==================== sync_power_calc
Figure 1. Selected gate families (sync_power_calc).
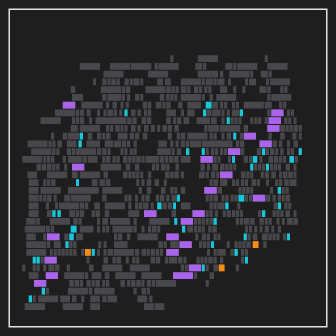

===== config.mk =====
export PLATFORM = sky130hd
export DESIGN_NAME = sync_power_calc
export DESIGN_NICKNAME = d
export VERILOG_FILES = /design/src/rtl/sync_calc_pkg.sv /design/src/rtl/seq_shift_add_mul.sv /design/src/rtl/sync_power_calc.sv
export SDC_FILE = /design/constraint.sdc
export NUM_CORES = 1
export LEC_CHECK = 0
export ABC_AREA = 1
export CAP_MARGIN = 0
export CORE_MARGIN = 4
export CORE_UTILIZATION = 40
export CTS_CLUSTER_SIZE = 40
export DETAILED_ROUTE_END_ITERATION = 8
export GPL_TIMING_DRIVEN = 0
export PLACE_DENSITY = 0.68
export RECOVER_POWER = 100
export SLEW_MARGIN = 10
export SYNTH_ARGS = -nofsm -noshare
export SYNTH_HDL_FRONTEND = slang
export SYNTH_SLANG_ARGS = --single-unit

===== constraint.sdc =====
create_clock -name Clk -period 3.85 [get_ports Clk]
set_clock_uncertainty 0.15 [all_clocks]
set_input_delay 0.5775 -clock Clk [delete_from_list [all_inputs] [get_ports Clk]]
set_output_delay 0.5775 -clock Clk [all_outputs]
set_load 0.01 [all_outputs]

===== src/rtl/sync_calc_pkg.sv =====
// Shared definitions for the sequential power unit: FSM states, mode codes and
// the accumulator width rule.
package sync_calc_pkg;

  typedef enum logic [1:0] {
    IDLE = 2'd0,
    MUL1 = 2'd1,
    MUL2 = 2'd2,
    DONE = 2'd3
  } state_e;

  localparam logic MODE_SQUARE = 1'b0;
  localparam logic MODE_CUBE   = 1'b1;

  // A cube of an n-bit operand needs 3n bits.
  function automatic int unsigned acc_width(input int unsigned data_bits);
    return 3 * data_bits;
  endfunction

endpackage


===== src/rtl/seq_shift_add_mul.sv =====
// Iterative shift-add multiplier: one multiplier bit per step, reloadable so a
// single instance serves both the square and the cube pass.
module seq_shift_add_mul
  import sync_calc_pkg::*;
#(
  parameter int unsigned data_bits = 6
) (
  input  logic                                clk,
  input  logic                                reset,
  input  logic                                load,
  input  logic                                step,
  input  logic [acc_width(data_bits)-1:0]     mcand,
  input  logic [data_bits-1:0]                mplier,
  output logic [acc_width(data_bits)-1:0]     acc_next_c,
  output logic                                last_c
);

  localparam int unsigned ACC_W = acc_width(data_bits);
  localparam int unsigned CNT_W = $clog2(data_bits);

  logic [ACC_W-1:0] mcand_q, mcand_d;
  logic [ACC_W-1:0] acc_q, acc_d;
  logic [CNT_W-1:0] cnt_q, cnt_d;

  // Load has priority so the top can chain the second pass on the last step.
  always_comb begin
    mcand_d    = mcand_q;
    acc_d      = acc_q;
    cnt_d      = cnt_q;
    acc_next_c = mplier[cnt_q] ? acc_q + (mcand_q << cnt_q) : acc_q;
    last_c     = (cnt_q == CNT_W'(data_bits - 1));
    if (load) begin
      mcand_d = mcand;
      acc_d   = '0;
      cnt_d   = '0;
    end else if (step) begin
      acc_d = acc_next_c;
      cnt_d = cnt_q + CNT_W'(1);
    end
  end

  always_ff @(posedge clk) begin
    if (reset) begin
      mcand_q <= '0;
      acc_q   <= '0;
      cnt_q   <= '0;
    end else begin
      mcand_q <= mcand_d;
      acc_q   <= acc_d;
      cnt_q   <= cnt_d;
    end
  end

endmodule


===== src/rtl/sync_power_calc.sv =====
// Sequential square/cube unit: captures Din on Start, runs one or two
// shift-add passes, then presents a saturated result with an overflow flag.
module sync_power_calc
  import sync_calc_pkg::*;
#(
  parameter int unsigned data_bits = 6,
  parameter int unsigned OUT_BITS  = 6
) (
  input  logic                 Clk,
  input  logic                 Reset,
  input  logic                 Start,
  input  logic                 Mode,
  input  logic [data_bits-1:0] Din,
  output logic [OUT_BITS-1:0]  Dout,
  output logic                 Ready,
  output logic                 Error,
  output logic                 Busy
);

  localparam int unsigned ACC_W = acc_width(data_bits);

  state_e                state_q, state_d;
  logic                  mode_q, mode_d;
  logic [data_bits-1:0]  a_q, a_d;
  logic [OUT_BITS-1:0]   dout_q, dout_d;
  logic                  error_q, error_d;
  logic                  ready_q, ready_d;
  logic                  busy_q, busy_d;

  logic                  mul_load_c, mul_step_c, mul_last_c, ovf_c;
  logic [ACC_W-1:0]      mul_mcand_c, mul_acc_next_c;

  seq_shift_add_mul #(.data_bits(data_bits)) u_mul (
    .clk        (Clk),
    .reset      (Reset),
    .load       (mul_load_c),
    .step       (mul_step_c),
    .mcand      (mul_mcand_c),
    .mplier     (a_q),
    .acc_next_c (mul_acc_next_c),
    .last_c     (mul_last_c)
  );

  always_comb begin
    state_d     = state_q;
    mode_d      = mode_q;
    a_d         = a_q;
    dout_d      = dout_q;
    error_d     = error_q;
    mul_load_c  = 1'b0;
    mul_step_c  = 1'b0;
    mul_mcand_c = '0;
    // Overflow judged on the full-width result, before any truncation.
    ovf_c       = |(mul_acc_next_c >> OUT_BITS);

    case (state_q)
      IDLE, DONE: begin
        if (Start) begin
          state_d     = MUL1;
          mode_d      = Mode;
          a_d         = Din;
          dout_d      = '0;
          error_d     = 1'b0;
          mul_load_c  = 1'b1;
          mul_mcand_c = ACC_W'(Din);
        end
      end
      MUL1: begin
        mul_step_c = 1'b1;
        if (mul_last_c) begin
          if (mode_q == MODE_CUBE) begin
            state_d     = MUL2;
            mul_load_c  = 1'b1;
            mul_mcand_c = mul_acc_next_c;
          end else begin
            state_d = DONE;
            dout_d  = ovf_c ? '1 : mul_acc_next_c[OUT_BITS-1:0];
            error_d = ovf_c;
          end
        end
      end
      MUL2: begin
        mul_step_c = 1'b1;
        if (mul_last_c) begin
          state_d = DONE;
          dout_d  = ovf_c ? '1 : mul_acc_next_c[OUT_BITS-1:0];
          error_d = ovf_c;
        end
      end
      default: state_d = IDLE;
    endcase

    ready_d = (state_d == DONE);
    busy_d  = (state_d == MUL1) || (state_d == MUL2);
  end

  always_ff @(posedge Clk) begin
    if (Reset) begin
      state_q <= IDLE;
      mode_q  <= MODE_SQUARE;
      a_q     <= '0;
      dout_q  <= '0;
      error_q <= 1'b0;
      ready_q <= 1'b0;
      busy_q  <= 1'b0;
    end else begin
      state_q <= state_d;
      mode_q  <= mode_d;
      a_q     <= a_d;
      dout_q  <= dout_d;
      error_q <= error_d;
      ready_q <= ready_d;
      busy_q  <= busy_d;
    end
  end

  assign Dout  = dout_q;
  assign Error = error_q;
  assign Ready = ready_q;
  assign Busy  = busy_q;

endmodule


==================== fwd_hazard_unit
## config.mk

```make
export PLATFORM = sky130hd
export DESIGN_NAME = fwd_hazard_unit
export DESIGN_NICKNAME = d
export VERILOG_FILES = /design/src/rtl/fwd_pkg.sv /design/src/rtl/fwd_wb_history.sv /design/src/rtl/fwd_hazard_unit.sv
export SDC_FILE = /design/constraint.sdc
export NUM_CORES = 1
export LEC_CHECK = 0
export CORE_ASPECT_RATIO = 0.75
export CORE_MARGIN = 1
export CORE_UTILIZATION = 29
export CTS_BUF_LIST = sky130_fd_sc_hd__clkbuf_4 sky130_fd_sc_hd__clkbuf_8
export CTS_CLUSTER_DIAMETER = 60
export DETAILED_ROUTE_END_ITERATION = 7
export GPL_TIMING_DRIVEN = 0
export HOLD_SLACK_MARGIN = 0.02
export SKIP_CTS_REPAIR_TIMING = 1
export SLEW_MARGIN = 20
export SYNTH_ARGS = -nofsm -noshare
export SYNTH_HDL_FRONTEND = slang
export SYNTH_SLANG_ARGS = --single-unit
```

## constraint.sdc

```tcl
create_clock -name clk -period 3.6 [get_ports clk]
set_clock_uncertainty 0.15 [all_clocks]
set_input_delay 0.72 -clock clk [delete_from_list [all_inputs] [get_ports clk]]
set_output_delay 0.72 -clock clk [all_outputs]
set_load 0.01 [all_outputs]
```

## src/rtl/fwd_pkg.sv

```systemverilog
// Shared types and defaults for the ID-stage forwarding / load-use hazard unit.
package fwd_pkg;

    localparam int DEF_XLEN       = 32;
    localparam int DEF_NUM_SRC    = 3;
    localparam int DEF_HIST_DEPTH = 2;
    localparam int SEL_W          = $clog2(DEF_NUM_SRC + DEF_HIST_DEPTH + 1);

    typedef enum logic {
        IDLE  = 1'b0,
        STALL = 1'b1
    } fwd_state_e;

    typedef struct packed {
        logic                valid;
        logic [4:0]          addr;
        logic [DEF_XLEN-1:0] data;
    } hist_entry_t;

    // Select code 0 is the RF, then one code per stage, then one per history entry.
    function automatic int sel_width(input int num_src, input int hist_depth);
        return $clog2(num_src + hist_depth + 1);
    endfunction

endpackage

```

## src/rtl/fwd_wb_history.sv

```systemverilog
// Push-shift record of retired WB writes; entry 0 is the newest, the oldest falls off the end.
module fwd_wb_history #(
    parameter  int XLEN       = 32,
    parameter  int HIST_DEPTH = 2,
    localparam int ENTRY_W    = XLEN + 6
) (
    input  logic                          clk,
    input  logic                          rst,
    input  logic                          push_i,
    input  logic [4:0]                    push_addr_i,
    input  logic [XLEN-1:0]               push_data_i,
    output logic [HIST_DEPTH*ENTRY_W-1:0] entries_o
);

    typedef struct packed {
        logic            valid;
        logic [4:0]      addr;
        logic [XLEN-1:0] data;
    } entry_t;

    entry_t [HIST_DEPTH-1:0] hist_q;
    entry_t [HIST_DEPTH-1:0] hist_d;

    always_comb begin
        hist_d = hist_q;
        if (push_i) begin
            hist_d[0] = '{valid: 1'b1, addr: push_addr_i, data: push_data_i};
            for (int k = 1; k < HIST_DEPTH; k++) begin
                hist_d[k] = hist_q[k-1];
            end
        end
    end

    always_ff @(posedge clk or posedge rst) begin
        if (rst) begin
            hist_q <= '0;
        end else begin
            hist_q <= hist_d;
        end
    end

    assign entries_o = hist_q;

endmodule

```

## src/rtl/fwd_hazard_unit.sv

```systemverilog
// ID-stage operand bypass from pipeline stages and retired-WB history, plus load-use stall control.
module fwd_hazard_unit
    import fwd_pkg::*;
#(
    parameter  int XLEN              = 32,
    parameter  int NUM_SRC           = 3,
    parameter  int HIST_DEPTH        = 2,
    parameter  int LOAD_STALL_CYCLES = 1,
    parameter  int CNT_W             = 16,
    localparam int SEL_BITS          = sel_width(NUM_SRC, HIST_DEPTH)
) (
    input  logic                      clk,
    input  logic                      rst,
    input  logic                      stall_in,
    input  logic [NUM_SRC-1:0]        src_valid,
    input  logic [NUM_SRC*5-1:0]      src_addr,
    input  logic [NUM_SRC*XLEN-1:0]   src_data,
    input  logic                      ex_is_load,
    input  logic [4:0]                rs1_addr,
    input  logic [4:0]                rs2_addr,
    input  logic                      rs1_used,
    input  logic                      rs2_used,
    input  logic [XLEN-1:0]           rs1_data_rf,
    input  logic [XLEN-1:0]           rs2_data_rf,
    output logic [XLEN-1:0]           rs1_data_out,
    output logic [XLEN-1:0]           rs2_data_out,
    output logic [SEL_BITS-1:0]       rs1_fwd_sel,
    output logic [SEL_BITS-1:0]       rs2_fwd_sel,
    output logic                      hazard_detected,
    output logic                      bubble_out,
    output logic [CNT_W-1:0]          hazard_count,
    output fwd_state_e                dbg_state
);

    localparam int ENTRY_W = XLEN + 6;
    localparam int CW      = $clog2(LOAD_STALL_CYCLES + 1);

    // ---------------- retired-WB history ----------------
    logic                          wb_push;
    logic [HIST_DEPTH*ENTRY_W-1:0] hist_flat;
    logic                          hist_valid [HIST_DEPTH];
    logic [4:0]                    hist_addr  [HIST_DEPTH];
    logic [XLEN-1:0]               hist_data  [HIST_DEPTH];

    assign wb_push = !stall_in && src_valid[NUM_SRC-1]
                     && (src_addr[5*(NUM_SRC-1) +: 5] != 5'd0);

    fwd_wb_history #(
        .XLEN       (XLEN),
        .HIST_DEPTH (HIST_DEPTH)
    ) u_hist (
        .clk         (clk),
        .rst         (rst),
        .push_i      (wb_push),
        .push_addr_i (src_addr[5*(NUM_SRC-1) +: 5]),
        .push_data_i (src_data[XLEN*(NUM_SRC-1) +: XLEN]),
        .entries_o   (hist_flat)
    );

    always_comb begin
        for (int j = 0; j < HIST_DEPTH; j++) begin
            hist_valid[j] = hist_flat[j*ENTRY_W + ENTRY_W - 1];
            hist_addr[j]  = hist_flat[j*ENTRY_W + XLEN +: 5];
            hist_data[j]  = hist_flat[j*ENTRY_W +: XLEN];
        end
    end

    // ---------------- operand forwarding ----------------
    logic [NUM_SRC-1:0]  src_fwd_ok;
    logic [4:0]          rs_addr [2];
    logic [XLEN-1:0]     rs_rf   [2];
    logic [XLEN-1:0]     rs_out  [2];
    logic [SEL_BITS-1:0] rs_sel  [2];

    // A load in EX has no data yet, so it must never be a bypass source.
    always_comb begin
        src_fwd_ok    = src_valid;
        src_fwd_ok[0] = src_valid[0] & ~ex_is_load;
    end

    always_comb begin
        rs_addr[0] = rs1_addr;
        rs_addr[1] = rs2_addr;
        rs_rf[0]   = rs1_data_rf;
        rs_rf[1]   = rs2_data_rf;
    end

    // Lowest priority first so each later hit overrides; the youngest stage ends up winning.
    always_comb begin
        for (int op = 0; op < 2; op++) begin
            rs_out[op] = rs_rf[op];
            rs_sel[op] = '0;
            if (rs_addr[op] != 5'd0) begin
                for (int j = HIST_DEPTH - 1; j >= 0; j--) begin
                    if (hist_valid[j] && (hist_addr[j] == rs_addr[op])) begin
                        rs_out[op] = hist_data[j];
                        rs_sel[op] = SEL_BITS'(NUM_SRC + 1 + j);
                    end
                end
                for (int i = NUM_SRC - 1; i >= 0; i--) begin
                    if (src_fwd_ok[i] && (src_addr[5*i +: 5] == rs_addr[op])) begin
                        rs_out[op] = src_data[XLEN*i +: XLEN];
                        rs_sel[op] = SEL_BITS'(i + 1);
                    end
                end
            end
        end
    end

    assign rs1_data_out = rs_out[0];
    assign rs2_data_out = rs_out[1];
    assign rs1_fwd_sel  = rs_sel[0];
    assign rs2_fwd_sel  = rs_sel[1];

    // ---------------- load-use stall FSM ----------------
    logic       load_use;
    logic [4:0] ex_rd;

    assign ex_rd    = src_addr[4:0];
    assign load_use = ex_is_load && src_valid[0] && (ex_rd != 5'd0)
                      && ((rs1_used && (rs1_addr == ex_rd)) || (rs2_used && (rs2_addr == ex_rd)));

    fwd_state_e     state_q, state_d;
    logic [CW-1:0]  cnt_q, cnt_d;
    logic           haz_raw;
    logic [CNT_W-1:0] hazard_count_q;

    always_ff @(posedge clk or posedge rst) begin
        if (rst) begin
            state_q <= IDLE;
            cnt_q   <= '0;
        end else begin
            state_q <= state_d;
            cnt_q   <= cnt_d;
        end
    end

    // The detection cycle is the first stall cycle, so STALL covers the remaining LOAD_STALL_CYCLES-1.
    always_comb begin
        state_d = state_q;
        cnt_d   = cnt_q;
        haz_raw = 1'b0;
        unique case (state_q)
            IDLE: begin
                haz_raw = load_use;
                if (load_use && (LOAD_STALL_CYCLES > 1) && !stall_in) begin
                    state_d = STALL;
                    cnt_d   = CW'(LOAD_STALL_CYCLES - 1);
                end
            end
            STALL: begin
                haz_raw = 1'b1;
                if (!stall_in) begin
                    cnt_d = cnt_q - 1'b1;
                    if (cnt_q == CW'(1)) begin
                        state_d = IDLE;
                    end
                end
            end
            default: state_d = IDLE;
        endcase
    end

    always_ff @(posedge clk or posedge rst) begin
        if (rst) begin
            hazard_count_q <= '0;
        end else if (haz_raw && (hazard_count_q != {CNT_W{1'b1}})) begin
            hazard_count_q <= hazard_count_q + 1'b1;
        end
    end

    assign hazard_detected = haz_raw & ~rst;
    assign bubble_out      = hazard_detected;
    assign hazard_count    = hazard_count_q;
    assign dbg_state       = state_q;

endmodule

```

==================== fetch_ctrl
===== src/rtl/fetch_ctrl.sv =====
// fetch_ctrl: instruction fetch sequencer that shares one single-port RAM
// between instruction fetch and a load/store data port. It feeds an external
// instruction FIFO with {pc, instruction} packets and follows taken branches
// on the returning fetch data, so a branch costs no extra cycle.
module fetch_ctrl #(
  parameter int I_WIDTH    = 13,
  parameter int A_WIDTH    = 10,
  parameter int O_WIDTH    = 5,
  parameter int FIFO_DEPTH = 8
) (
  input  logic                       clk,
  input  logic                       reset_n,
  input  logic                       restart_i,
  input  logic [A_WIDTH-1:0]         restart_addr_i,
  input  logic                       dequeue_i,
  input  logic                       load_store_valid_i,
  input  logic                       store_en_i,
  input  logic [A_WIDTH-1:0]         load_store_addr_i,
  input  logic [I_WIDTH-1:0]         store_data_i,
  input  logic [I_WIDTH-1:0]         ram_data_i,
  output logic [A_WIDTH-1:0]         ram_addr_o,
  output logic                       ram_we_o,
  output logic [I_WIDTH-1:0]         ram_wdata_o,
  output logic                       load_store_ready_o,
  output logic [I_WIDTH-1:0]         load_data_o,
  output logic                       load_data_valid_o,
  output logic                       fifo_enqueue_o,
  output logic                       fifo_clear_o,
  output logic [A_WIDTH+I_WIDTH-1:0] instr_packet_o
);

  // Counter must be able to hold the value FIFO_DEPTH itself.
  localparam int CW = $clog2(FIFO_DEPTH + 1);
  localparam logic [CW:0]        DEPTH_C = (CW+1)'(FIFO_DEPTH);
  localparam logic [CW-1:0]      ONE_C   = CW'(1);
  localparam logic [A_WIDTH-1:0] ONE_A   = A_WIDTH'(1);

  logic [A_WIDTH-1:0] pc_q, pc_d;
  logic [A_WIDTH-1:0] fetch_pc_q, fetch_pc_d;
  logic               fetch_inflight_q, fetch_inflight_d;
  logic               load_inflight_q, load_inflight_d;
  logic [CW-1:0]      cnt_q, cnt_d;

  logic               is_branch;
  logic [A_WIDTH-1:0] offset_ext;
  logic [A_WIDTH-1:0] branch_target;
  logic [A_WIDTH-1:0] next_pc;
  logic               room;
  logic               enqueue;
  logic               deq_ok;

  // A returning fetch whose MSB is set is a relative branch off its own pc.
  assign is_branch     = fetch_inflight_q & ram_data_i[I_WIDTH-1];
  assign offset_ext    = {{(A_WIDTH-O_WIDTH){ram_data_i[O_WIDTH-1]}}, ram_data_i[O_WIDTH-1:0]};
  assign branch_target = fetch_pc_q + offset_ext;
  assign next_pc       = is_branch ? branch_target : pc_q;

  // Fetches in flight are counted as occupied so the FIFO can never overflow.
  assign room    = ({1'b0, cnt_q} + {{CW{1'b0}}, fetch_inflight_q}) < DEPTH_C;
  // A fetch returning during a restart (or reset) is dropped.
  assign enqueue = reset_n & fetch_inflight_q & ~restart_i;
  assign deq_ok  = dequeue_i & (cnt_q != '0);

  assign ram_wdata_o       = store_data_i;
  assign load_data_o       = ram_data_i;
  assign load_data_valid_o = load_inflight_q;
  assign fifo_enqueue_o    = enqueue;
  assign fifo_clear_o      = restart_i | ~reset_n;
  assign instr_packet_o    = {fetch_pc_q, ram_data_i};

  // RAM port arbitration: restart fetch > load/store > normal fetch.
  always_comb begin
    pc_d               = pc_q;
    fetch_pc_d         = fetch_pc_q;
    fetch_inflight_d   = 1'b0;
    load_inflight_d    = 1'b0;
    ram_addr_o         = next_pc;
    ram_we_o           = 1'b0;
    load_store_ready_o = 1'b0;
    if (restart_i) begin
      ram_addr_o       = restart_addr_i;
      fetch_pc_d       = restart_addr_i;
      fetch_inflight_d = 1'b1;
      pc_d             = restart_addr_i + ONE_A;
    end else if (load_store_valid_i) begin
      load_store_ready_o = 1'b1;
      ram_addr_o         = load_store_addr_i;
      ram_we_o           = store_en_i;
      load_inflight_d    = ~store_en_i;
      pc_d               = next_pc;
    end else if (room) begin
      fetch_pc_d       = next_pc;
      fetch_inflight_d = 1'b1;
      pc_d             = next_pc + ONE_A;
    end else begin
      pc_d = next_pc;
    end
    // Nothing is granted or written while held in reset.
    if (!reset_n) begin
      ram_we_o           = 1'b0;
      load_store_ready_o = 1'b0;
    end
  end

  // FIFO occupancy tracking; a restart empties the FIFO.
  always_comb begin
    cnt_d = cnt_q;
    if (restart_i) begin
      cnt_d = '0;
    end else if (enqueue && !deq_ok) begin
      cnt_d = cnt_q + ONE_C;
    end else if (!enqueue && deq_ok) begin
      cnt_d = cnt_q - ONE_C;
    end
  end

  // State registers; reset abandons any access in flight.
  always_ff @(posedge clk or negedge reset_n) begin
    if (!reset_n) begin
      pc_q             <= '0;
      fetch_pc_q       <= '0;
      fetch_inflight_q <= 1'b0;
      load_inflight_q  <= 1'b0;
      cnt_q            <= '0;
    end else begin
      pc_q             <= pc_d;
      fetch_pc_q       <= fetch_pc_d;
      fetch_inflight_q <= fetch_inflight_d;
      load_inflight_q  <= load_inflight_d;
      cnt_q            <= cnt_d;
    end
  end

endmodule


===== config.mk =====
export PLATFORM = sky130hd
export DESIGN_NAME = fetch_ctrl
export DESIGN_NICKNAME = d
export VERILOG_FILES = /design/src/rtl/fetch_ctrl.sv
export SDC_FILE = /design/constraint.sdc
export NUM_CORES = 1
export LEC_CHECK = 0
export ABC_CLOCK_PERIOD_IN_PS = 4750
export CAP_MARGIN = 20
export CORE_ASPECT_RATIO = 1.4
export CORE_MARGIN = 5
export CORE_UTILIZATION = 43
export DETAILED_ROUTE_END_ITERATION = 8
export PLACE_DENSITY = 0.82
export SYNTH_ARGS = -nofsm -noshare
export SYNTH_HDL_FRONTEND = slang
export SYNTH_SLANG_ARGS = --single-unit

===== constraint.sdc =====
create_clock -name clk -period 4.75 [get_ports clk]
set_input_delay 1.1875 -clock clk [delete_from_list [all_inputs] [get_ports clk]]
set_output_delay 1.1875 -clock clk [all_outputs]
set_load 0.02 [all_outputs]

Figure 2. Selected gate families (fwd_hazard_unit).
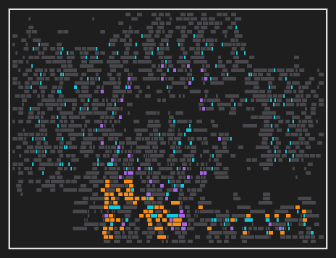
orange -> XOR/XNOR gates  # cells 63
purple -> AND and OR gates  # cells 44
cyan -> NOR gates  # cells 149, where all over the die

==> changes_impl.md, fwd_hazard_unit <==
### Implementation results

- Max stage delay cell, worst path: dfrtp_1
- Met2 Wirelength: 19,400 µm
- Vias/cell: 5.84
- Comb power frac: 44.6%
- Failing checks: setup timing
- Die area: 30,400 µm²
- Run status: complete, but fails checks
- Clk sink count: 94
- Cell family with most CP delay: AND-OR/OR-AND gates
- Area fraction in mux cells: 15.7%
- Clk slew on worst S/H paths: 110 ps
- I/O pin cnt: 283
- Final setup violating endpoints: 11
- Final critical-path setup slack: -69.4 ps
- Tapcells: 392
- FF-to-FF End: hazard_count[10]
==> fwd_hazard_unit: power groups by stage <==
| stage | sequential, mW | clock, mW | combinational, mW |
|---|---|---|---|
| after global routing | 1.48 | 0.796 | 1.85 |
| after detailed placement | 1.47 | 0 | 1.70 |
| after CTS | 1.45 | 0.745 | 1.70 |
| final | 1.46 | 0.728 | 1.76 |
| after global placement | 1.46 | 0 | 1.68 |
| after floorplan | 1.42 | 0 | 0.884 |
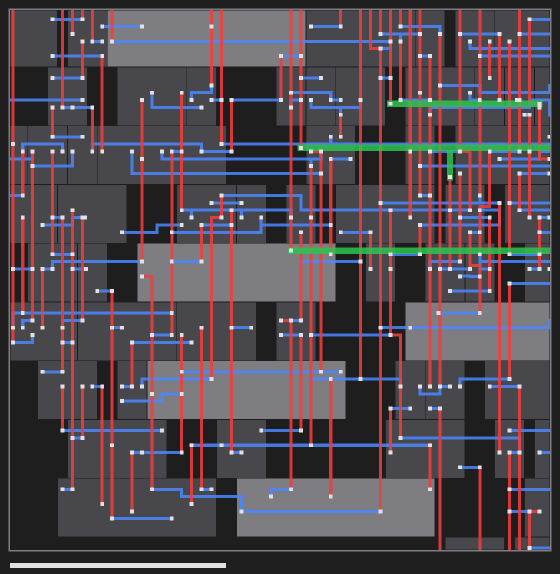
Figure 3: fetch_ctrl, a small window of the routed layout.
Scale bar: 10 µm. Region (7, 13) to (32, 38) µm. Cells in grey, sequential cells in the stronger grey; small squares are vias.
red -> met2
green -> met3
blue -> met1
most frequent = nand2_1 (9), nor2_1 (6)
netlist names of flops here include = `cnt_q` (4), `pc_q` (1)
cells with their middle in the window = 55
sequential cells in the window = 5

==> changes_impl.md, fetch_ctrl <==
### Implementation results

- Cell area leaders: dfrtp_1 (24%), buf_4 (11%), ha_1 (6.1%)
- Syn_area_per_cell: 8.30 µm²
- Synth flops: 26
- GRT Total Usage: 17.6%
- Final critical-path setup slack: 149 ps
- Clk pwr: 0.143 mW
- Final hold vios: 0
- Remaining DRCs: 0
- Switching pwr: 0.537 mW
- Pwr Total: 1.27 mW
- Adder Area Share: 7.63%
- Final worst-path cycle share: 96.9%
- Worst-margin pin slew: 558 ps
- FF-to-FF End: pc_q[7]
- Commonest Layout Cell: clkdlybuf4s50_1
- Run status: completed
- Hold WS: 604 ps
- Largest regs: fetch_pc_q: 10 flops, pc_q: 10 flops, cnt_q: 4 flops
- Clock Path Buffers: 2
- Vias in the first global route: 2,550
- WL met1: 2700 µm
- Initial Util: 43.4%
- Max-slew violations: 0
- Hold_sp: fetch_pc_q[2]
- GRT met3 Usage: 2.19%
- CTS root buf: clkbuf_8
- Total power divided by cell area: 366 nW/µm²
- Comb power frac: 62.9%
- Seq pwr: 0.328 mW
- Register area share after synthesis: 24.5%
fetch_ctrl: cell type report:
class                           count  area [µm²]
Clock buffer                        4        55.1
Sequential cell                    26         651
Multi-Input combinational cell    235        1700
Inverter                            6        22.5
Tap cell                           72        90.1
Timing Repair Buffer              107         951
Fill cell                         559        2660
fetch_ctrl: timing repair:
action / in CTS / in global routing
hold buffers: 0 / 0
cloned: 0 / 0
gates resized: 31 / 12
setup endpoints to repair: 7 / 6
pin swaps: 3 / 6
buffers inserted: 2 / 2
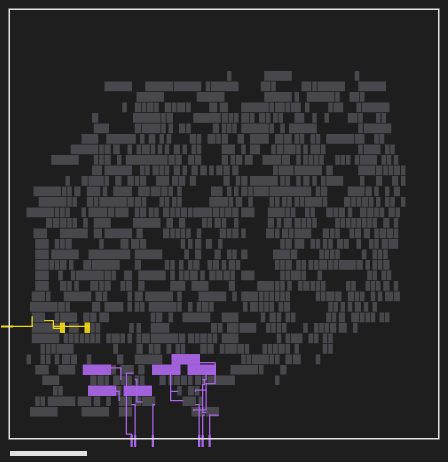
Figure 4: sync_power_calc, nets reached from selected ports.
Scale bar: 20 µm.
purple -> `Dout`  # bits 6, direction output, edge south, end cells 6, buffers 6, wire 137 µm
yellow -> `Start`  # bits 1, direction input, edge west, end cells 2, buffers 1, wire 23.7 µm
I/O pin cnt: 19
Port Buffers: 17

Notes on Figure 1 above:
purple -> adder and majority cells  # cells 24
orange -> AND and OR gates  # cells 3
cyan -> NOR gates  # cells 45

==> changes_impl.md, sync_power_calc <==
### Implementation results

- First-pass GRT wire length: 20,000 µm
- Initial antenna violation count: 0
- Fraction of registers with async set/reset: 0%
- Hold-critical path depth: 2
- Run status: completed
- Area share, top type: 26.9%
- Max-slew violations: 0
- Min-Delay Endpoint: Error
- Clock buffer count from CTS: 9
- Syn Std Cell Area: 4240 µm²
- Final worst-path cycle share: 92.8%
- P_leak: 2.28 nW
- Adder Area Share: 7.27%
- Nets: 770
- Syn nets: 741
- Max stage delay cell, worst path: fa_1
-- sync_power_calc: cell usage in the layout (no fill, tap or decap), drive strengths merged, types with 9 or more instances in the layout --
master and n:
dfxtp 57, dlygate4sd3 9, clkbuf 26, nand2 250
nand3 58, nor2 41, buf 10, a21oi 35
o21ai 58, inv 110, ha 23, o211ai 11
-- sync_power_calc: stage by stage --
step	worst slack, ps	area (µm²)
6_report	278	4820
5_1_grt	17.1	4820
4_1_cts	81.3	4820
3_5_place_dp	103	4580
3_3_place_gp	137	4580
2_1_floorplan	937	4240

==> layout pictures side by side <==
Track usage over the die.
Plate I
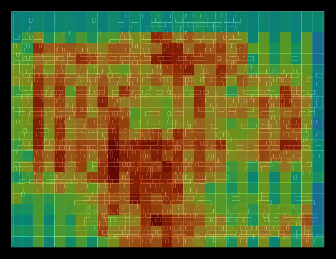
Plate II
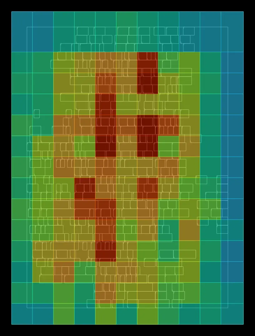
Plate III
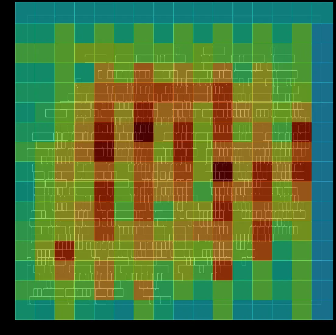
- highest track usage: Plate I
- highest utilization: Plate II
For sync_power_calc, see Plate III.
For fetch_ctrl, see Plate II.
For fwd_hazard_unit, see Plate I.


==================== perf_monitor
Figure 5. Track usage over the die (perf_monitor).
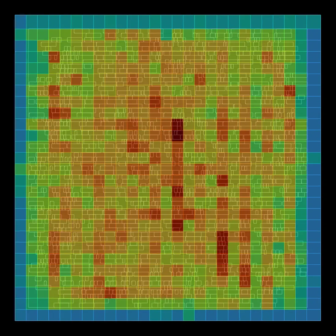

[src/rtl/perf_pkg.sv]
// Shared constants for the decode-stage performance monitor.
// Latency: n/a (package).
// Backpressure: n/a (package).
package perf_pkg;

    localparam int NUM_CNT = 8;

    // Counter bank index map
    typedef enum logic [2:0] {
        CNT_INSTR   = 3'd0,
        CNT_ARITH   = 3'd1,
        CNT_MEM     = 3'd2,
        CNT_STALL   = 3'd3,
        CNT_CTRL    = 3'd4,
        CNT_VEC     = 3'd5,
        CNT_ILLEGAL = 3'd6,
        CNT_CYCLE   = 3'd7
    } cnt_idx_e;

    // Decode instruction classes
    localparam logic [1:0] TYPE_MEM  = 2'b00;
    localparam logic [1:0] TYPE_DATA = 2'b01;
    localparam logic [1:0] TYPE_CTRL = 2'b10;
    localparam logic [1:0] TYPE_VEC  = 2'b11;

    // Data-class opcodes that represent pipeline stalls
    localparam logic [4:0] STALL_OP0 = 5'b00101;
    localparam logic [4:0] STALL_OP1 = 5'b00110;
    localparam logic [4:0] STALL_OP2 = 5'b00111;

    function automatic logic is_stall(input logic [4:0] op);
        return (op == STALL_OP0) || (op == STALL_OP1) || (op == STALL_OP2);
    endfunction

endpackage

[src/rtl/perf_counter.sv]
// Single event counter with sticky overflow, wrap or saturate at max.
// Latency: an inc in cycle N is visible in cnt after the edge closing cycle N.
// Backpressure: none; clr beats frz beats inc.
// Ports: clk, rst (async high), inc/clr/frz controls, cnt value, ovf sticky flag.
module perf_counter #(
    parameter int CNT_W    = 19,
    parameter int SATURATE = 0
) (
    input  logic             clk,
    input  logic             rst,
    input  logic             inc,
    input  logic             clr,
    input  logic             frz,
    output logic [CNT_W-1:0] cnt,
    output logic             ovf
);

    localparam logic [CNT_W-1:0] CNT_MAX = {CNT_W{1'b1}};

    always_ff @(posedge clk or posedge rst) begin
        if (rst) begin
            cnt <= '0;
            ovf <= 1'b0;
        end else if (clr) begin
            cnt <= '0;
            ovf <= 1'b0;
        end else if (!frz && inc) begin
            if (cnt == CNT_MAX) begin
                ovf <= 1'b1;
                cnt <= (SATURATE != 0) ? CNT_MAX : '0;
            end else begin
                cnt <= cnt + 1'b1;
            end
        end
    end

endmodule

[src/rtl/perf_monitor.sv]
// Decode-stage performance monitor: classifies accepted instructions into 8 counters,
// Latency: counters update one edge after the event; rd_data/rd_valid one cycle after rd_en.
// Backpressure: none; one instruction and one read per cycle, freeze holds counters only.
// Ports: clk, rst; in_valid/instruction_type/opcode decode fields; freeze/clear/snap
//        controls; rd_en/rd_sel read request; rd_data/rd_valid read result; ovf flags.
module perf_monitor
    import perf_pkg::*;
#(
    parameter int CNT_W    = 19,
    parameter int SATURATE = 0,
    parameter int CYCLE_EN = 1
) (
    input  logic                clk,
    input  logic                rst,
    input  logic                in_valid,
    input  logic [1:0]          instruction_type,
    input  logic [4:0]          opcode,
    input  logic                freeze,
    input  logic                clear,
    input  logic                snap,
    input  logic                rd_en,
    input  logic [2:0]          rd_sel,
    output logic [CNT_W-1:0]    rd_data,
    output logic                rd_valid,
    output logic [NUM_CNT-1:0]  ovf
);

    logic [NUM_CNT-1:0] inc;
    logic [CNT_W-1:0]   live   [NUM_CNT];
    logic [CNT_W-1:0]   shadow [NUM_CNT];

    // Classifier: every decode combination maps to a defined set of events.
    always_comb begin
        inc = '0;
        if (in_valid) begin
            inc[CNT_INSTR] = 1'b1;
            case (instruction_type)
                TYPE_MEM:  inc[CNT_MEM]  = 1'b1;
                TYPE_CTRL: inc[CNT_CTRL] = 1'b1;
                TYPE_VEC: begin
                    inc[CNT_ARITH] = 1'b1;
                    inc[CNT_VEC]   = 1'b1;
                end
                TYPE_DATA: begin
                    // Upper half is arithmetic; 01xxx is unused; 00101-00111 are stalls.
                    if (opcode[4])
                        inc[CNT_ARITH] = 1'b1;
                    else if (opcode[3])
                        inc[CNT_ILLEGAL] = 1'b1;
                    else if (is_stall(opcode))
                        inc[CNT_STALL] = 1'b1;
                    else
                        inc[CNT_ARITH] = 1'b1;
                end
            endcase
        end
        inc[CNT_CYCLE] = (CYCLE_EN != 0);
    end

    for (genvar g = 0; g < NUM_CNT; g++) begin : g_cnt
        perf_counter #(
            .CNT_W    (CNT_W),
            .SATURATE (SATURATE)
        ) u_cnt (
            .clk (clk),
            .rst (rst),
            .inc (inc[g]),
            .clr (clear),
            .frz (freeze),
            .cnt (live[g]),
            .ovf (ovf[g])
        );
    end

    // Shadows sample the live registers before this edge's update, so a snap
    // alongside clear or an increment captures the old values.
    always_ff @(posedge clk or posedge rst) begin
        if (rst) begin
            for (int i = 0; i < NUM_CNT; i++) shadow[i] <= '0;
        end else if (snap) begin
            for (int i = 0; i < NUM_CNT; i++) shadow[i] <= live[i];
        end
    end

    // Read port sees the shadow value from before any same-cycle snap.
    always_ff @(posedge clk or posedge rst) begin
        if (rst) begin
            rd_data  <= '0;
            rd_valid <= 1'b0;
        end else begin
            rd_valid <= rd_en;
            if (rd_en) rd_data <= shadow[rd_sel];
        end
    end

endmodule

[config.mk]
export PLATFORM = sky130hd
export DESIGN_NAME = perf_monitor
export DESIGN_NICKNAME = d
export VERILOG_FILES = /design/src/rtl/perf_pkg.sv /design/src/rtl/perf_counter.sv /design/src/rtl/perf_monitor.sv
export SDC_FILE = /design/constraint.sdc
export NUM_CORES = 1
export LEC_CHECK = 0
export ABC_AREA = 0
export ABC_CLOCK_PERIOD_IN_PS = 21800
export CELL_PAD_IN_SITES_DETAIL_PLACEMENT = 0
export CELL_PAD_IN_SITES_GLOBAL_PLACEMENT = 1
export CORE_MARGIN = 8
export CORE_UTILIZATION = 54
export CTS_CLUSTER_SIZE = 12
export DETAILED_ROUTE_END_ITERATION = 10
export HOLD_SLACK_MARGIN = 0.03
export PLACE_DENSITY_LB_ADDON = 0.1
export SYNTH_ARGS = -nofsm -noshare
export SYNTH_HDL_FRONTEND = slang
export SYNTH_SLANG_ARGS = --single-unit
[constraint.sdc]
create_clock -name clk -period 21.8 [get_ports clk]
set_input_delay 4.36 -clock clk [delete_from_list [all_inputs] [get_ports clk]]
set_output_delay 4.36 -clock clk [all_outputs]
set_load 0.1 [all_outputs]
==================== tt_sai_encoder
$ cat src/rtl/tt_hamming_pkg.sv
// Shared widths and parity bit positions for the Hamming(7,4) encoder path.
package tt_hamming_pkg;

  localparam int DATA_W     = 4;
  localparam int CODE_W     = 7;
  localparam int FIFO_DEPTH = 2;

  // Parity bits sit at the power-of-two positions 1, 2 and 4 (0-based 0, 1, 3).
  localparam int P0_IDX = 0;
  localparam int P1_IDX = 1;
  localparam int P2_IDX = 3;

endpackage

$ cat src/rtl/tt_hamming74_enc.sv
// Combinational Hamming(7,4) encoder: nibble in, codeword with zero syndrome out.
module tt_hamming74_enc
  import tt_hamming_pkg::*;
(
  input  logic [DATA_W-1:0] data_i,
  output logic [CODE_W-1:0] code_o
);

  always_comb begin
    code_o         = '0;
    code_o[6]      = data_i[3];
    code_o[5]      = data_i[2];
    code_o[4]      = data_i[1];
    code_o[2]      = data_i[0];
    code_o[P0_IDX] = data_i[3] ^ data_i[1] ^ data_i[0];
    code_o[P1_IDX] = data_i[3] ^ data_i[2] ^ data_i[0];
    code_o[P2_IDX] = data_i[3] ^ data_i[2] ^ data_i[1];
  end

endmodule

$ cat src/rtl/tt_sai_encoder.sv
// Hamming(7,4) encoder feeding a 2-entry valid/ready FIFO with a delivered-word counter.
// Optional single-bit error injection at push time is built when HAM_ERR_INJECT_EN is defined.
module tt_sai_encoder
  import tt_hamming_pkg::*;
(
  input  logic              clk,
  input  logic              rst_n,
  input  logic              in_valid,
  output logic              in_ready,
  input  logic [DATA_W-1:0] in_data,
  output logic              out_valid,
  input  logic              out_ready,
  output logic [CODE_W-1:0] out_code,
  input  logic              inj_en,
  input  logic [2:0]        inj_pos,
  output logic [15:0]       sent_count
);

  // Handshake: a transfer happens on a rising edge where valid and ready are
  // both high; valid never waits on ready, and ready depends only on registers.
  logic [CODE_W-1:0] mem_q [FIFO_DEPTH];
  logic              wr_ptr_q, wr_ptr_d;
  logic              rd_ptr_q, rd_ptr_d;
  logic [1:0]        count_q, count_d;
  logic [15:0]       sent_q, sent_d;
  logic              ready_en_q;
  logic [CODE_W-1:0] enc_code;
  logic [CODE_W-1:0] wr_code;
  logic              push;
  logic              pop;

  tt_hamming74_enc u_enc (
    .data_i (in_data),
    .code_o (enc_code)
  );

`ifdef HAM_ERR_INJECT_EN
  logic [CODE_W-1:0] inj_mask;

  always_comb begin
    inj_mask = '0;
    if (inj_en && (inj_pos != 3'd0)) inj_mask[inj_pos - 3'd1] = 1'b1;
  end

  assign wr_code = enc_code ^ inj_mask;
`else
  logic unused_inj;
  assign unused_inj = ^{inj_en, inj_pos};
  assign wr_code    = enc_code;
`endif

  // ready_en_q holds in_ready low while in reset and releases it one edge later.
  assign in_ready   = ready_en_q && (count_q < 2'(FIFO_DEPTH));
  assign out_valid  = (count_q != 2'd0);
  assign out_code   = mem_q[rd_ptr_q];
  assign sent_count = sent_q;

  assign push = in_valid && in_ready;
  assign pop  = out_valid && out_ready;

  always_comb begin
    count_d  = count_q;
    wr_ptr_d = wr_ptr_q;
    rd_ptr_d = rd_ptr_q;
    sent_d   = sent_q;
    if (push) wr_ptr_d = ~wr_ptr_q;
    if (pop) begin
      rd_ptr_d = ~rd_ptr_q;
      sent_d   = sent_q + 16'd1;
    end
    case ({push, pop})
      2'b10:   count_d = count_q + 2'd1;
      2'b01:   count_d = count_q - 2'd1;
      default: count_d = count_q;
    endcase
  end

  always_ff @(posedge clk or negedge rst_n) begin
    if (!rst_n) begin
      for (int i = 0; i < FIFO_DEPTH; i++) mem_q[i] <= '0;
      wr_ptr_q   <= 1'b0;
      rd_ptr_q   <= 1'b0;
      count_q    <= 2'd0;
      sent_q     <= 16'd0;
      ready_en_q <= 1'b0;
    end else begin
      if (push) mem_q[wr_ptr_q] <= wr_code;
      wr_ptr_q   <= wr_ptr_d;
      rd_ptr_q   <= rd_ptr_d;
      count_q    <= count_d;
      sent_q     <= sent_d;
      ready_en_q <= 1'b1;
    end
  end

endmodule

$ cat config.mk
export PLATFORM = sky130hd
export DESIGN_NAME = tt_sai_encoder
export DESIGN_NICKNAME = d
export VERILOG_FILES = /design/src/rtl/tt_hamming_pkg.sv /design/src/rtl/tt_hamming74_enc.sv /design/src/rtl/tt_sai_encoder.sv
export SDC_FILE = /design/constraint.sdc
export NUM_CORES = 1
export LEC_CHECK = 0
export CAP_MARGIN = 20
export CORE_MARGIN = 10
export CORE_UTILIZATION = 53
export DETAILED_ROUTE_END_ITERATION = 10
export HOLD_SLACK_MARGIN = 0.15
export PLACE_DENSITY_LB_ADDON = 0.08
export SLEW_MARGIN = 20
export SYNTH_ARGS = -nofsm -noshare
export SYNTH_HDL_FRONTEND = slang
export SYNTH_HIERARCHICAL = 1
export SYNTH_SLANG_ARGS = --single-unit
$ cat constraint.sdc
create_clock -name clk -period 3.1 [get_ports clk]
set_input_delay 0.62 -clock clk [delete_from_list [all_inputs] [get_ports clk]]
set_output_delay 0.62 -clock clk [all_outputs]
set_load 0.005 [all_outputs]
==================== perm_rank_seq_flat
$ cat src/rtl/perm_rank_pkg.sv
// Shared types and constant helpers for the sequential permutation ranker.
// Rank width derives from N! so downstream tables size themselves from the same function.
package perm_rank_pkg;

  typedef enum logic [1:0] {StIdle, StCalc, StDone} state_e;

  function automatic longint unsigned fact(input int unsigned n);
    longint unsigned f;
    f = 1;
    for (int unsigned i = 2; i <= n; i++) f = f * i;
    return f;
  endfunction

  function automatic int unsigned rank_width(input int unsigned n);
    return $clog2(fact(n));
  endfunction

  // Width of one permutation element; the element type is logic [elem_width(N)-1:0].
  function automatic int unsigned elem_width(input int unsigned n);
    return $clog2(n);
  endfunction

endpackage

$ cat src/rtl/perm_rank_seq_if.sv
// Handshake bundle between the permutation generator, the ranker and the config table.
interface perm_rank_seq_if
  import perm_rank_pkg::*;
#(
  parameter int unsigned N = 6
);
  localparam int unsigned W  = elem_width(N);
  localparam int unsigned RW = rank_width(N);

  logic          in_valid;
  logic          in_ready;
  logic [N*W-1:0] prm;
  logic          out_valid;
  logic          out_ready;
  logic [RW-1:0] enm;
  logic          err;

  modport master (
    output in_valid, prm, out_ready,
    input  in_ready, out_valid, enm, err
  );

  modport slave (
    input  in_valid, prm, out_ready,
    output in_ready, out_valid, enm, err
  );

endinterface

$ cat src/rtl/perm_rank_cnt.sv
// Lehmer digit for one position: count of later elements smaller than element k.
// With PERM_RANK_CHECK_EN it also flags an out-of-range or later-duplicated element k.
module perm_rank_cnt
  import perm_rank_pkg::*;
#(
  parameter int unsigned N = 6,
  localparam int unsigned W  = elem_width(N),
  localparam int unsigned KW = $clog2(N + 1)
) (
  input  logic [N*W-1:0] prm,
  input  logic [KW-1:0]  k,
  output logic [W:0]     c
`ifdef PERM_RANK_CHECK_EN
  ,
  output logic           hit
`endif
);

  typedef logic [W-1:0] elem_t;
  elem_t pk;

  always_comb begin
    pk = '0;
    for (int i = 0; i < int'(N); i++) begin
      if (KW'(i) == k) pk = prm[i*W +: W];
    end
    c = '0;
`ifdef PERM_RANK_CHECK_EN
    hit = (32'(pk) >= N);
`endif
    for (int j = 0; j < int'(N); j++) begin
      if (KW'(j) > k) begin
        if (prm[j*W +: W] < pk) c = c + 1'b1;
`ifdef PERM_RANK_CHECK_EN
        if (prm[j*W +: W] == pk) hit = 1'b1;
`endif
      end
    end
  end

endmodule

$ cat src/rtl/perm_rank_seq.sv
// Sequential Lehmer ranker: one position per clock, Horner accumulation of digits.
// Optional malformed-permutation flag is built when PERM_RANK_CHECK_EN is defined.
module perm_rank_seq
  import perm_rank_pkg::*;
#(
  parameter int unsigned N = 6
) (
  input  logic           clk,
  input  logic           rst_n,
  perm_rank_seq_if.slave bus
);

  localparam int unsigned W  = elem_width(N);
  localparam int unsigned RW = rank_width(N);
  localparam int unsigned KW = $clog2(N + 1);

  state_e         state_q;
  logic           in_ready_q;
  logic           out_valid_q;
  logic [RW-1:0]  enm_q;
  logic [RW-1:0]  acc_q;
  logic [RW-1:0]  acc_next;
  logic [KW-1:0]  k_q;
  logic [N*W-1:0] prm_q;
  logic [W:0]     c_k;
`ifdef PERM_RANK_CHECK_EN
  logic           hit;
  logic           bad_q;
  logic           err_q;
`endif

  perm_rank_cnt #(
    .N (N)
  ) u_cnt (
    .prm (prm_q),
    .k   (k_q),
    .c   (c_k)
`ifdef PERM_RANK_CHECK_EN
    ,
    .hit (hit)
`endif
  );

  // At k=0 acc is zero, so a factor truncated to RW bits (N=2) is harmless.
  assign acc_next = RW'(acc_q * RW'(N - 32'(k_q))) + RW'(c_k);

  always_ff @(posedge clk or negedge rst_n) begin
    if (!rst_n) begin
      state_q     <= StIdle;
      in_ready_q  <= 1'b0;
      out_valid_q <= 1'b0;
      enm_q       <= '0;
      acc_q       <= '0;
      k_q         <= '0;
      prm_q       <= '0;
`ifdef PERM_RANK_CHECK_EN
      bad_q       <= 1'b0;
      err_q       <= 1'b0;
`endif
    end else begin
      unique case (state_q)
        StIdle: begin
          in_ready_q <= 1'b1;
          if (bus.in_valid && in_ready_q) begin
            state_q    <= StCalc;
            in_ready_q <= 1'b0;
            prm_q      <= bus.prm;
            k_q        <= '0;
            acc_q      <= '0;
`ifdef PERM_RANK_CHECK_EN
            bad_q      <= 1'b0;
`endif
          end
        end
        StCalc: begin
          // k == N is the commit cycle that registers the finished rank.
          if (k_q == KW'(N)) begin
            state_q     <= StDone;
            out_valid_q <= 1'b1;
`ifdef PERM_RANK_CHECK_EN
            enm_q       <= bad_q ? '0 : acc_q;
            err_q       <= bad_q;
`else
            enm_q       <= acc_q;
`endif
          end else begin
            acc_q <= acc_next;
            k_q   <= k_q + 1'b1;
`ifdef PERM_RANK_CHECK_EN
            bad_q <= bad_q | hit;
`endif
          end
        end
        StDone: begin
          if (bus.out_ready) begin
            state_q     <= StIdle;
            out_valid_q <= 1'b0;
            in_ready_q  <= 1'b1;
          end
        end
        default: state_q <= StIdle;
      endcase
    end
  end

  assign bus.in_ready  = in_ready_q;
  assign bus.out_valid = out_valid_q;
  assign bus.enm       = enm_q;
`ifdef PERM_RANK_CHECK_EN
  assign bus.err       = err_q;
`else
  assign bus.err       = 1'b0;
`endif

endmodule

$ cat src/flat_wrapper.sv
// flat-port wrapper written by rule: the top's interface ports become plain ports
module perm_rank_seq_flat import perm_rank_pkg::*;
#(
  parameter int unsigned N = 6
)
  (clk, rst_n, bus_in_valid, bus_prm, bus_out_ready, bus_in_ready, bus_out_valid, bus_enm, bus_err);
  perm_rank_seq_if #(.N(N)) bus_i ();
  input  logic clk;
  input  logic rst_n;
  input wire logic [$bits(bus_i.in_valid)-1:0] bus_in_valid;
  input wire logic [$bits(bus_i.prm)-1:0] bus_prm;
  input wire logic [$bits(bus_i.out_ready)-1:0] bus_out_ready;
  output wire logic [$bits(bus_i.in_ready)-1:0] bus_in_ready;
  output wire logic [$bits(bus_i.out_valid)-1:0] bus_out_valid;
  output wire logic [$bits(bus_i.enm)-1:0] bus_enm;
  output wire logic [$bits(bus_i.err)-1:0] bus_err;
  assign bus_i.in_valid = bus_in_valid;
  assign bus_i.prm = bus_prm;
  assign bus_i.out_ready = bus_out_ready;
  assign bus_in_ready = bus_i.in_ready;
  assign bus_out_valid = bus_i.out_valid;
  assign bus_enm = bus_i.enm;
  assign bus_err = bus_i.err;
  perm_rank_seq #(.N(N)) u_core (.clk(clk), .rst_n(rst_n), .bus(bus_i));
endmodule
$ cat config.mk
export PLATFORM = sky130hd
export DESIGN_NAME = perm_rank_seq_flat
export DESIGN_NICKNAME = d
export VERILOG_FILES = /design/src/rtl/perm_rank_pkg.sv /design/src/rtl/perm_rank_seq_if.sv /design/src/rtl/perm_rank_cnt.sv /design/src/rtl/perm_rank_seq.sv /design/src/flat_wrapper.sv
export SDC_FILE = /design/constraint.sdc
export NUM_CORES = 1
export LEC_CHECK = 0
export CAP_MARGIN = 30
export CORE_MARGIN = 5
export CORE_UTILIZATION = 25
export CTS_CLUSTER_DIAMETER = 30
export DETAILED_ROUTE_END_ITERATION = 8
export GPL_ROUTABILITY_DRIVEN = 0
export PLACE_DENSITY_LB_ADDON = 0.1
export SLEW_MARGIN = 20
export SYNTH_ARGS = -nofsm -noshare
export SYNTH_HDL_FRONTEND = slang
export SYNTH_SLANG_ARGS = --single-unit
export TNS_END_PERCENT = 5
$ cat constraint.sdc
create_clock -name clk -period 8.15 [get_ports clk]
set_input_delay 0.815 -clock clk [delete_from_list [all_inputs] [get_ports clk]]
set_output_delay 0.815 -clock clk [all_outputs]
set_load 0.03 [all_outputs]
==================== sun_pll_rosc_ctrl
--- config.mk ---
export PLATFORM = sky130hd
export DESIGN_NAME = sun_pll_rosc_ctrl
export DESIGN_NICKNAME = d
export VERILOG_FILES = /design/src/rtl/sun_pll_rosc_ctrl.sv
export SDC_FILE = /design/constraint.sdc
export NUM_CORES = 1
export LEC_CHECK = 0
export CAP_MARGIN = 20
export CORE_ASPECT_RATIO = 1.1
export CORE_MARGIN = 2
export CORE_UTILIZATION = 56
export DETAILED_ROUTE_END_ITERATION = 8
export PLACE_DENSITY_LB_ADDON = 0.05
export RECOVER_POWER = 25
export SETUP_SLACK_MARGIN = 0.02
export SLEW_MARGIN = 10
export SYNTH_ARGS = -nofsm -noshare
export SYNTH_HDL_FRONTEND = slang
export SYNTH_SLANG_ARGS = --single-unit
--- constraint.sdc ---
create_clock -name CK -period 9.67 [get_ports CK]
set_input_delay 2.901 -clock CK [delete_from_list [all_inputs] [get_ports CK]]
set_output_delay 2.901 -clock CK [all_outputs]
set_load 0.02 [all_outputs]
--- src/rtl/sun_pll_rosc_ctrl.sv ---
// Startup and lock controller for the PLL ring oscillator: power-up, settle,
// repeated frequency measurement over a reference window, then LOCK or FAIL.
module sun_pll_rosc_ctrl #(
    parameter int CNT_W         = 10,
    parameter int SETTLE_CYCLES = 16,
    parameter int WINDOW_CYCLES = 64,
    parameter int LOCK_COUNT    = 4,
    parameter int MAX_MISS      = 8
) (
    input  logic             CK,
    input  logic             RST,
    input  logic             EN,
    input  logic             ROSC_DIV,
    input  logic [CNT_W-1:0] TARGET,
    input  logic [CNT_W-1:0] TOL,
    output logic             PWRUP_1V8,
    output logic             LOCK,
    output logic             FAIL,
    output logic             FREQ_VALID,
    output logic [CNT_W-1:0] FREQ_CNT,
    output logic [2:0]       STATE
);

    localparam int SW = (SETTLE_CYCLES > 1) ? $clog2(SETTLE_CYCLES) : 1;
    localparam int WW = (WINDOW_CYCLES > 1) ? $clog2(WINDOW_CYCLES) : 1;
    localparam int KW = $clog2(LOCK_COUNT + 1);
    localparam int MW = $clog2(MAX_MISS + 1);

    localparam logic [SW-1:0] SET_LAST = SW'(SETTLE_CYCLES - 1);
    localparam logic [WW-1:0] WIN_LAST = WW'(WINDOW_CYCLES - 1);
    localparam logic [KW-1:0] LOCK_N   = KW'(LOCK_COUNT);
    localparam logic [MW-1:0] MISS_N   = MW'(MAX_MISS);

    typedef enum logic [2:0] {
        S_OFF     = 3'd0,
        S_SETTLE  = 3'd1,
        S_MEASURE = 3'd2,
        S_LOCKED  = 3'd3,
        S_FAIL    = 3'd4
    } state_t;

    state_t           state, next_state;
    logic [SW-1:0]    set_cnt;
    logic [WW-1:0]    win_cnt;
    logic [CNT_W-1:0] edge_cnt, cnt_inc;
    logic [KW-1:0]    streak, streak_n, streak_inc;
    logic [MW-1:0]    miss, miss_n, miss_inc;
    logic             prev, rise, measuring, win_done, good;
    logic [CNT_W:0]   cnt_ext, tgt_ext, diff;

    assign rise       = ROSC_DIV & ~prev;
    assign cnt_inc    = (rise && (edge_cnt != {CNT_W{1'b1}})) ? edge_cnt + 1'b1 : edge_cnt;
    assign measuring  = (state == S_MEASURE) || (state == S_LOCKED);
    // Dropping EN wins over a completing window: the result is discarded.
    assign win_done   = measuring && EN && (win_cnt == WIN_LAST);
    assign cnt_ext    = {1'b0, cnt_inc};
    assign tgt_ext    = {1'b0, TARGET};
    assign diff       = (cnt_ext >= tgt_ext) ? cnt_ext - tgt_ext : tgt_ext - cnt_ext;
    assign good       = diff <= {1'b0, TOL};
    assign streak_inc = streak + 1'b1;
    assign miss_inc   = miss + 1'b1;

    always_comb begin
        next_state = state;
        streak_n   = streak;
        miss_n     = miss;
        case (state)
            S_OFF: begin
                if (EN) next_state = S_SETTLE;
            end
            S_SETTLE: begin
                streak_n = '0;
                miss_n   = '0;
                if (!EN)                    next_state = S_OFF;
                else if (set_cnt == SET_LAST) next_state = S_MEASURE;
            end
            S_MEASURE: begin
                if (!EN) begin
                    next_state = S_OFF;
                end else if (win_done) begin
                    if (good) begin
                        streak_n = streak_inc;
                        if (streak_inc >= LOCK_N) next_state = S_LOCKED;
                    end else begin
                        streak_n = '0;
                        miss_n   = miss_inc;
                        if (miss_inc >= MISS_N) next_state = S_FAIL;
                    end
                end
            end
            S_LOCKED: begin
                if (!EN) begin
                    next_state = S_OFF;
                end else if (win_done && !good) begin
                    next_state = S_MEASURE;
                    streak_n   = '0;
                    miss_n     = '0;
                end
            end
            S_FAIL: begin
                if (!EN) next_state = S_OFF;
            end
            default: next_state = S_OFF;
        endcase
    end

    always_ff @(posedge CK) begin
        if (RST) begin
            state      <= S_OFF;
            set_cnt    <= '0;
            win_cnt    <= '0;
            edge_cnt   <= '0;
            streak     <= '0;
            miss       <= '0;
            prev       <= 1'b0;
            FREQ_CNT   <= '0;
            FREQ_VALID <= 1'b0;
            PWRUP_1V8  <= 1'b0;
            LOCK       <= 1'b0;
            FAIL       <= 1'b0;
        end else begin
            state      <= next_state;
            prev       <= ROSC_DIV;
            streak     <= streak_n;
            miss       <= miss_n;
            set_cnt    <= (state == S_SETTLE && next_state == S_SETTLE) ? set_cnt + 1'b1 : '0;
            FREQ_VALID <= win_done;
            if (win_done) FREQ_CNT <= cnt_inc;
            // Windows run back-to-back; the cycle after completion is the
            // first cycle of the next window.
            if (measuring && EN) begin
                if (win_done) begin
                    win_cnt  <= '0;
                    edge_cnt <= '0;
                end else begin
                    win_cnt  <= win_cnt + 1'b1;
                    edge_cnt <= cnt_inc;
                end
            end else begin
                win_cnt  <= '0;
                edge_cnt <= '0;
            end
            PWRUP_1V8 <= (next_state == S_SETTLE) || (next_state == S_MEASURE) ||
                         (next_state == S_LOCKED);
            LOCK      <= (next_state == S_LOCKED);
            FAIL      <= (next_state == S_FAIL);
        end
    end

    assign STATE = state;

endmodule


==> screenshots <==
A small window of the routed layout.
image #1
Scale bar: 10 µm. Region (6, 8) to (31, 33) µm. Cells in grey, sequential cells in the stronger grey; small squares are vias.
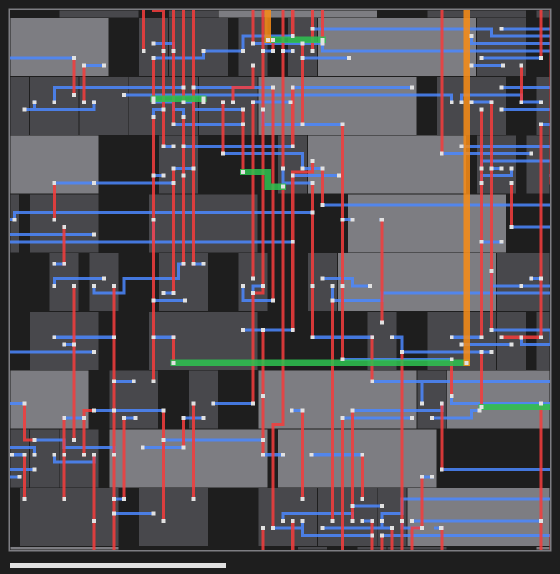
image #2
Scale bar: 10 µm. Region (6, 6) to (31, 31) µm. Cells in grey, sequential cells in the stronger grey; small squares are vias.
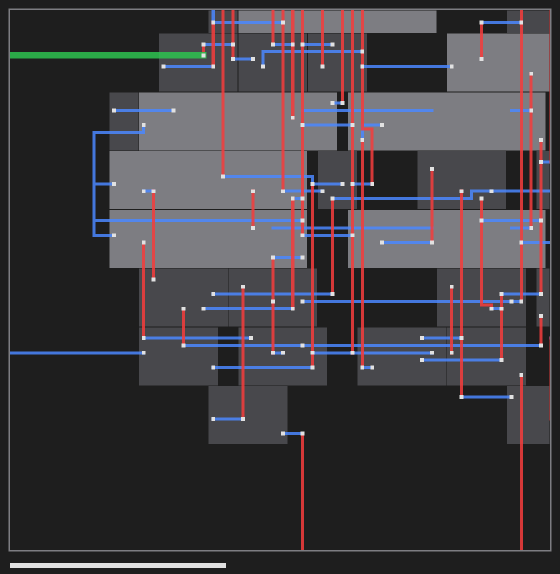
image #3
Scale bar: 10 µm. Region (34, 34) to (59, 59) µm. Cells in grey, sequential cells in the stronger grey; small squares are vias.
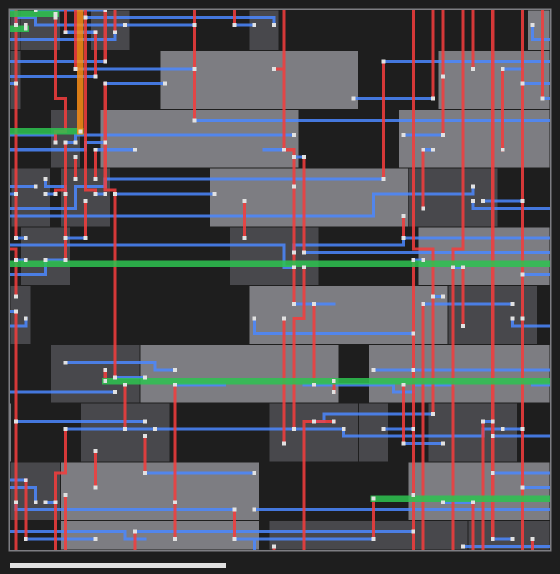
image #4
Scale bar: 10 µm. Region (22, 22) to (47, 47) µm. Cells in grey, sequential cells in the stronger grey; small squares are vias.
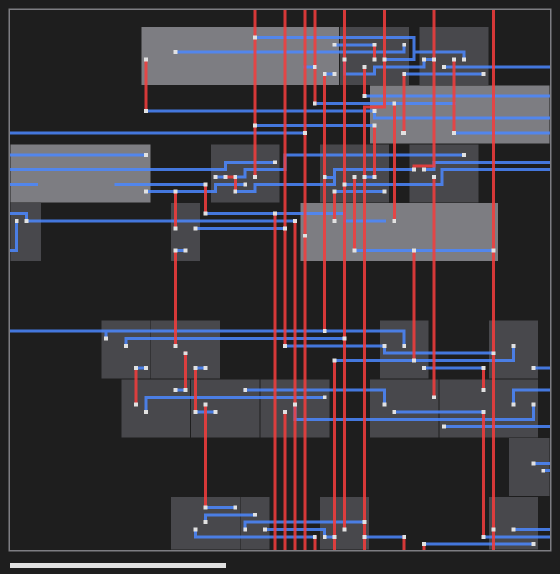
| picture | from |
|---|---|
| image #3 | perf_monitor |
| image #4 | perm_rank_seq_flat |
| image #1 | sun_pll_rosc_ctrl |
| image #2 | tt_sai_encoder |
Of these, largest die: image #3

Figure 6. Sequential cells coloured by netlist name (tt_sai_encoder).
Scale bar: 20 µm. Other sequential cells in the stronger grey, the rest of the logic in the fainter grey.
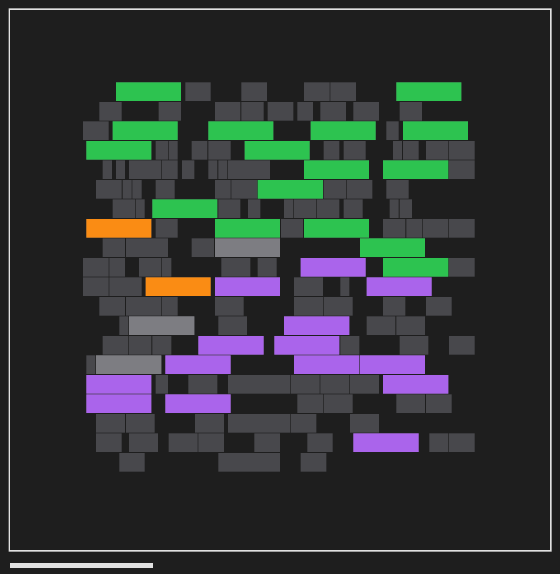
orange -> `count_q`  # flops 2
green -> `sent_count`  # flops 16
purple -> `mem_q`  # flops 14

==> changes_impl.md, tt_sai_encoder <==
### Implementation results

- Plain + repair buffers: 33
- Vias in the first global route: 1,044
- WP buf/inv: 1
- Via Count: 964
- Startpoint Class: register
- Adder Area Share: 1.54%
- Flop share of the area: 43.8%
- Layout cell share with drive strength beyond 1: 21.4%
- Syn_area_per_cell: 13.5 µm²
- Clk_buf instances: 6
- Routed WL: 2850 µm
- Cell Chain, Critical Path: mux2_2, clkdlybuf4s50_1
- GRT met3 Usage: 6.51%
- Run status: completed
- Synth Warn #: 6
- Count leader, synth: dfrtp_1
- FF-to-FF End: count_q[1]
- Leading cell kind: flip-flops and latches
- CTS tree: built
- Syn Std Cell Area: 1620 µm²
- Final min period: 2360 ps
- Worst r2r src: count_q[1]
- CP startpoint: rd_ptr_q
- Largest area contributor in the netlist: dfrtp_1
- Combinational share of cell area: 35.4%
- Largest net degree at the start of global routing: 36
[tt_sai_encoder: worst max path at each step]
stage	to	depth (start not counted)
2_1_floorplan	out_code[0]	2
3_3_place_gp	mem_q[10]	4
3_5_place_dp	mem_q[7]	4
4_1_cts	out_code[1]	2
5_1_grt	out_code[1]	2
6_report	out_code[1]	2
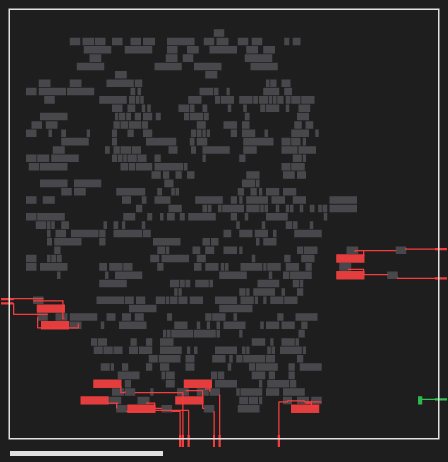
Figure 7: perm_rank_seq_flat, nets reached from selected ports.
Scale bar: 50 µm.
red -> `bus_enm`  # bits 10, direction output, edge 6 south, 2 east, 2 west, end cells 10, buffers 10, wire 269 µm
green -> `bus_err`  # bits 1, direction output, edge east, end cells 1, buffers 0, wire 5.10 µm
I/O pin cnt: 35
Port Buffers: 33

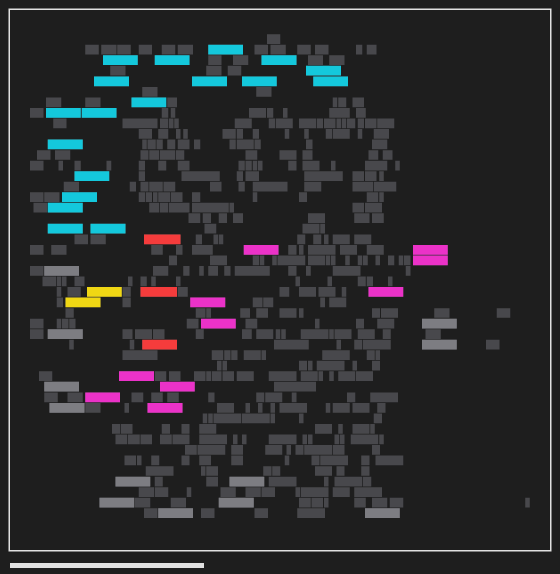
Figure 8: perm_rank_seq_flat, sequential cells coloured by netlist name.
Scale bar: 50 µm. Other sequential cells in the stronger grey, the rest of the logic in the fainter grey.
magenta -> `u_core.acc_q`  # flops 10
red -> `u_core.k_q`  # flops 3
yellow -> `u_core.state_q`  # flops 2
cyan -> `u_core.prm_q`  # flops 18
not coloured = 12
Register Area: 1130 µm²
flop share of the area: 22.7%
Util after Layout: 30.1%

==> changes_impl.md, perm_rank_seq_flat <==
### Implementation results

- Run status: completed
- Commonest Layout Cell: inv_1
- DRT Pass-1 Iters: 4
- Maxcap violations: 0
- Worst setup path end: u_core.acc_q[9]
- Vias/cell: 4.32
- Grt met1 use: 16.6%
- Plain + repair buffers: 39
- Max-slew violations: 0
- CTS tree: built
- Worst skew pair latency: 300 ps
- Post-CTS setup buffers: 0
- CP Class: register to register
- Hold-critical path depth: 1
- Post-Synthesis Cells: 422
- Hold_buf cts: 0
- Final hold vios: 0
- Die W: 139 µm
[perm_rank_seq_flat: kinds of logic (layout without fill, tap and decap cells)]
logic type,Yosys count,after routing,share of synthesized area [%]
AND-OR/OR-AND,64,64,11.6
XOR/XNOR,29,29,6.24
adder cells (fa/ha/maj),71,71,25.7
buffers and inverters,69,102,6.51
flip-flops,45,45,26.9
multiplexers,31,31,8.39
other,1,1,0.0895
AND/OR/NAND/NOR,112,112,14.6
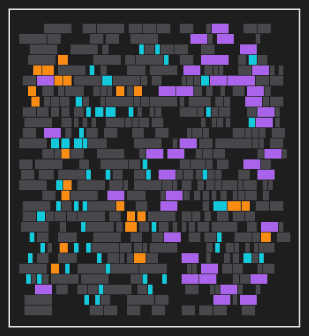
Figure 9: sun_pll_rosc_ctrl, selected gate families.
cyan -> NOR gates  # cells 52, where all over the die
orange -> AND and OR gates  # cells 22
purple -> adder and majority cells  # cells 38

==> changes_impl.md, sun_pll_rosc_ctrl <==
### Implementation results

- Worst path required time: 9910 ps
- Grt met1 use: 24.4%
- ClkCell Share: 2.77%
- Comb_multi_in: 275
- Ant diodes: 0
- Hold_buf cts: 0
- Placed Area: 3560 µm²
- Fillers: 492
- Synth flops: 45
- Register area share after synthesis: 28.8%
- Area share, top type: 28.8%
- Comb area: 2000 µm²
- Final HPWL DP: 5010 µm
- Final worst-path cycle share: 90.0%
- Met3 WL: 264 µm
- Slowest stage delay, CP: 480 ps
- Post-CTS setup buffers: 0
- Run status: completed
- Die area: 6190 µm²
- Initial Util: 57.9%
- Top_reg_cell synth: dfxtp_1
- I/O pin cnt: 41
- Core area: 5400 µm²
- Clock Path Buffers: 2
- Synth Warn #: 0
sun_pll_rosc_ctrl: path summary, 6_finish.rpt:
check | end | slack, ps | depth (start not counted)
max | streak[2] | 970 | 26
min | win_cnt[0] | 450 | 1
max reg2reg | streak[2] | 3370 | 26
min reg2reg | win_cnt[0] | 450 | 1
sun_pll_rosc_ctrl: metrics by stage:
step | setup slack, ps | util, % | hold slack [ps] | cells
floorplan | 1810 | - | 418 | 371
finish | 971 | 67.8 | 453 | 483
CTS | 995 | 67.8 | 462 | 483
global placement | 1010 | 65.9 | 436 | 475
detailed placement | 689 | 65.9 | 451 | 475
global route | 373 | 67.8 | 475 | 483
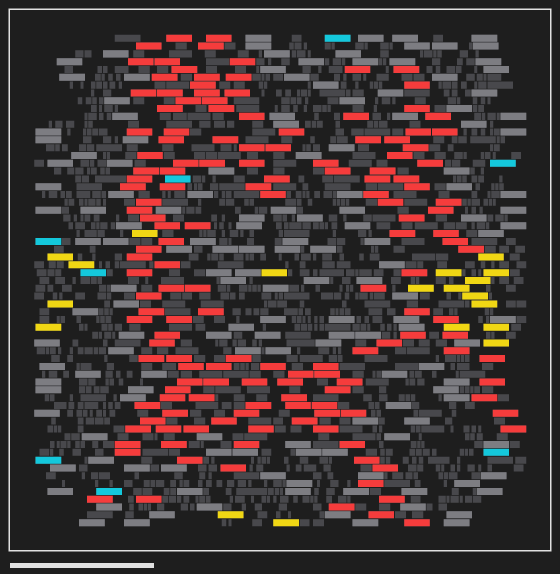
Figure 10: perf_monitor, sequential cells coloured by netlist name.
Scale bar: 50 µm. Other sequential cells in the stronger grey, the rest of the logic in the fainter grey.
cyan -> `g_cnt.u_cnt.ovf`  # flops 8, where all over the die
yellow -> `rd_data`  # flops 19
red -> `shadow`  # flops 152
not coloured = 153

Notes on Figure 5 above:
GR peak layer: met1
Util after Layout: 60.8%
GRT met3 Usage: 3.68%
global-route track usage on met2: 31.9%

==> changes_impl.md, perf_monitor <==
### Implementation results

- WP buf/inv: 1
- Clock Skews: 13.9 ps
- Remaining DRCs: 0
- DRT Pass-1 Iters: 6
- WL met1: 19,700 µm
- Yosys xor share: 3.78%
- Comb_multi_in: 972
- Slowest stage delay, CP: 880 ps
- Clk sink count: 332
- Worst r2r src: g_cnt[1].u_cnt.cnt[0]
- Fillers: 2,397
- Top_reg_cell synth: dfrtp_1
- Placed cell count: 1,766
- Final HPWL DP: 27,700 µm
- Core area: 29,400 µm²
- Routed WL: 40,100 µm
- Complex Gates by Area: 7.10%
- Run status: completed
- Final critical-path setup slack: 14,900 ps
perf_monitor: worst register-to-register path, cell delays in order, from the launching register on:
cell and delay (ps):
dfrtp_1 430, ha_1 260, nand3_2 170, nor4_4 110, a21oi_1 880, nand2_1 350
o31ai_1 330
perf_monitor: routing by layer:
| layer | vias up | track usage, % |
|---|---|---|
| li1 | 5129 | - |
| met4 | 0 | 5.33 |
| met5 | - | 0 |
| met1 | 5637 | 36.2 |
| met3 | 50 | 3.68 |
| met2 | 287 | 31.9 |

==================== led_bank_scheduler
Figure 11. Track usage over the die (led_bank_scheduler).
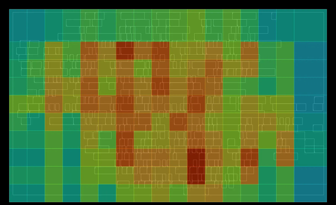

File: src/rtl/led_bank_scheduler.sv
// -----------------------------------------------------------------------------
// led_bank_scheduler
//   Owns the 8-LED bar and lends it to one of two requesters at a time.
//   Each run plays the winner's pattern (off, scan, blink or fill), one step
//   per prescaler period, for reps+1 passes. The bar then returns to idle.
//
// Ports:
//   hwclk          system clock
//   rst_n          asynchronous active-low reset
//   req[1:0]       per-requester request
//   mode0/mode1    pattern select: 0 OFF, 1 SCAN, 2 BLINK, 3 FILL
//   reps0/reps1    extra repetitions (total plays = reps+1)
//   abort          ends the current run early, without a done pulse
//   grant[1:0]     one-hot grant, held for the whole run
//   busy           high while a run is in progress
//   done           one-cycle pulse after a run completes normally
//   leds[7:0]      LED drive, bit0 = led1
// -----------------------------------------------------------------------------
module led_bank_scheduler #(
   parameter int DIV_BITS = 20
) (
   input  logic       hwclk,
   input  logic       rst_n,
   input  logic [1:0] req,
   input  logic [1:0] mode0,
   input  logic [3:0] reps0,
   input  logic [1:0] mode1,
   input  logic [3:0] reps1,
   input  logic       abort,
   output logic [1:0] grant,
   output logic       busy,
   output logic       done,
   output logic [7:0] leds
);

   typedef enum logic [0:0] {
      ST_IDLE = 1'b0,
      ST_RUN  = 1'b1
   } state_t;

   state_t              r_state;
   state_t              w_state_nxt;
   logic [DIV_BITS-1:0] r_presc;
   logic [DIV_BITS-1:0] w_presc_nxt;
   logic [3:0]          r_step;
   logic [3:0]          w_step_nxt;
   logic [3:0]          r_rep;
   logic [3:0]          w_rep_nxt;
   logic [1:0]          r_mode_q;
   logic [1:0]          w_mode_nxt;
   logic [3:0]          r_reps_q;
   logic [3:0]          w_reps_nxt;
   logic                r_last;      // requester that held the bar most recently
   logic                w_last_nxt;
   logic [1:0]          r_grant;
   logic [1:0]          w_grant_nxt;
   logic                r_busy;
   logic                w_busy_nxt;
   logic                r_done;
   logic                w_done_nxt;
   logic [7:0]          r_leds;
   logic [7:0]          w_leds_nxt;
   logic                w_win;
   logic                w_finish;
   logic                w_tick;
   logic [3:0]          w_len;

   // Number of steps in one pass of a pattern.
   function automatic logic [3:0] pat_len(input logic [1:0] mode);
      case (mode)
         2'd0:    pat_len = 4'd1;
         2'd1:    pat_len = 4'd12;
         2'd2:    pat_len = 4'd2;
         2'd3:    pat_len = 4'd9;
         default: pat_len = 4'd1;
      endcase
   endfunction

   // LED value of a pattern at a given step.
   function automatic logic [7:0] pat_val(input logic [1:0] mode, input logic [3:0] step);
      logic [8:0] fill;
      fill    = (9'd1 << step) - 9'd1;
      pat_val = 8'h00;
      case (mode)
         2'd1: begin
            // Two-lit bar walks up to the top, then back down without
            // repeating either end position.
            if (step <= 4'd6) begin
               pat_val = 8'h03 << step;
            end else begin
               pat_val = 8'hC0 >> (step - 4'd6);
            end
         end
         2'd2:    pat_val = step[0] ? 8'h00 : 8'hFF;
         2'd3:    pat_val = fill[7:0];
         default: pat_val = 8'h00;
      endcase
   endfunction

   assign w_tick = &r_presc;
   assign w_len  = pat_len(r_mode_q);

   // Next-state and next-output logic for the idle/run controller.
   always_comb begin
      w_state_nxt = r_state;
      w_presc_nxt = r_presc;
      w_step_nxt  = r_step;
      w_rep_nxt   = r_rep;
      w_mode_nxt  = r_mode_q;
      w_reps_nxt  = r_reps_q;
      w_last_nxt  = r_last;
      w_grant_nxt = r_grant;
      w_busy_nxt  = r_busy;
      w_done_nxt  = 1'b0;
      w_leds_nxt  = r_leds;
      w_finish    = 1'b0;
      // With both requesting, the one that did not hold the bar last wins.
      w_win       = (req == 2'b11) ? ~r_last : req[1];

      case (r_state)
         ST_IDLE: begin
            w_grant_nxt = 2'b00;
            w_busy_nxt  = 1'b0;
            w_leds_nxt  = 8'h00;
            if (req != 2'b00) begin
               w_mode_nxt  = w_win ? mode1 : mode0;
               w_reps_nxt  = w_win ? reps1 : reps0;
               w_state_nxt = ST_RUN;
               w_presc_nxt = '0;
               w_step_nxt  = 4'd0;
               w_rep_nxt   = 4'd0;
               w_grant_nxt = w_win ? 2'b10 : 2'b01;
               w_busy_nxt  = 1'b1;
               w_leds_nxt  = pat_val(w_mode_nxt, 4'd0);
            end else begin
               w_state_nxt = ST_IDLE;
            end
         end
         ST_RUN: begin
            w_presc_nxt = r_presc + DIV_BITS'(1);
            if (abort) begin
               w_finish = 1'b1;
            end else if (w_tick) begin
               if (r_step < (w_len - 4'd1)) begin
                  w_step_nxt = r_step + 4'd1;
                  w_leds_nxt = pat_val(r_mode_q, r_step + 4'd1);
               end else if (r_rep < r_reps_q) begin
                  w_step_nxt = 4'd0;
                  w_rep_nxt  = r_rep + 4'd1;
                  w_leds_nxt = pat_val(r_mode_q, 4'd0);
               end else begin
                  w_finish   = 1'b1;
                  w_done_nxt = 1'b1;
               end
            end else begin
               w_finish = 1'b0;
            end
            if (w_finish) begin
               w_state_nxt = ST_IDLE;
               w_grant_nxt = 2'b00;
               w_busy_nxt  = 1'b0;
               w_leds_nxt  = 8'h00;
               w_last_nxt  = r_grant[1];
            end else begin
               w_state_nxt = ST_RUN;
            end
         end
         default: begin
            w_state_nxt = ST_IDLE;
            w_grant_nxt = 2'b00;
            w_busy_nxt  = 1'b0;
            w_leds_nxt  = 8'h00;
         end
      endcase
   end

   // State, counters and registered outputs.
   always_ff @(posedge hwclk or negedge rst_n) begin
      if (!rst_n) begin
         r_state  <= ST_IDLE;
         r_presc  <= '0;
         r_step   <= 4'd0;
         r_rep    <= 4'd0;
         r_mode_q <= 2'd0;
         r_reps_q <= 4'd0;
         r_last   <= 1'b1;
         r_grant  <= 2'b00;
         r_busy   <= 1'b0;
         r_done   <= 1'b0;
         r_leds   <= 8'h00;
      end else begin
         r_state  <= w_state_nxt;
         r_presc  <= w_presc_nxt;
         r_step   <= w_step_nxt;
         r_rep    <= w_rep_nxt;
         r_mode_q <= w_mode_nxt;
         r_reps_q <= w_reps_nxt;
         r_last   <= w_last_nxt;
         r_grant  <= w_grant_nxt;
         r_busy   <= w_busy_nxt;
         r_done   <= w_done_nxt;
         r_leds   <= w_leds_nxt;
      end
   end

   assign grant = r_grant;
   assign busy  = r_busy;
   assign done  = r_done;
   assign leds  = r_leds;

endmodule
File: config.mk
export PLATFORM = sky130hd
export DESIGN_NAME = led_bank_scheduler
export DESIGN_NICKNAME = d
export VERILOG_FILES = /design/src/rtl/led_bank_scheduler.sv
export SDC_FILE = /design/constraint.sdc
export NUM_CORES = 1
export LEC_CHECK = 0
export CORE_ASPECT_RATIO = 0.6
export CORE_UTILIZATION = 38
export DETAILED_ROUTE_END_ITERATION = 12
export GPL_TIMING_DRIVEN = 0
export PLACE_DENSITY = 0.67
export SETUP_SLACK_MARGIN = 0.05
export SLEW_MARGIN = 10
export SYNTH_ARGS = -nofsm -noshare
export SYNTH_HDL_FRONTEND = slang
export SYNTH_SLANG_ARGS = --single-unit
File: constraint.sdc
create_clock -name hwclk -period 6.4 [get_ports hwclk]
set_clock_uncertainty 0.1 [all_clocks]
set_input_delay 1.92 -clock hwclk [delete_from_list [all_inputs] [get_ports hwclk]]
set_output_delay 1.92 -clock hwclk [all_outputs]
set_load 0.02 [all_outputs]
==================== qcl_ddr_rx_align_ctrl_flat
## config.mk

```make
export PLATFORM = sky130hd
export DESIGN_NAME = qcl_ddr_rx_align_ctrl_flat
export DESIGN_NICKNAME = d
export VERILOG_FILES = /design/src/rtl/qcl_ddr_rx_align_pkg.sv /design/src/rtl/qcl_ddr_rx_align_ctrl_if.sv /design/src/rtl/qcl_ddr_rx_phase_mux.sv /design/src/rtl/qcl_ddr_rx_align_ctrl.sv /design/src/flat_wrapper.sv
export SDC_FILE = /design/constraint.sdc
export NUM_CORES = 1
export LEC_CHECK = 0
export ABC_CLOCK_PERIOD_IN_PS = 3300
export CAP_MARGIN = 25
export CORE_ASPECT_RATIO = 2
export CORE_UTILIZATION = 45
export DETAILED_ROUTE_END_ITERATION = 8
export PLACE_DENSITY = 0.8
export SLEW_MARGIN = 25
export SYNTH_ARGS = -nofsm -noshare
export SYNTH_HDL_FRONTEND = slang
export SYNTH_SLANG_ARGS = --single-unit
```

## constraint.sdc

```tcl
create_clock -name clk_i -period 3.3 [get_ports clk_i]
set_input_delay 0.825 -clock clk_i [delete_from_list [all_inputs] [get_ports clk_i]]
set_output_delay 0.825 -clock clk_i [all_outputs]
set_load 0.01 [all_outputs]
```

## src/rtl/qcl_ddr_rx_align_pkg.sv

```systemverilog
// Shared types and constants for the DDR receive word-alignment controller.
package qcl_ddr_rx_align_pkg;

    localparam int unsigned LANES    = 16;
    localparam int unsigned WORD_W   = 2 * LANES;
    localparam int unsigned RISE_LSB = 0;
    localparam int unsigned RISE_MSB = LANES - 1;
    localparam int unsigned FALL_LSB = LANES;
    localparam int unsigned FALL_MSB = WORD_W - 1;

    typedef enum logic [2:0] {
        ST_RST    = 3'd0,
        ST_SETTLE = 3'd1,
        ST_CHECK  = 3'd2,
        ST_SLIP   = 3'd3,
        ST_LOCKED = 3'd4,
        ST_FAIL   = 3'd5
    } state_e;

endpackage

```

## src/rtl/qcl_ddr_rx_align_ctrl_if.sv

```systemverilog
// Receiver-side bus between the DDR rx wrapper / deframer and the alignment controller.
interface qcl_ddr_rx_align_ctrl_if;
    import qcl_ddr_rx_align_pkg::*;

    logic [WORD_W-1:0] data_par_i;
    logic              retrain_i;
    logic              err_i;
    logic              rx_reset_o;
    logic [WORD_W-1:0] data_o;
    logic              v_o;
    logic              locked_o;
    logic              fail_o;

    modport master (
        output data_par_i, retrain_i, err_i,
        input  rx_reset_o, data_o, v_o, locked_o, fail_o
    );

    modport slave (
        input  data_par_i, retrain_i, err_i,
        output rx_reset_o, data_o, v_o, locked_o, fail_o
    );

endinterface

```

## src/rtl/qcl_ddr_rx_phase_mux.sv

```systemverilog
// Selects which DDR half starts a word and registers the aligned result.
module qcl_ddr_rx_phase_mux
    import qcl_ddr_rx_align_pkg::*;
(
    input  logic              clk_i,
    input  logic              reset_i,
    input  logic              phase_i,
    input  logic [WORD_W-1:0] data_par_i,
    output logic [WORD_W-1:0] data_o
);

    logic [LANES-1:0]  prev_q;
    logic [WORD_W-1:0] data_q;
    logic [WORD_W-1:0] aligned_c;

    // Phase 1 pairs this cycle's rising half with the previous falling half.
    always_comb begin
        aligned_c = data_par_i;
        if (phase_i) begin
            aligned_c = {data_par_i[RISE_MSB:RISE_LSB], prev_q};
        end
    end

    // Hold last falling half and register the aligned word every cycle.
    always_ff @(posedge clk_i) begin
        if (reset_i) begin
            prev_q <= '0;
            data_q <= '0;
        end else begin
            prev_q <= data_par_i[FALL_MSB:FALL_LSB];
            data_q <= aligned_c;
        end
    end

    assign data_o = data_q;

endmodule

```

## src/rtl/qcl_ddr_rx_align_ctrl.sv

```systemverilog
// Link bring-up: io reset, word-phase training, lock, and error-driven retrain.
module qcl_ddr_rx_align_ctrl
    import qcl_ddr_rx_align_pkg::*;
#(
    parameter logic [31:0] train_pattern_p = 32'h5A5A_A5A5,
    parameter int unsigned rst_cycles_p    = 16,
    parameter int unsigned settle_cycles_p = 8,
    parameter int unsigned lock_count_p    = 64,
    parameter int unsigned max_slips_p     = 4,
    parameter int unsigned err_thresh_p    = 4
) (
    input  logic                   clk_i,
    input  logic                   reset_i,
    qcl_ddr_rx_align_ctrl_if.slave bus_if
);

    localparam int unsigned CNT_MAX = (rst_cycles_p > settle_cycles_p) ? rst_cycles_p
                                                                        : settle_cycles_p;
    localparam int unsigned CNT_W   = $clog2(CNT_MAX + 1);
    localparam int unsigned MATCH_W = $clog2(lock_count_p + 1);
    localparam int unsigned SLIP_W  = $clog2(max_slips_p + 1);
    localparam int unsigned ERR_W   = $clog2(err_thresh_p + 1);

    state_e             state_q, state_d;
    logic [CNT_W-1:0]   cnt_q, cnt_d;
    logic [MATCH_W-1:0] match_q, match_d;
    logic [SLIP_W-1:0]  slips_q, slips_d;
    logic [ERR_W-1:0]   err_q, err_d;
    logic               phase_q, phase_d;
    logic               rx_reset_q, rx_reset_d;
    logic               locked_q, locked_d;
    logic               v_q, v_d;
    logic               fail_q, fail_d;
    logic [WORD_W-1:0]  data_w;

    qcl_ddr_rx_phase_mux u_phase_mux (
        .clk_i      (clk_i),
        .reset_i    (reset_i),
        .phase_i    (phase_q),
        .data_par_i (bus_if.data_par_i),
        .data_o     (data_w)
    );

    // Next-state, counter updates and registered-output decode of the next state.
    always_comb begin
        state_d = state_q;
        cnt_d   = cnt_q;
        match_d = match_q;
        slips_d = slips_q;
        err_d   = err_q;
        phase_d = phase_q;

        unique case (state_q)
            ST_RST: begin
                if (cnt_q == CNT_W'(rst_cycles_p - 1)) begin
                    state_d = ST_SETTLE;
                    cnt_d   = '0;
                end else begin
                    cnt_d = cnt_q + CNT_W'(1);
                end
            end
            ST_SETTLE: begin
                if (cnt_q == CNT_W'(settle_cycles_p - 1)) begin
                    state_d = ST_CHECK;
                    cnt_d   = '0;
                    match_d = '0;
                end else begin
                    cnt_d = cnt_q + CNT_W'(1);
                end
            end
            ST_CHECK: begin
                if (data_w == train_pattern_p) begin
                    if (match_q == MATCH_W'(lock_count_p - 1)) begin
                        state_d = ST_LOCKED;
                        err_d   = '0;
                    end else begin
                        match_d = match_q + MATCH_W'(1);
                    end
                end else begin
                    match_d = '0;
                    // Every allowed slip already spent: give up.
                    if (slips_q == SLIP_W'(max_slips_p)) begin
                        state_d = ST_FAIL;
                    end else begin
                        state_d = ST_SLIP;
                    end
                end
            end
            ST_SLIP: begin
                phase_d = ~phase_q;
                slips_d = slips_q + SLIP_W'(1);
                cnt_d   = '0;
                state_d = ST_SETTLE;
            end
            ST_LOCKED: begin
                if (bus_if.err_i) begin
                    if (err_q == ERR_W'(err_thresh_p - 1)) begin
                        // Retrain keeping the last good phase.
                        state_d = ST_RST;
                        cnt_d   = '0;
                        slips_d = '0;
                        err_d   = '0;
                    end else begin
                        err_d = err_q + ERR_W'(1);
                    end
                end else begin
                    err_d = '0;
                end
            end
            ST_FAIL: begin
                state_d = ST_FAIL;
            end
            default: begin
                state_d = ST_RST;
                cnt_d   = '0;
            end
        endcase

        if (bus_if.retrain_i) begin
            state_d = ST_RST;
            cnt_d   = '0;
            match_d = '0;
            slips_d = '0;
            err_d   = '0;
            phase_d = 1'b0;
        end

        rx_reset_d = (state_d == ST_RST);
        locked_d   = (state_d == ST_LOCKED);
        v_d        = (state_d == ST_LOCKED);
        fail_d     = (state_d == ST_FAIL);
    end

    // State, counters and output registers.
    always_ff @(posedge clk_i) begin
        if (reset_i) begin
            state_q    <= ST_RST;
            cnt_q      <= '0;
            match_q    <= '0;
            slips_q    <= '0;
            err_q      <= '0;
            phase_q    <= 1'b0;
            rx_reset_q <= 1'b1;
            locked_q   <= 1'b0;
            v_q        <= 1'b0;
            fail_q     <= 1'b0;
        end else begin
            state_q    <= state_d;
            cnt_q      <= cnt_d;
            match_q    <= match_d;
            slips_q    <= slips_d;
            err_q      <= err_d;
            phase_q    <= phase_d;
            rx_reset_q <= rx_reset_d;
            locked_q   <= locked_d;
            v_q        <= v_d;
            fail_q     <= fail_d;
        end
    end

    assign bus_if.rx_reset_o = rx_reset_q;
    assign bus_if.data_o     = data_w;
    assign bus_if.v_o        = v_q;
    assign bus_if.locked_o   = locked_q;
    assign bus_if.fail_o     = fail_q;

endmodule

```

## src/flat_wrapper.sv

```systemverilog
// flat-port wrapper written by rule: the top's interface ports become plain ports
module qcl_ddr_rx_align_ctrl_flat import qcl_ddr_rx_align_pkg::*;
#(
    parameter logic [31:0] train_pattern_p = 32'h5A5A_A5A5,
    parameter int unsigned rst_cycles_p    = 16,
    parameter int unsigned settle_cycles_p = 8,
    parameter int unsigned lock_count_p    = 64,
    parameter int unsigned max_slips_p     = 4,
    parameter int unsigned err_thresh_p    = 4
)
  (clk_i, reset_i, bus_if_data_par_i, bus_if_retrain_i, bus_if_err_i, bus_if_rx_reset_o, bus_if_data_o, bus_if_v_o, bus_if_locked_o, bus_if_fail_o);
  qcl_ddr_rx_align_ctrl_if bus_if_i ();
  input  logic clk_i;
  input  logic reset_i;
  input wire logic [$bits(bus_if_i.data_par_i)-1:0] bus_if_data_par_i;
  input wire logic [$bits(bus_if_i.retrain_i)-1:0] bus_if_retrain_i;
  input wire logic [$bits(bus_if_i.err_i)-1:0] bus_if_err_i;
  output wire logic [$bits(bus_if_i.rx_reset_o)-1:0] bus_if_rx_reset_o;
  output wire logic [$bits(bus_if_i.data_o)-1:0] bus_if_data_o;
  output wire logic [$bits(bus_if_i.v_o)-1:0] bus_if_v_o;
  output wire logic [$bits(bus_if_i.locked_o)-1:0] bus_if_locked_o;
  output wire logic [$bits(bus_if_i.fail_o)-1:0] bus_if_fail_o;
  assign bus_if_i.data_par_i = bus_if_data_par_i;
  assign bus_if_i.retrain_i = bus_if_retrain_i;
  assign bus_if_i.err_i = bus_if_err_i;
  assign bus_if_rx_reset_o = bus_if_i.rx_reset_o;
  assign bus_if_data_o = bus_if_i.data_o;
  assign bus_if_v_o = bus_if_i.v_o;
  assign bus_if_locked_o = bus_if_i.locked_o;
  assign bus_if_fail_o = bus_if_i.fail_o;
  qcl_ddr_rx_align_ctrl #(.train_pattern_p(train_pattern_p), .rst_cycles_p(rst_cycles_p), .settle_cycles_p(settle_cycles_p), .lock_count_p(lock_count_p), .max_slips_p(max_slips_p), .err_thresh_p(err_thresh_p)) u_core (.clk_i(clk_i), .reset_i(reset_i), .bus_if(bus_if_i));
endmodule
```

Figure 12. Track usage over the die (qcl_ddr_rx_align_ctrl_flat).
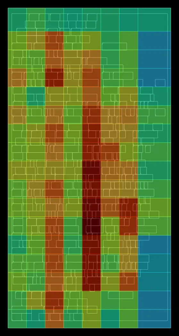
GRT Total Usage: 21.7%
global-route track usage on met2: 40.0%

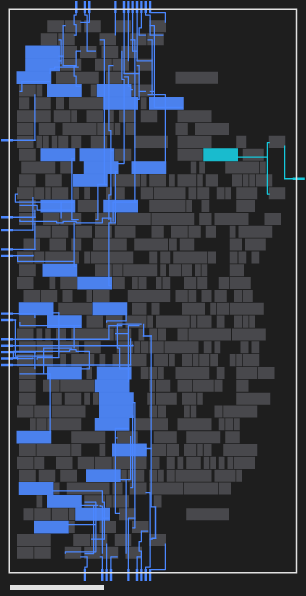
Figure 13: qcl_ddr_rx_align_ctrl_flat, nets reached from selected ports.
Scale bar: 20 µm.
cyan -> `bus_if_locked_o`  # bits 1, direction output, edge east, end cells 1, buffers 1, wire 27.3 µm
blue -> `bus_if_data_o`  # bits 32, direction output, edge 12 west, 11 north, 9 south, end cells 32, buffers 32, wire 1,060 µm

==> changes_impl.md, qcl_ddr_rx_align_ctrl_flat <==
### Implementation results

- Peak VDD IR: 0.443 mV
- RSZ-0062 raised after global routing: false
- Run status: completed
- Final worst-path cycle share: 64.8%
- Max stage delay cell, worst path: clkdlybuf4s50_1
- Synth cell count leaders: dfxtp_1 (73), nor2_1 (52), mux2i_1 (34)
- Crit. End Element: register
- Combinational share of cell area: 36.7%
- Sw Ratio: 22.4%
- Top comb family, area: simple AND/OR/NAND/NOR gates
- Area growth, synth to finish: 33.8%
- OpenROAD warnings: 28
- Worst-path fanout max: 49
- Final HPWL DP: 5260 µm
- Register area share after synthesis: 47.4%
- Cell Chain, Critical Path: clkdlybuf4s50_1, buf_4, nor2_1, nand2_1, a41oi_1, o21ai_1, o21ai_0
- Synth flops: 73
- Switching pwr: 0.445 mW
- Plain + repair buffers: 73
- Die W: 60.5 µm
- Worst-margin pin slew: 993 ps
- Via Count: 2,465
- Hold_buf cts: 0
## qcl_ddr_rx_align_ctrl_flat: final timing paths
path                            slack (ps)               from  depth (start not counted)                end
worst min-delay path                   440  u_core.match_q[6]                          2  u_core.match_q[6]
worst min register to register         440  u_core.match_q[6]                          2  u_core.match_q[6]
worst max-delay path                  1160            reset_i                          7  u_core.match_q[3]
worst max register to register        1340  u_core.match_q[0]                          6    u_core.err_q[0]
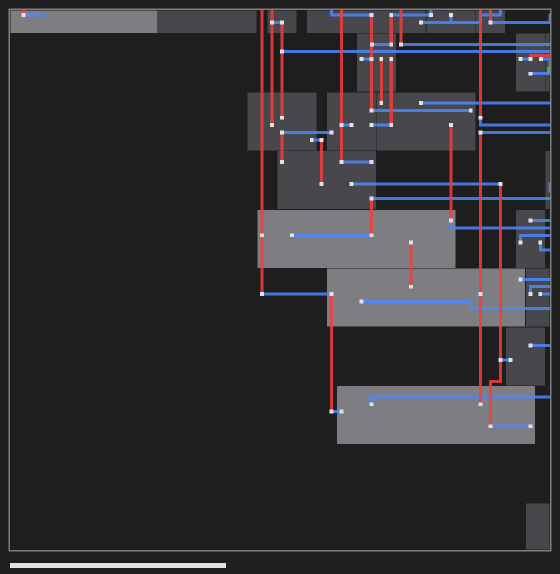
Figure 14: led_bank_scheduler, a small window of the routed layout.
Scale bar: 10 µm. Region (18, 6) to (43, 31) µm. Cells in grey, sequential cells in the stronger grey; small squares are vias.
green -> met3
red -> met2
blue -> met1
netlist names of flops here include = `r_step` (3)
cells with their middle in the window = 12
most frequent = dfrtp_1 (3), nand2_1 (2), ha_1 (2)
sequential cells in the window = 3

Notes on Figure 11 above:
GRT Total Usage: 19.4%
GR peak layer: met1

==> changes_impl.md, led_bank_scheduler <==
### Implementation results

- Run status: completed
- Worst r2r src: r_step[1]
- Peak VDD IR: 0.109 mV
- Syn_area_per_cell: 8.75 µm²
- Layout cell share with drive strength beyond 1: 10.3%
- Slowest stage delay, CP: 750 ps
- Final min period: 4620 ps
- CTS tree: built
- Post-route cell area: 3930 µm²
- Top routing layer in use: met4
- Initial Util: 39.2%
- Synth Warn #: 0
- WP buf/inv: 1
- RSZ-0062 raised after global routing: false
- Ant diodes: 0
- Die W: 123 µm
- Most instantiated logic cells after routing: dfrtp_1 (47), nand2_1 (45), o21ai_0 (34)
led_bank_scheduler: logic make-up (layout without fill, tap and decap cells):
logic type	count (synthesis)	count (layout)	share of synthesized area [%]
multiplexers	20	20	6.25
AND/OR/NAND/NOR	153	153	23.6
XOR/XNOR	7	7	1.83
flip-flops	48	48	36.0
adder cells (fa/ha/maj)	22	22	8.24
AND-OR/OR-AND	101	101	20.1
buffers and inverters	31	68	3.97
led_bank_scheduler: power by group:
part           total, mW  switching (mW)  leakage, nW  internal [mW]
sequential         0.404          0.0463        0.639          0.358
clock              0.272           0.116       0.0691          0.156
combinational      0.421           0.253        0.973          0.168

==================== fp2int_pipe
Figure 15. Selected gate families (fp2int_pipe).
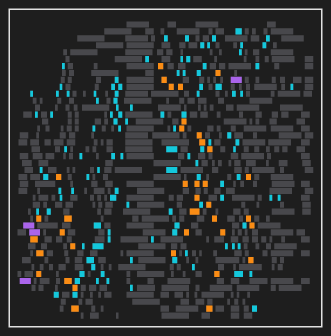

File: src/rtl/fp2int_pipe.sv
// fp2int_pipe: two-stage float-to-integer converter with valid/ready flow control.
// Define FP2INT_RNE_EN for round-to-nearest-even; otherwise results truncate toward zero.
module fp2int_pipe #(
    parameter int EXP_W = 8,
    parameter int MAN_W = 7,
    parameter int INT_W = 32
) (
    input  logic                   clk_i,
    input  logic                   rst_i,
    input  logic                   in_valid_i,
    output logic                   in_ready_o,
    input  logic [EXP_W+MAN_W:0]   fp_i,
    input  logic                   signed_i,
    output logic                   out_valid_o,
    input  logic                   out_ready_i,
    output logic [INT_W-1:0]       int_o,
    output logic [2:0]             flag_o
);
    localparam int BIAS = (1 << (EXP_W - 1)) - 1;
    localparam int FR = MAN_W + 2;
    localparam int XW = INT_W + FR;
    localparam int EW = (EXP_W > 8 ? EXP_W : 8) + 2;
    localparam logic signed [EW-1:0] E_BIAS = EW'(BIAS);
    localparam logic signed [EW-1:0] E_LO = EW'(-2);
    localparam logic signed [EW-1:0] E_HI = EW'(INT_W);
    localparam logic [INT_W-1:0] SMAX = {1'b0, {(INT_W-1){1'b1}}};
    localparam logic [INT_W-1:0] SMIN = {1'b1, {(INT_W-1){1'b0}}};
    localparam logic [INT_W:0] NEG_LIM = {2'b01, {(INT_W-1){1'b0}}};

    logic                   r1_valid, r1_sign, r1_signed, r1_nan, r1_inf, r1_zero, r1_sub, r1_big, r1_g, r1_st;
    logic [INT_W-1:0]       r1_mag;
    logic                   r2_valid;
    logic [INT_W-1:0]       r2_int;
    logic [2:0]             r2_flag;
    logic [EXP_W-1:0]       w_exp;
    logic [MAN_W-1:0]       w_man;
    logic signed [EW-1:0]   w_e;
    logic [EW-1:0]          w_shamt;
    logic [XW-1:0]          w_x;
    logic                   w_exp_max, w_exp_zero, w_man_nz, w_s1_ld, w_s2_ld;
    logic [INT_W:0]         w_rmag;
    logic                   w_inex, w_rzero, w_ovf;
    logic [INT_W-1:0]       w_int;
    logic [2:0]             w_flag;

    assign w_exp      = fp_i[EXP_W+MAN_W-1:MAN_W];
    assign w_man      = fp_i[MAN_W-1:0];
    assign w_exp_max  = &w_exp;
    assign w_exp_zero = ~|w_exp;
    assign w_man_nz   = |w_man;
    assign w_e        = $signed({{(EW-EXP_W){1'b0}}, w_exp}) - E_BIAS;
    // Fixed point with FR fraction bits: guard at FR-1, sticky below it
    assign w_shamt    = w_e - E_LO;
    assign w_x        = {{(XW-MAN_W-1){1'b0}}, 1'b1, w_man} << w_shamt;

    assign w_s2_ld    = !r2_valid | out_ready_i;
    assign w_s1_ld    = !r1_valid | w_s2_ld;
    assign in_ready_o = w_s1_ld & !rst_i;

    always_ff @(posedge clk_i) begin
        if (w_s1_ld & in_valid_i) begin
            r1_sign   <= fp_i[EXP_W+MAN_W];
            r1_signed <= signed_i;
            r1_nan    <= w_exp_max & w_man_nz;
            r1_inf    <= w_exp_max & !w_man_nz;
            r1_zero   <= w_exp_zero & !w_man_nz;
            r1_sub    <= w_exp_zero & w_man_nz;
            r1_big    <= !w_exp_zero & !w_exp_max & (w_e >= E_HI);
            r1_mag    <= w_x[XW-1:FR];
            r1_g      <= w_x[FR-1];
            r1_st     <= (|w_x[FR-2:0]) | (w_e < E_LO);
        end
    end

`ifdef FP2INT_RNE_EN
    assign w_rmag = {1'b0, r1_mag} + {{INT_W{1'b0}}, r1_g & (r1_st | r1_mag[0])};
`else
    assign w_rmag = {1'b0, r1_mag};
`endif
    assign w_inex  = r1_g | r1_st;
    assign w_rzero = ~|w_rmag;
    assign w_ovf   = r1_sign ? (w_rmag > NEG_LIM) : r1_signed ? |w_rmag[INT_W:INT_W-1] : w_rmag[INT_W];

    always_comb begin
        w_int  = '0;
        w_flag = 3'b000;
        if (r1_nan) begin
            w_int  = r1_signed ? SMAX : '1;
            w_flag = 3'b001;
        end else if (r1_zero) begin
            w_flag = 3'b000;
        end else if (r1_sub) begin
            w_flag = 3'b110;
        end else if (r1_sign & !r1_signed) begin
            w_flag = {w_inex & !r1_inf, 2'b10};
        end else if (r1_inf | r1_big | w_ovf) begin
            w_int  = r1_sign ? SMIN : r1_signed ? SMAX : '1;
            w_flag = 3'b001;
        end else begin
            w_int  = r1_sign ? -w_rmag[INT_W-1:0] : w_rmag[INT_W-1:0];
            w_flag = {w_inex, w_inex & w_rzero, 1'b0};
        end
    end

    always_ff @(posedge clk_i or posedge rst_i) begin
        if (rst_i) begin
            r1_valid <= 1'b0;
            r2_valid <= 1'b0;
            r2_int   <= '0;
            r2_flag  <= 3'b000;
        end else begin
            if (w_s1_ld) r1_valid <= in_valid_i;
            if (w_s2_ld) begin
                r2_valid <= r1_valid;
                if (r1_valid) begin
                    r2_int  <= w_int;
                    r2_flag <= w_flag;
                end
            end
        end
    end

    assign out_valid_o = r2_valid;
    assign int_o       = r2_int;
    assign flag_o      = r2_flag;
endmodule
File: config.mk
export PLATFORM = sky130hd
export DESIGN_NAME = fp2int_pipe
export DESIGN_NICKNAME = d
export VERILOG_FILES = /design/src/rtl/fp2int_pipe.sv
export SDC_FILE = /design/constraint.sdc
export NUM_CORES = 1
export LEC_CHECK = 0
export CELL_PAD_IN_SITES_DETAIL_PLACEMENT = 1
export CELL_PAD_IN_SITES_GLOBAL_PLACEMENT = 2
export CORE_AREA = 2 2 120 122
export DETAILED_ROUTE_END_ITERATION = 12
export DIE_AREA = 0 0 122 124
export GPL_TIMING_DRIVEN = 0
export PLACE_DENSITY = 0.83
export SLEW_MARGIN = 20
export SYNTH_ARGS = -nofsm -noshare
export SYNTH_HDL_FRONTEND = slang
export SYNTH_SLANG_ARGS = --single-unit
File: constraint.sdc
create_clock -name clk_i -period 4.55 [get_ports clk_i]
set_input_delay 0.455 -clock clk_i [delete_from_list [all_inputs] [get_ports clk_i]]
set_output_delay 0.455 -clock clk_i [all_outputs]
set_load 0.03 [all_outputs]
==================== hazard_forward_ctrl
<file path="src/rtl/hazard_forward_ctrl.sv">
`default_nettype none
// ============================================================================
// Module   : hazard_forward_ctrl
// Purpose  : EX-stage forward selects and load-use interlock, driven from a
//            private EX/MEM/WB destination shadow. Define HAZARD_STATS_EN to
//            add the saturating stall_count output.
// Revision : 1.0 - initial release
// ============================================================================
module hazard_forward_ctrl #(
   parameter int REG_W       = 5,
   parameter int STALL_CNT_W = 16
) (
   input  logic             clk,
   input  logic             reset,
   input  logic             id_valid,
   input  logic [REG_W-1:0] id_rs,
   input  logic [REG_W-1:0] id_rt,
   input  logic             id_rs_used,
   input  logic             id_rt_used,
   input  logic [REG_W-1:0] id_rd,
   input  logic             id_regwrite,
   input  logic             id_memread,
   input  logic             flush,
   output logic [1:0]       ForwardA_signal,
   output logic [1:0]       ForwardB_signal,
   output logic             stall,
   output logic             bubble
`ifdef HAZARD_STATS_EN
   ,
   output logic [STALL_CNT_W-1:0] stall_count
`endif
);

   typedef struct packed {
      logic             valid;
      logic             regwrite;
      logic [REG_W-1:0] rd;
   } dst_t;

   typedef struct packed {
      dst_t             dst;
      logic             memread;
      logic             rs_used;
      logic             rt_used;
      logic [REG_W-1:0] rs;
      logic [REG_W-1:0] rt;
   } ex_t;

   if (REG_W < 1 || STALL_CNT_W < 1) begin : g_param_check
      $error("hazard_forward_ctrl: REG_W and STALL_CNT_W must be positive");
   end

   ex_t  ex_q,  ex_d;
   dst_t mem_q, mem_d;
   dst_t wb_q,  wb_d;

   logic load_use;

   function automatic logic writes(input dst_t s, input logic [REG_W-1:0] r);
      return s.valid && s.regwrite && (s.rd == r) && (s.rd != '0);
   endfunction

   // Newest producer wins: MEM is checked before WB.
   function automatic logic [1:0] fwd_sel(input logic used, input logic [REG_W-1:0] r,
                                          input dst_t mem, input dst_t wb);
      if (used && writes(mem, r))
         return 2'b10;
      else if (writes(wb, r))
         return 2'b01;
      else
         return 2'b00;
   endfunction

   always_comb begin
      ForwardA_signal = 2'b00;
      ForwardB_signal = 2'b00;
      if (ex_q.dst.valid) begin
         ForwardA_signal = fwd_sel(ex_q.rs_used, ex_q.rs, mem_q, wb_q);
         ForwardB_signal = fwd_sel(ex_q.rt_used, ex_q.rt, mem_q, wb_q);
      end
   end

   always_comb begin
      load_use = id_valid && ex_q.dst.valid && ex_q.memread && (ex_q.dst.rd != '0) &&
                 ((id_rs_used && (id_rs == ex_q.dst.rd)) ||
                  (id_rt_used && (id_rt == ex_q.dst.rd)));
      // Outputs are forced low for as long as reset is held.
      stall  = !reset && load_use && !flush;
      bubble = !reset && (load_use || flush);
   end

   always_comb begin
      ex_d = '0;
      if (id_valid && !bubble && !flush) begin
         ex_d.dst.valid    = 1'b1;
         ex_d.dst.regwrite = id_regwrite;
         ex_d.dst.rd       = id_rd;
         ex_d.memread      = id_memread;
         ex_d.rs_used      = id_rs_used;
         ex_d.rt_used      = id_rt_used;
         ex_d.rs           = id_rs;
         ex_d.rt           = id_rt;
      end
      mem_d = ex_q.dst;
      wb_d  = mem_q;
   end

   always_ff @(posedge clk or posedge reset) begin
      if (reset) begin
         ex_q  <= '0;
         mem_q <= '0;
         wb_q  <= '0;
      end else begin
         ex_q  <= ex_d;
         mem_q <= mem_d;
         wb_q  <= wb_d;
      end
   end

`ifdef HAZARD_STATS_EN
   logic [STALL_CNT_W-1:0] stall_count_q, stall_count_d;

   always_comb begin
      stall_count_d = stall_count_q;
      if (stall && (stall_count_q != '1))
         stall_count_d = stall_count_q + 1'b1;
   end

   always_ff @(posedge clk or posedge reset) begin
      if (reset)
         stall_count_q <= '0;
      else
         stall_count_q <= stall_count_d;
   end

   assign stall_count = stall_count_q;
`endif

endmodule
`default_nettype wire

</file>
<file path="config.mk">
export PLATFORM = sky130hd
export DESIGN_NAME = hazard_forward_ctrl
export DESIGN_NICKNAME = d
export VERILOG_FILES = /design/src/rtl/hazard_forward_ctrl.sv
export SDC_FILE = /design/constraint.sdc
export NUM_CORES = 1
export LEC_CHECK = 0
export CAP_MARGIN = 20
export CORE_ASPECT_RATIO = 0.6
export CORE_MARGIN = 2
export CORE_UTILIZATION = 25
export CTS_BUF_LIST = sky130_fd_sc_hd__clkbuf_4
export DETAILED_ROUTE_END_ITERATION = 12
export HOLD_SLACK_MARGIN = 0.08
export PLACE_DENSITY = 0.54
export SYNTH_ARGS = -nofsm -noshare
export SYNTH_HDL_FRONTEND = slang
export SYNTH_SLANG_ARGS = --single-unit
</file>
<file path="constraint.sdc">
create_clock -name clk -period 1.7 [get_ports clk]
set_input_delay 0.34 -clock clk [delete_from_list [all_inputs] [get_ports clk]]
set_output_delay 0.34 -clock clk [all_outputs]
set_load 0.03 [all_outputs]
</file>
Figure 16. Sequential cells coloured by netlist name (fp2int_pipe).
Scale bar: 20 µm. Other sequential cells in the stronger grey, the rest of the logic in the fainter grey.
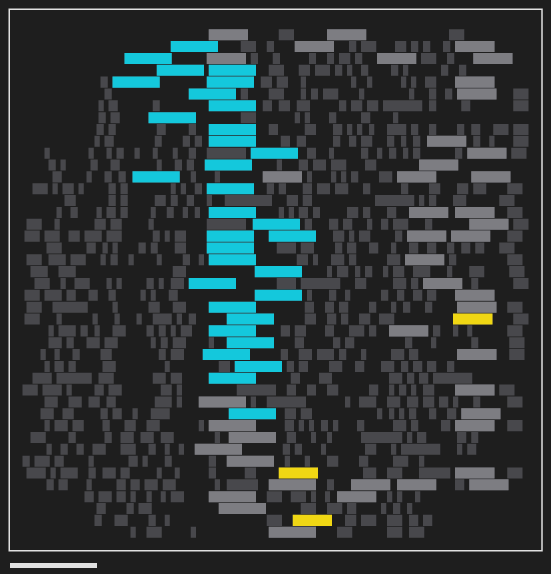
yellow -> `flag_o`  # flops 3
cyan -> `r1_mag`  # flops 32

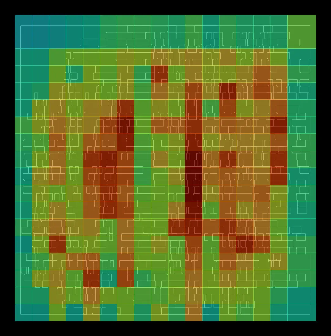
Figure 17: fp2int_pipe, track usage over the die.
Util after Layout: 45.6%
post-DR wirelength/cell: 20.1 µm
GR peak layer: met2

## Picture notes: Figure 15
orange -> AND and OR gates  # cells 37
purple -> adder and majority cells  # cells 4
cyan -> NOR gates  # cells 111
Commonest Layout Cell: nor2_1
Non-Filler Instances: 832
combinational share of cell area: 44.5%

==> changes_impl.md, fp2int_pipe <==
### Implementation results

- Fillers: 1,624
- Max-slew violations: 0
- Clk sink count: 78
- Relative slew slack: 44.8%
- Placed cell count: 816
- Run status: completed
- Die W: 122 µm
- Peak VDD IR: 0.183 mV
- CTS tree: built
- Iteration-0 DRC Markers: 372
- Tapcells: 180
- DRT Pass-1 Iters: 4
- I/O pin cnt: 58
- Routed WL: 16,700 µm
- Clk pwr: 0.728 mW
- Flop Count: 78
- Final min period: 4100 ps
- Seq pwr: 0.895 mW
[fp2int_pipe: cell usage in the layout, fill, tap and decap left out, types with 7 or more instances in the layout]
cell,count
clkdlybuf4s50_1,53
o211a_1,7
o21ai_0,41
a31oi_1,14
a21oi_1,37
xor2_1,10
inv_1,16
nand3_1,22
a211oi_1,15
edfxtp_1,41
clkbuf_16,9
nor2_1,56
nor3_1,36
and3_1,7
o22ai_1,7
nand4_1,13
clkbuf_1,26
dfrtp_1,37
nand2_1,46
or3_1,13
o31ai_1,9
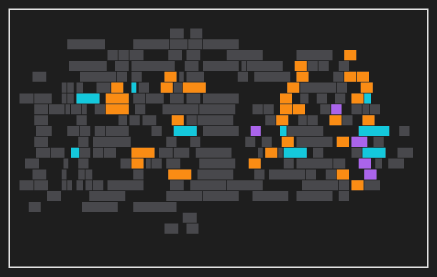
Figure 18: hazard_forward_ctrl, selected gate families.
orange -> XOR/XNOR gates  # cells 30
purple -> AND and OR gates  # cells 5, where east
cyan -> NOR gates  # cells 9

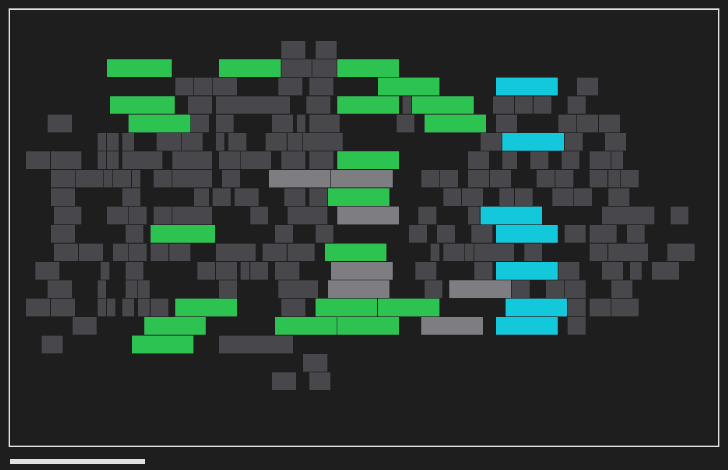
Figure 19: hazard_forward_ctrl, sequential cells coloured by netlist name.
Scale bar: 20 µm. Other sequential cells in the stronger grey, the rest of the logic in the fainter grey.
green -> `ex_q`  # flops 20
cyan -> `wb_q`  # flops 7
not coloured = 7
Register Area: 855 µm²
flop share of the area: 34.9%
Util after Layout: 42.8%
seq pwr: 0.867 mW

==> changes_impl.md, hazard_forward_ctrl <==
### Implementation results

- Run status: complete, but fails checks
- Failing checks: setup timing
- Critical path depth: 6
- Syn_area_per_cell: 12.0 µm²
- Buffer share of cell area: 25.6%
- Vias in the first global route: 1,284
- Clk slew on worst S/H paths: 110 ps
- Clock Skews: 9.52 ps
- Internal: 1.45 mW
- Cell variety after synth: 25
- Post-Synthesis Cells: 127
- Top_reg_cell synth: dfrtp_1
- Final critical-path setup slack: -744 ps
- P_leak: 1.23 nW
- Final setup violating endpoints: 6
==> hazard_forward_ctrl: flip-flops by register name, indices dropped and copies added (netlist names) <==
register	count
wb_q	7
mem_q	7
ex_q	20
==> hazard_forward_ctrl: layout by cell type (no fill, tap or decap), types with 3 or more instances in the layout <==
cell type and instances:
nand4_1 4, dlymetal6s2s_1 3, nand2_1 11, a21oi_1 7
clkdlybuf4s50_1 16, buf_4 44, nor3_4 4, buf_6 6
xnor2_2 5, o211a_1 12, xor2_1 8, dfrtp_1 31
dfrtp_2 3, xnor2_1 17, dlygate4sd2_1 3, clkbuf_4 5

==================== memory_access_stage
Figure 20. A small window of the routed layout (memory_access_stage).
Scale bar: 10 µm. Region (34, 34) to (59, 59) µm. Cells in grey, sequential cells in the stronger grey; small squares are vias.
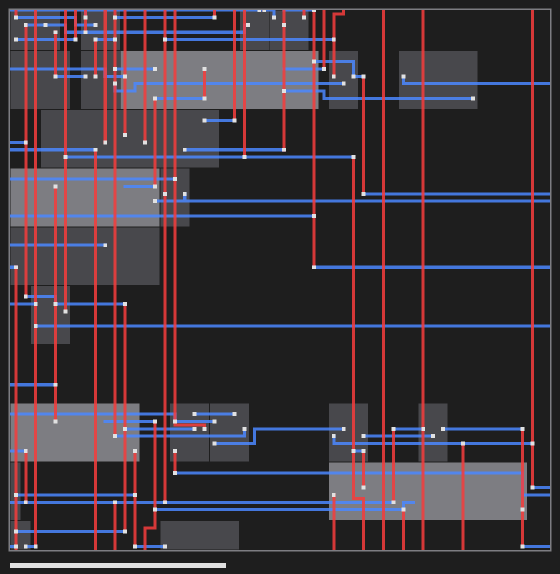
Figure 21. Track usage over the die (memory_access_stage).
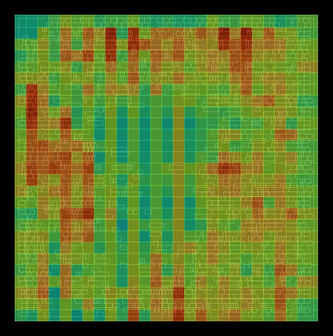
Figure 22. Nets reached from selected ports (memory_access_stage).
Scale bar: 50 µm.
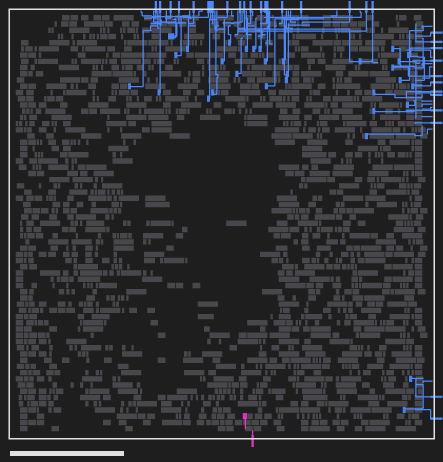
<file path="config.mk">
export PLATFORM = sky130hd
export DESIGN_NAME = memory_access_stage
export DESIGN_NICKNAME = d
export VERILOG_FILES = /design/src/rtl/memory_access_stage.sv
export SDC_FILE = /design/constraint.sdc
export NUM_CORES = 1
export LEC_CHECK = 0
export CAP_MARGIN = 20
export CORE_AREA = 2 2 183 185
export CTS_CLUSTER_DIAMETER = 30
export DETAILED_ROUTE_END_ITERATION = 8
export DIE_AREA = 0 0 185 187
export GPL_ROUTABILITY_DRIVEN = 1
export PLACE_DENSITY_LB_ADDON = 0.2
export SLEW_MARGIN = 0
export SYNTH_ARGS = -nofsm -noshare
export SYNTH_HDL_FRONTEND = slang
export SYNTH_SLANG_ARGS = --single-unit
</file>
<file path="constraint.sdc">
create_clock -name clk -period 9.3 [get_ports clk]
set_clock_uncertainty 0.05 [all_clocks]
set_input_delay 2.79 -clock clk [delete_from_list [all_inputs] [get_ports clk]]
set_output_delay 2.79 -clock clk [all_outputs]
set_load 0.01 [all_outputs]
</file>
<file path="src/rtl/memory_access_stage.sv">
// Memory-access pipeline stage: data-cache load/store handshake, load/store lane
// alignment, stall generation and the MA/WB pipeline register.
module memory_access_stage #(
    parameter int XLEN   = 32,
    parameter int CNT_W  = 32,
    parameter int CTRL_W = 32
) (
    input  logic              clk,
    input  logic              rst,
    input  logic [CTRL_W-1:0] ctrl_word_in,
    input  logic [XLEN-1:0]   instruction_in,
    input  logic [XLEN-1:0]   PC_in,
    input  logic [XLEN-1:0]   alu_in,
    input  logic [XLEN-1:0]   rs2_in,
    input  logic [3:0]        mem_byte_enable,
    input  logic [1:0]        addr_offset,
    input  logic              br_en_in,
    input  logic [XLEN-1:0]   dmem_rdata,
    input  logic              dmem_resp,
    output logic              dmem_read,
    output logic              dmem_write,
    output logic [XLEN-1:0]   dmem_address,
    output logic [XLEN-1:0]   dmem_wdata,
    output logic [3:0]        dmem_byte_enable,
    output logic              MA_stall,
    output logic              miss,
    output logic [CNT_W-1:0]  stall_cycles,
    output logic [CTRL_W-1:0] ctrl_word_wb,
    output logic [XLEN-1:0]   instruction_wb,
    output logic [XLEN-1:0]   PC_wb,
    output logic [XLEN-1:0]   alu_wb,
    output logic [XLEN-1:0]   mem_rdata_wb,
    output logic              br_en_wb,
    output logic [3:0]        rmask_wb,
    output logic [3:0]        wmask_wb
);

    localparam logic [6:0] OP_LOAD  = 7'b0000011;
    localparam logic [6:0] OP_STORE = 7'b0100011;
    localparam logic [0:0] IDLE     = 1'b0;
    localparam logic [0:0] WAIT     = 1'b1;
    localparam logic [CNT_W-1:0] CNT_MAX = '1;

    logic [0:0]      state_reg;
    logic [0:0]      state_next;
    logic            is_load;
    logic            is_store;
    logic            mem_op;
    logic [2:0]      funct3;
    logic [7:0]      byte_lane [4];
    logic [7:0]      sel_byte;
    logic [15:0]     sel_half;
    logic [XLEN-1:0] load_data;

    assign is_load  = (instruction_in[6:0] == OP_LOAD);
    assign is_store = (instruction_in[6:0] == OP_STORE);
    assign mem_op   = is_load | is_store;
    assign funct3   = instruction_in[14:12];

    // Requests are gated by rst so they drop the instant reset asserts.
    assign dmem_read        = is_load & ~rst;
    assign dmem_write       = is_store & ~rst;
    assign MA_stall         = mem_op & ~dmem_resp & ~rst;
    assign dmem_address     = {alu_in[XLEN-1:2], 2'b00};
    assign dmem_wdata       = rs2_in << {addr_offset, 3'b000};
    assign dmem_byte_enable = is_load ? 4'b1111 : mem_byte_enable;
    // The completion cycle itself is not counted as a miss cycle.
    assign miss             = (state_reg == WAIT) & ~dmem_resp;

    always_comb begin
        state_next = state_reg;
        case (state_reg)
            IDLE:    if (mem_op && !dmem_resp) state_next = WAIT;
            WAIT:    if (dmem_resp || !mem_op) state_next = IDLE;
            default: state_next = IDLE;
        endcase
    end

    for (genvar gi = 0; gi < 4; gi++) begin : g_lane
        assign byte_lane[gi] = dmem_rdata[8*gi +: 8];
    end

    assign sel_byte = byte_lane[addr_offset];
    assign sel_half = addr_offset[1] ? dmem_rdata[31:16] : dmem_rdata[15:0];

    always_comb begin
        load_data = dmem_rdata;
        case (funct3)
            3'b000:  load_data = {{(XLEN-8){sel_byte[7]}}, sel_byte};
            3'b100:  load_data = {{(XLEN-8){1'b0}}, sel_byte};
            3'b001:  load_data = {{(XLEN-16){sel_half[15]}}, sel_half};
            3'b101:  load_data = {{(XLEN-16){1'b0}}, sel_half};
            default: load_data = dmem_rdata;
        endcase
    end

    always_ff @(posedge clk or posedge rst) begin
        if (rst) begin
            state_reg    <= IDLE;
            stall_cycles <= '0;
        end else begin
            state_reg <= state_next;
            if (MA_stall && stall_cycles != CNT_MAX)
                stall_cycles <= stall_cycles + 1'b1;
        end
    end

    // MA/WB register holds (no bubble) while the stage is stalled.
    always_ff @(posedge clk or posedge rst) begin
        if (rst) begin
            ctrl_word_wb   <= '0;
            instruction_wb <= '0;
            PC_wb          <= '0;
            alu_wb         <= '0;
            mem_rdata_wb   <= '0;
            br_en_wb       <= 1'b0;
            rmask_wb       <= 4'b0000;
            wmask_wb       <= 4'b0000;
        end else if (!MA_stall) begin
            ctrl_word_wb   <= ctrl_word_in;
            instruction_wb <= instruction_in;
            PC_wb          <= PC_in;
            alu_wb         <= alu_in;
            mem_rdata_wb   <= is_load ? load_data : '0;
            br_en_wb       <= br_en_in;
            rmask_wb       <= is_load ? mem_byte_enable : 4'b0000;
            wmask_wb       <= is_store ? mem_byte_enable : 4'b0000;
        end
    end

endmodule

</file>
==> changes_impl.md <==
### Implementation results

- I/O pin cnt: 475
- Nets: 1,706
- Clock buffer count from CTS: 49
- Cell variety after synth: 58
- Comb_multi_in: 758
- Yosys stat chip area: 9490 µm²
- Max-slew violations: 0
- Switching pwr: 0.679 mW
- Clk network pwr share: 58.5%
- Comb area: 3920 µm²
- Remaining DRCs: 0
- Area fraction in mux cells: 3.57%
- Combinational share of cell area: 24.3%
- Clk slew on worst S/H paths: 40 ps
- Run status: completed
- Sw Ratio: 22.3%
- CTS tree: built
- Worst-path fanout max: 9
About Figure 20:
blue -> met1
red -> met2
most frequent = a21oi_1 (4), dfrtp_1 (4)
cells with their middle in the window = 22
netlist names of flops here include = `mem_rdata_wb` (4)
sequential cells in the window = 4

About Figure 21:
global-route track usage on met2: 33.8%
post-DR wirelength/cell: 17.6 µm
GRT Total Usage: 19.5%

About Figure 22:
magenta -> `dmem_read`  # bits 1, direction output, edge south, end cells 1, buffers 1, wire 8.60 µm
blue -> `alu_in`  # bits 32, direction input, edge 20 north, 12 east, end cells 32, buffers 62, wire 1,450 µm

[final timing paths]
check / startpoint / to / slack, ps / cells after the start
setup / recovery: instruction_in[2] / dmem_byte_enable[3] / 1410 / 6
hold / removal: PC_wb[4] / PC_wb[4] / 420 / 2
setup reg to reg: stall_cycles[5] / stall_cycles[1] / 6900 / 5
hold reg to reg: PC_wb[4] / PC_wb[4] / 420 / 2
max in group asynchronous: rst / PC_wb[6] / 4700 / 3
min in group asynchronous: rst / state_reg / 2850 / 2


==> layout pictures side by side <==
Track usage over the die.
panel A
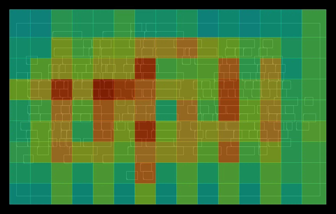
panel B
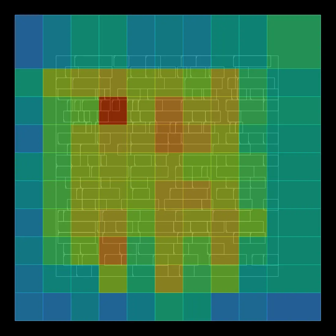
panel C
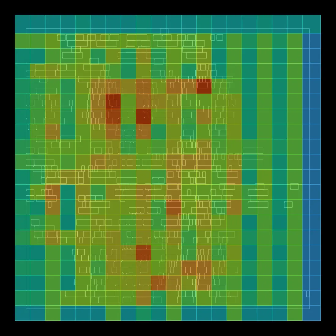
panel D
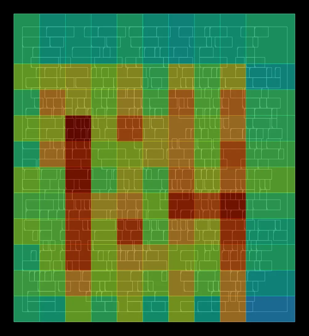
| picture | from |
|---|---|
| panel D | sun_pll_rosc_ctrl |
| panel A | hazard_forward_ctrl |
| panel B | tt_sai_encoder |
| panel C | perm_rank_seq_flat |


==> notes/layouts.md <==
Pictures saved along the way, in no particular order.

Nets reached from selected ports.
(a)
Scale bar: 20 µm.
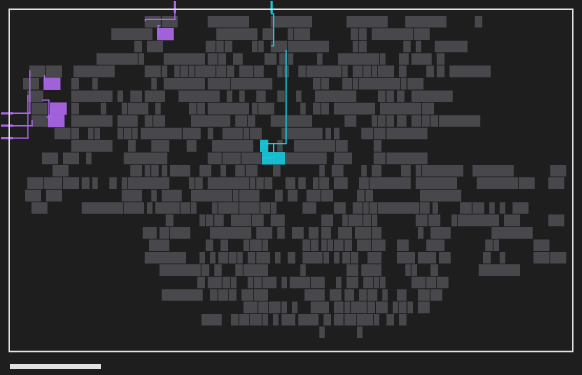
(b)
Scale bar: 20 µm.
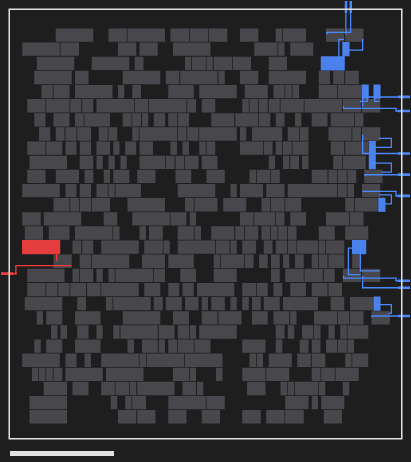
(c)
Scale bar: 20 µm.
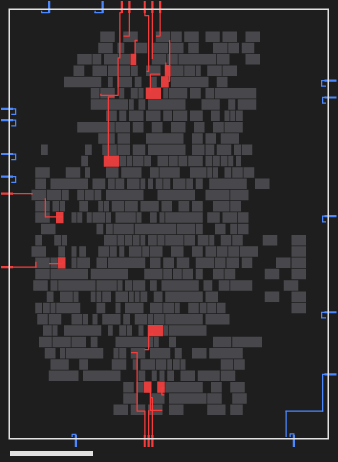
(d)
Scale bar: 50 µm.
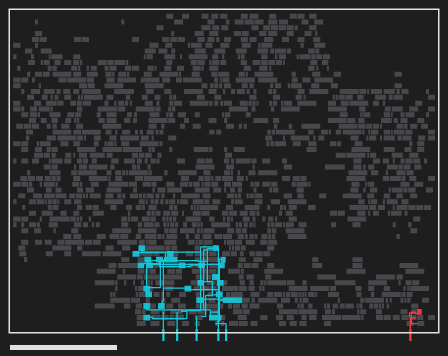
(e)
Scale bar: 50 µm.
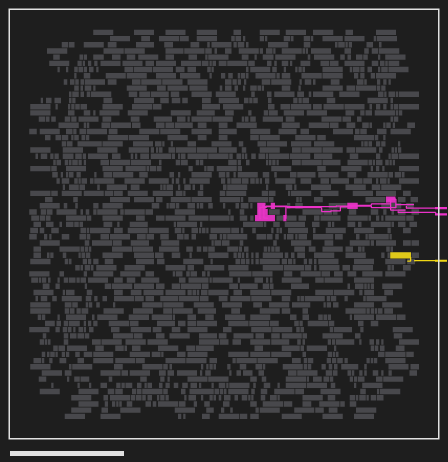
(f)
Scale bar: 20 µm.
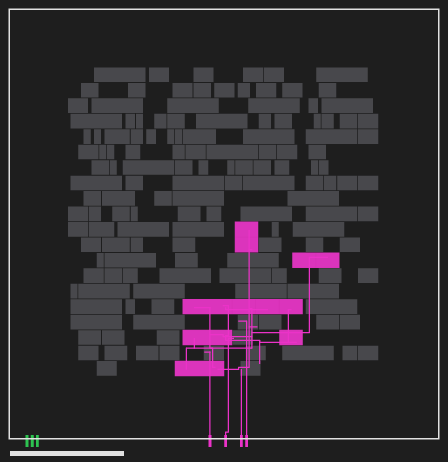
tt_sai_encoder: (f)
sun_pll_rosc_ctrl: (b)
fetch_ctrl: (c)
fwd_hazard_unit: (d)
led_bank_scheduler: (a)
perf_monitor: (e)
The one with the fewest cells is (f).
The one with the largest die is (e).

Key to (e):
yellow -> `rd_valid`  # bits 1, direction output, edge east, end cells 1, buffers 1, wire 12.7 µm
magenta -> `instruction_type`  # bits 2, direction input, edge east, end cells 7, buffers 2, wire 201 µm

Power figures rest on the tool's default switching activity, not on a simulated workload.
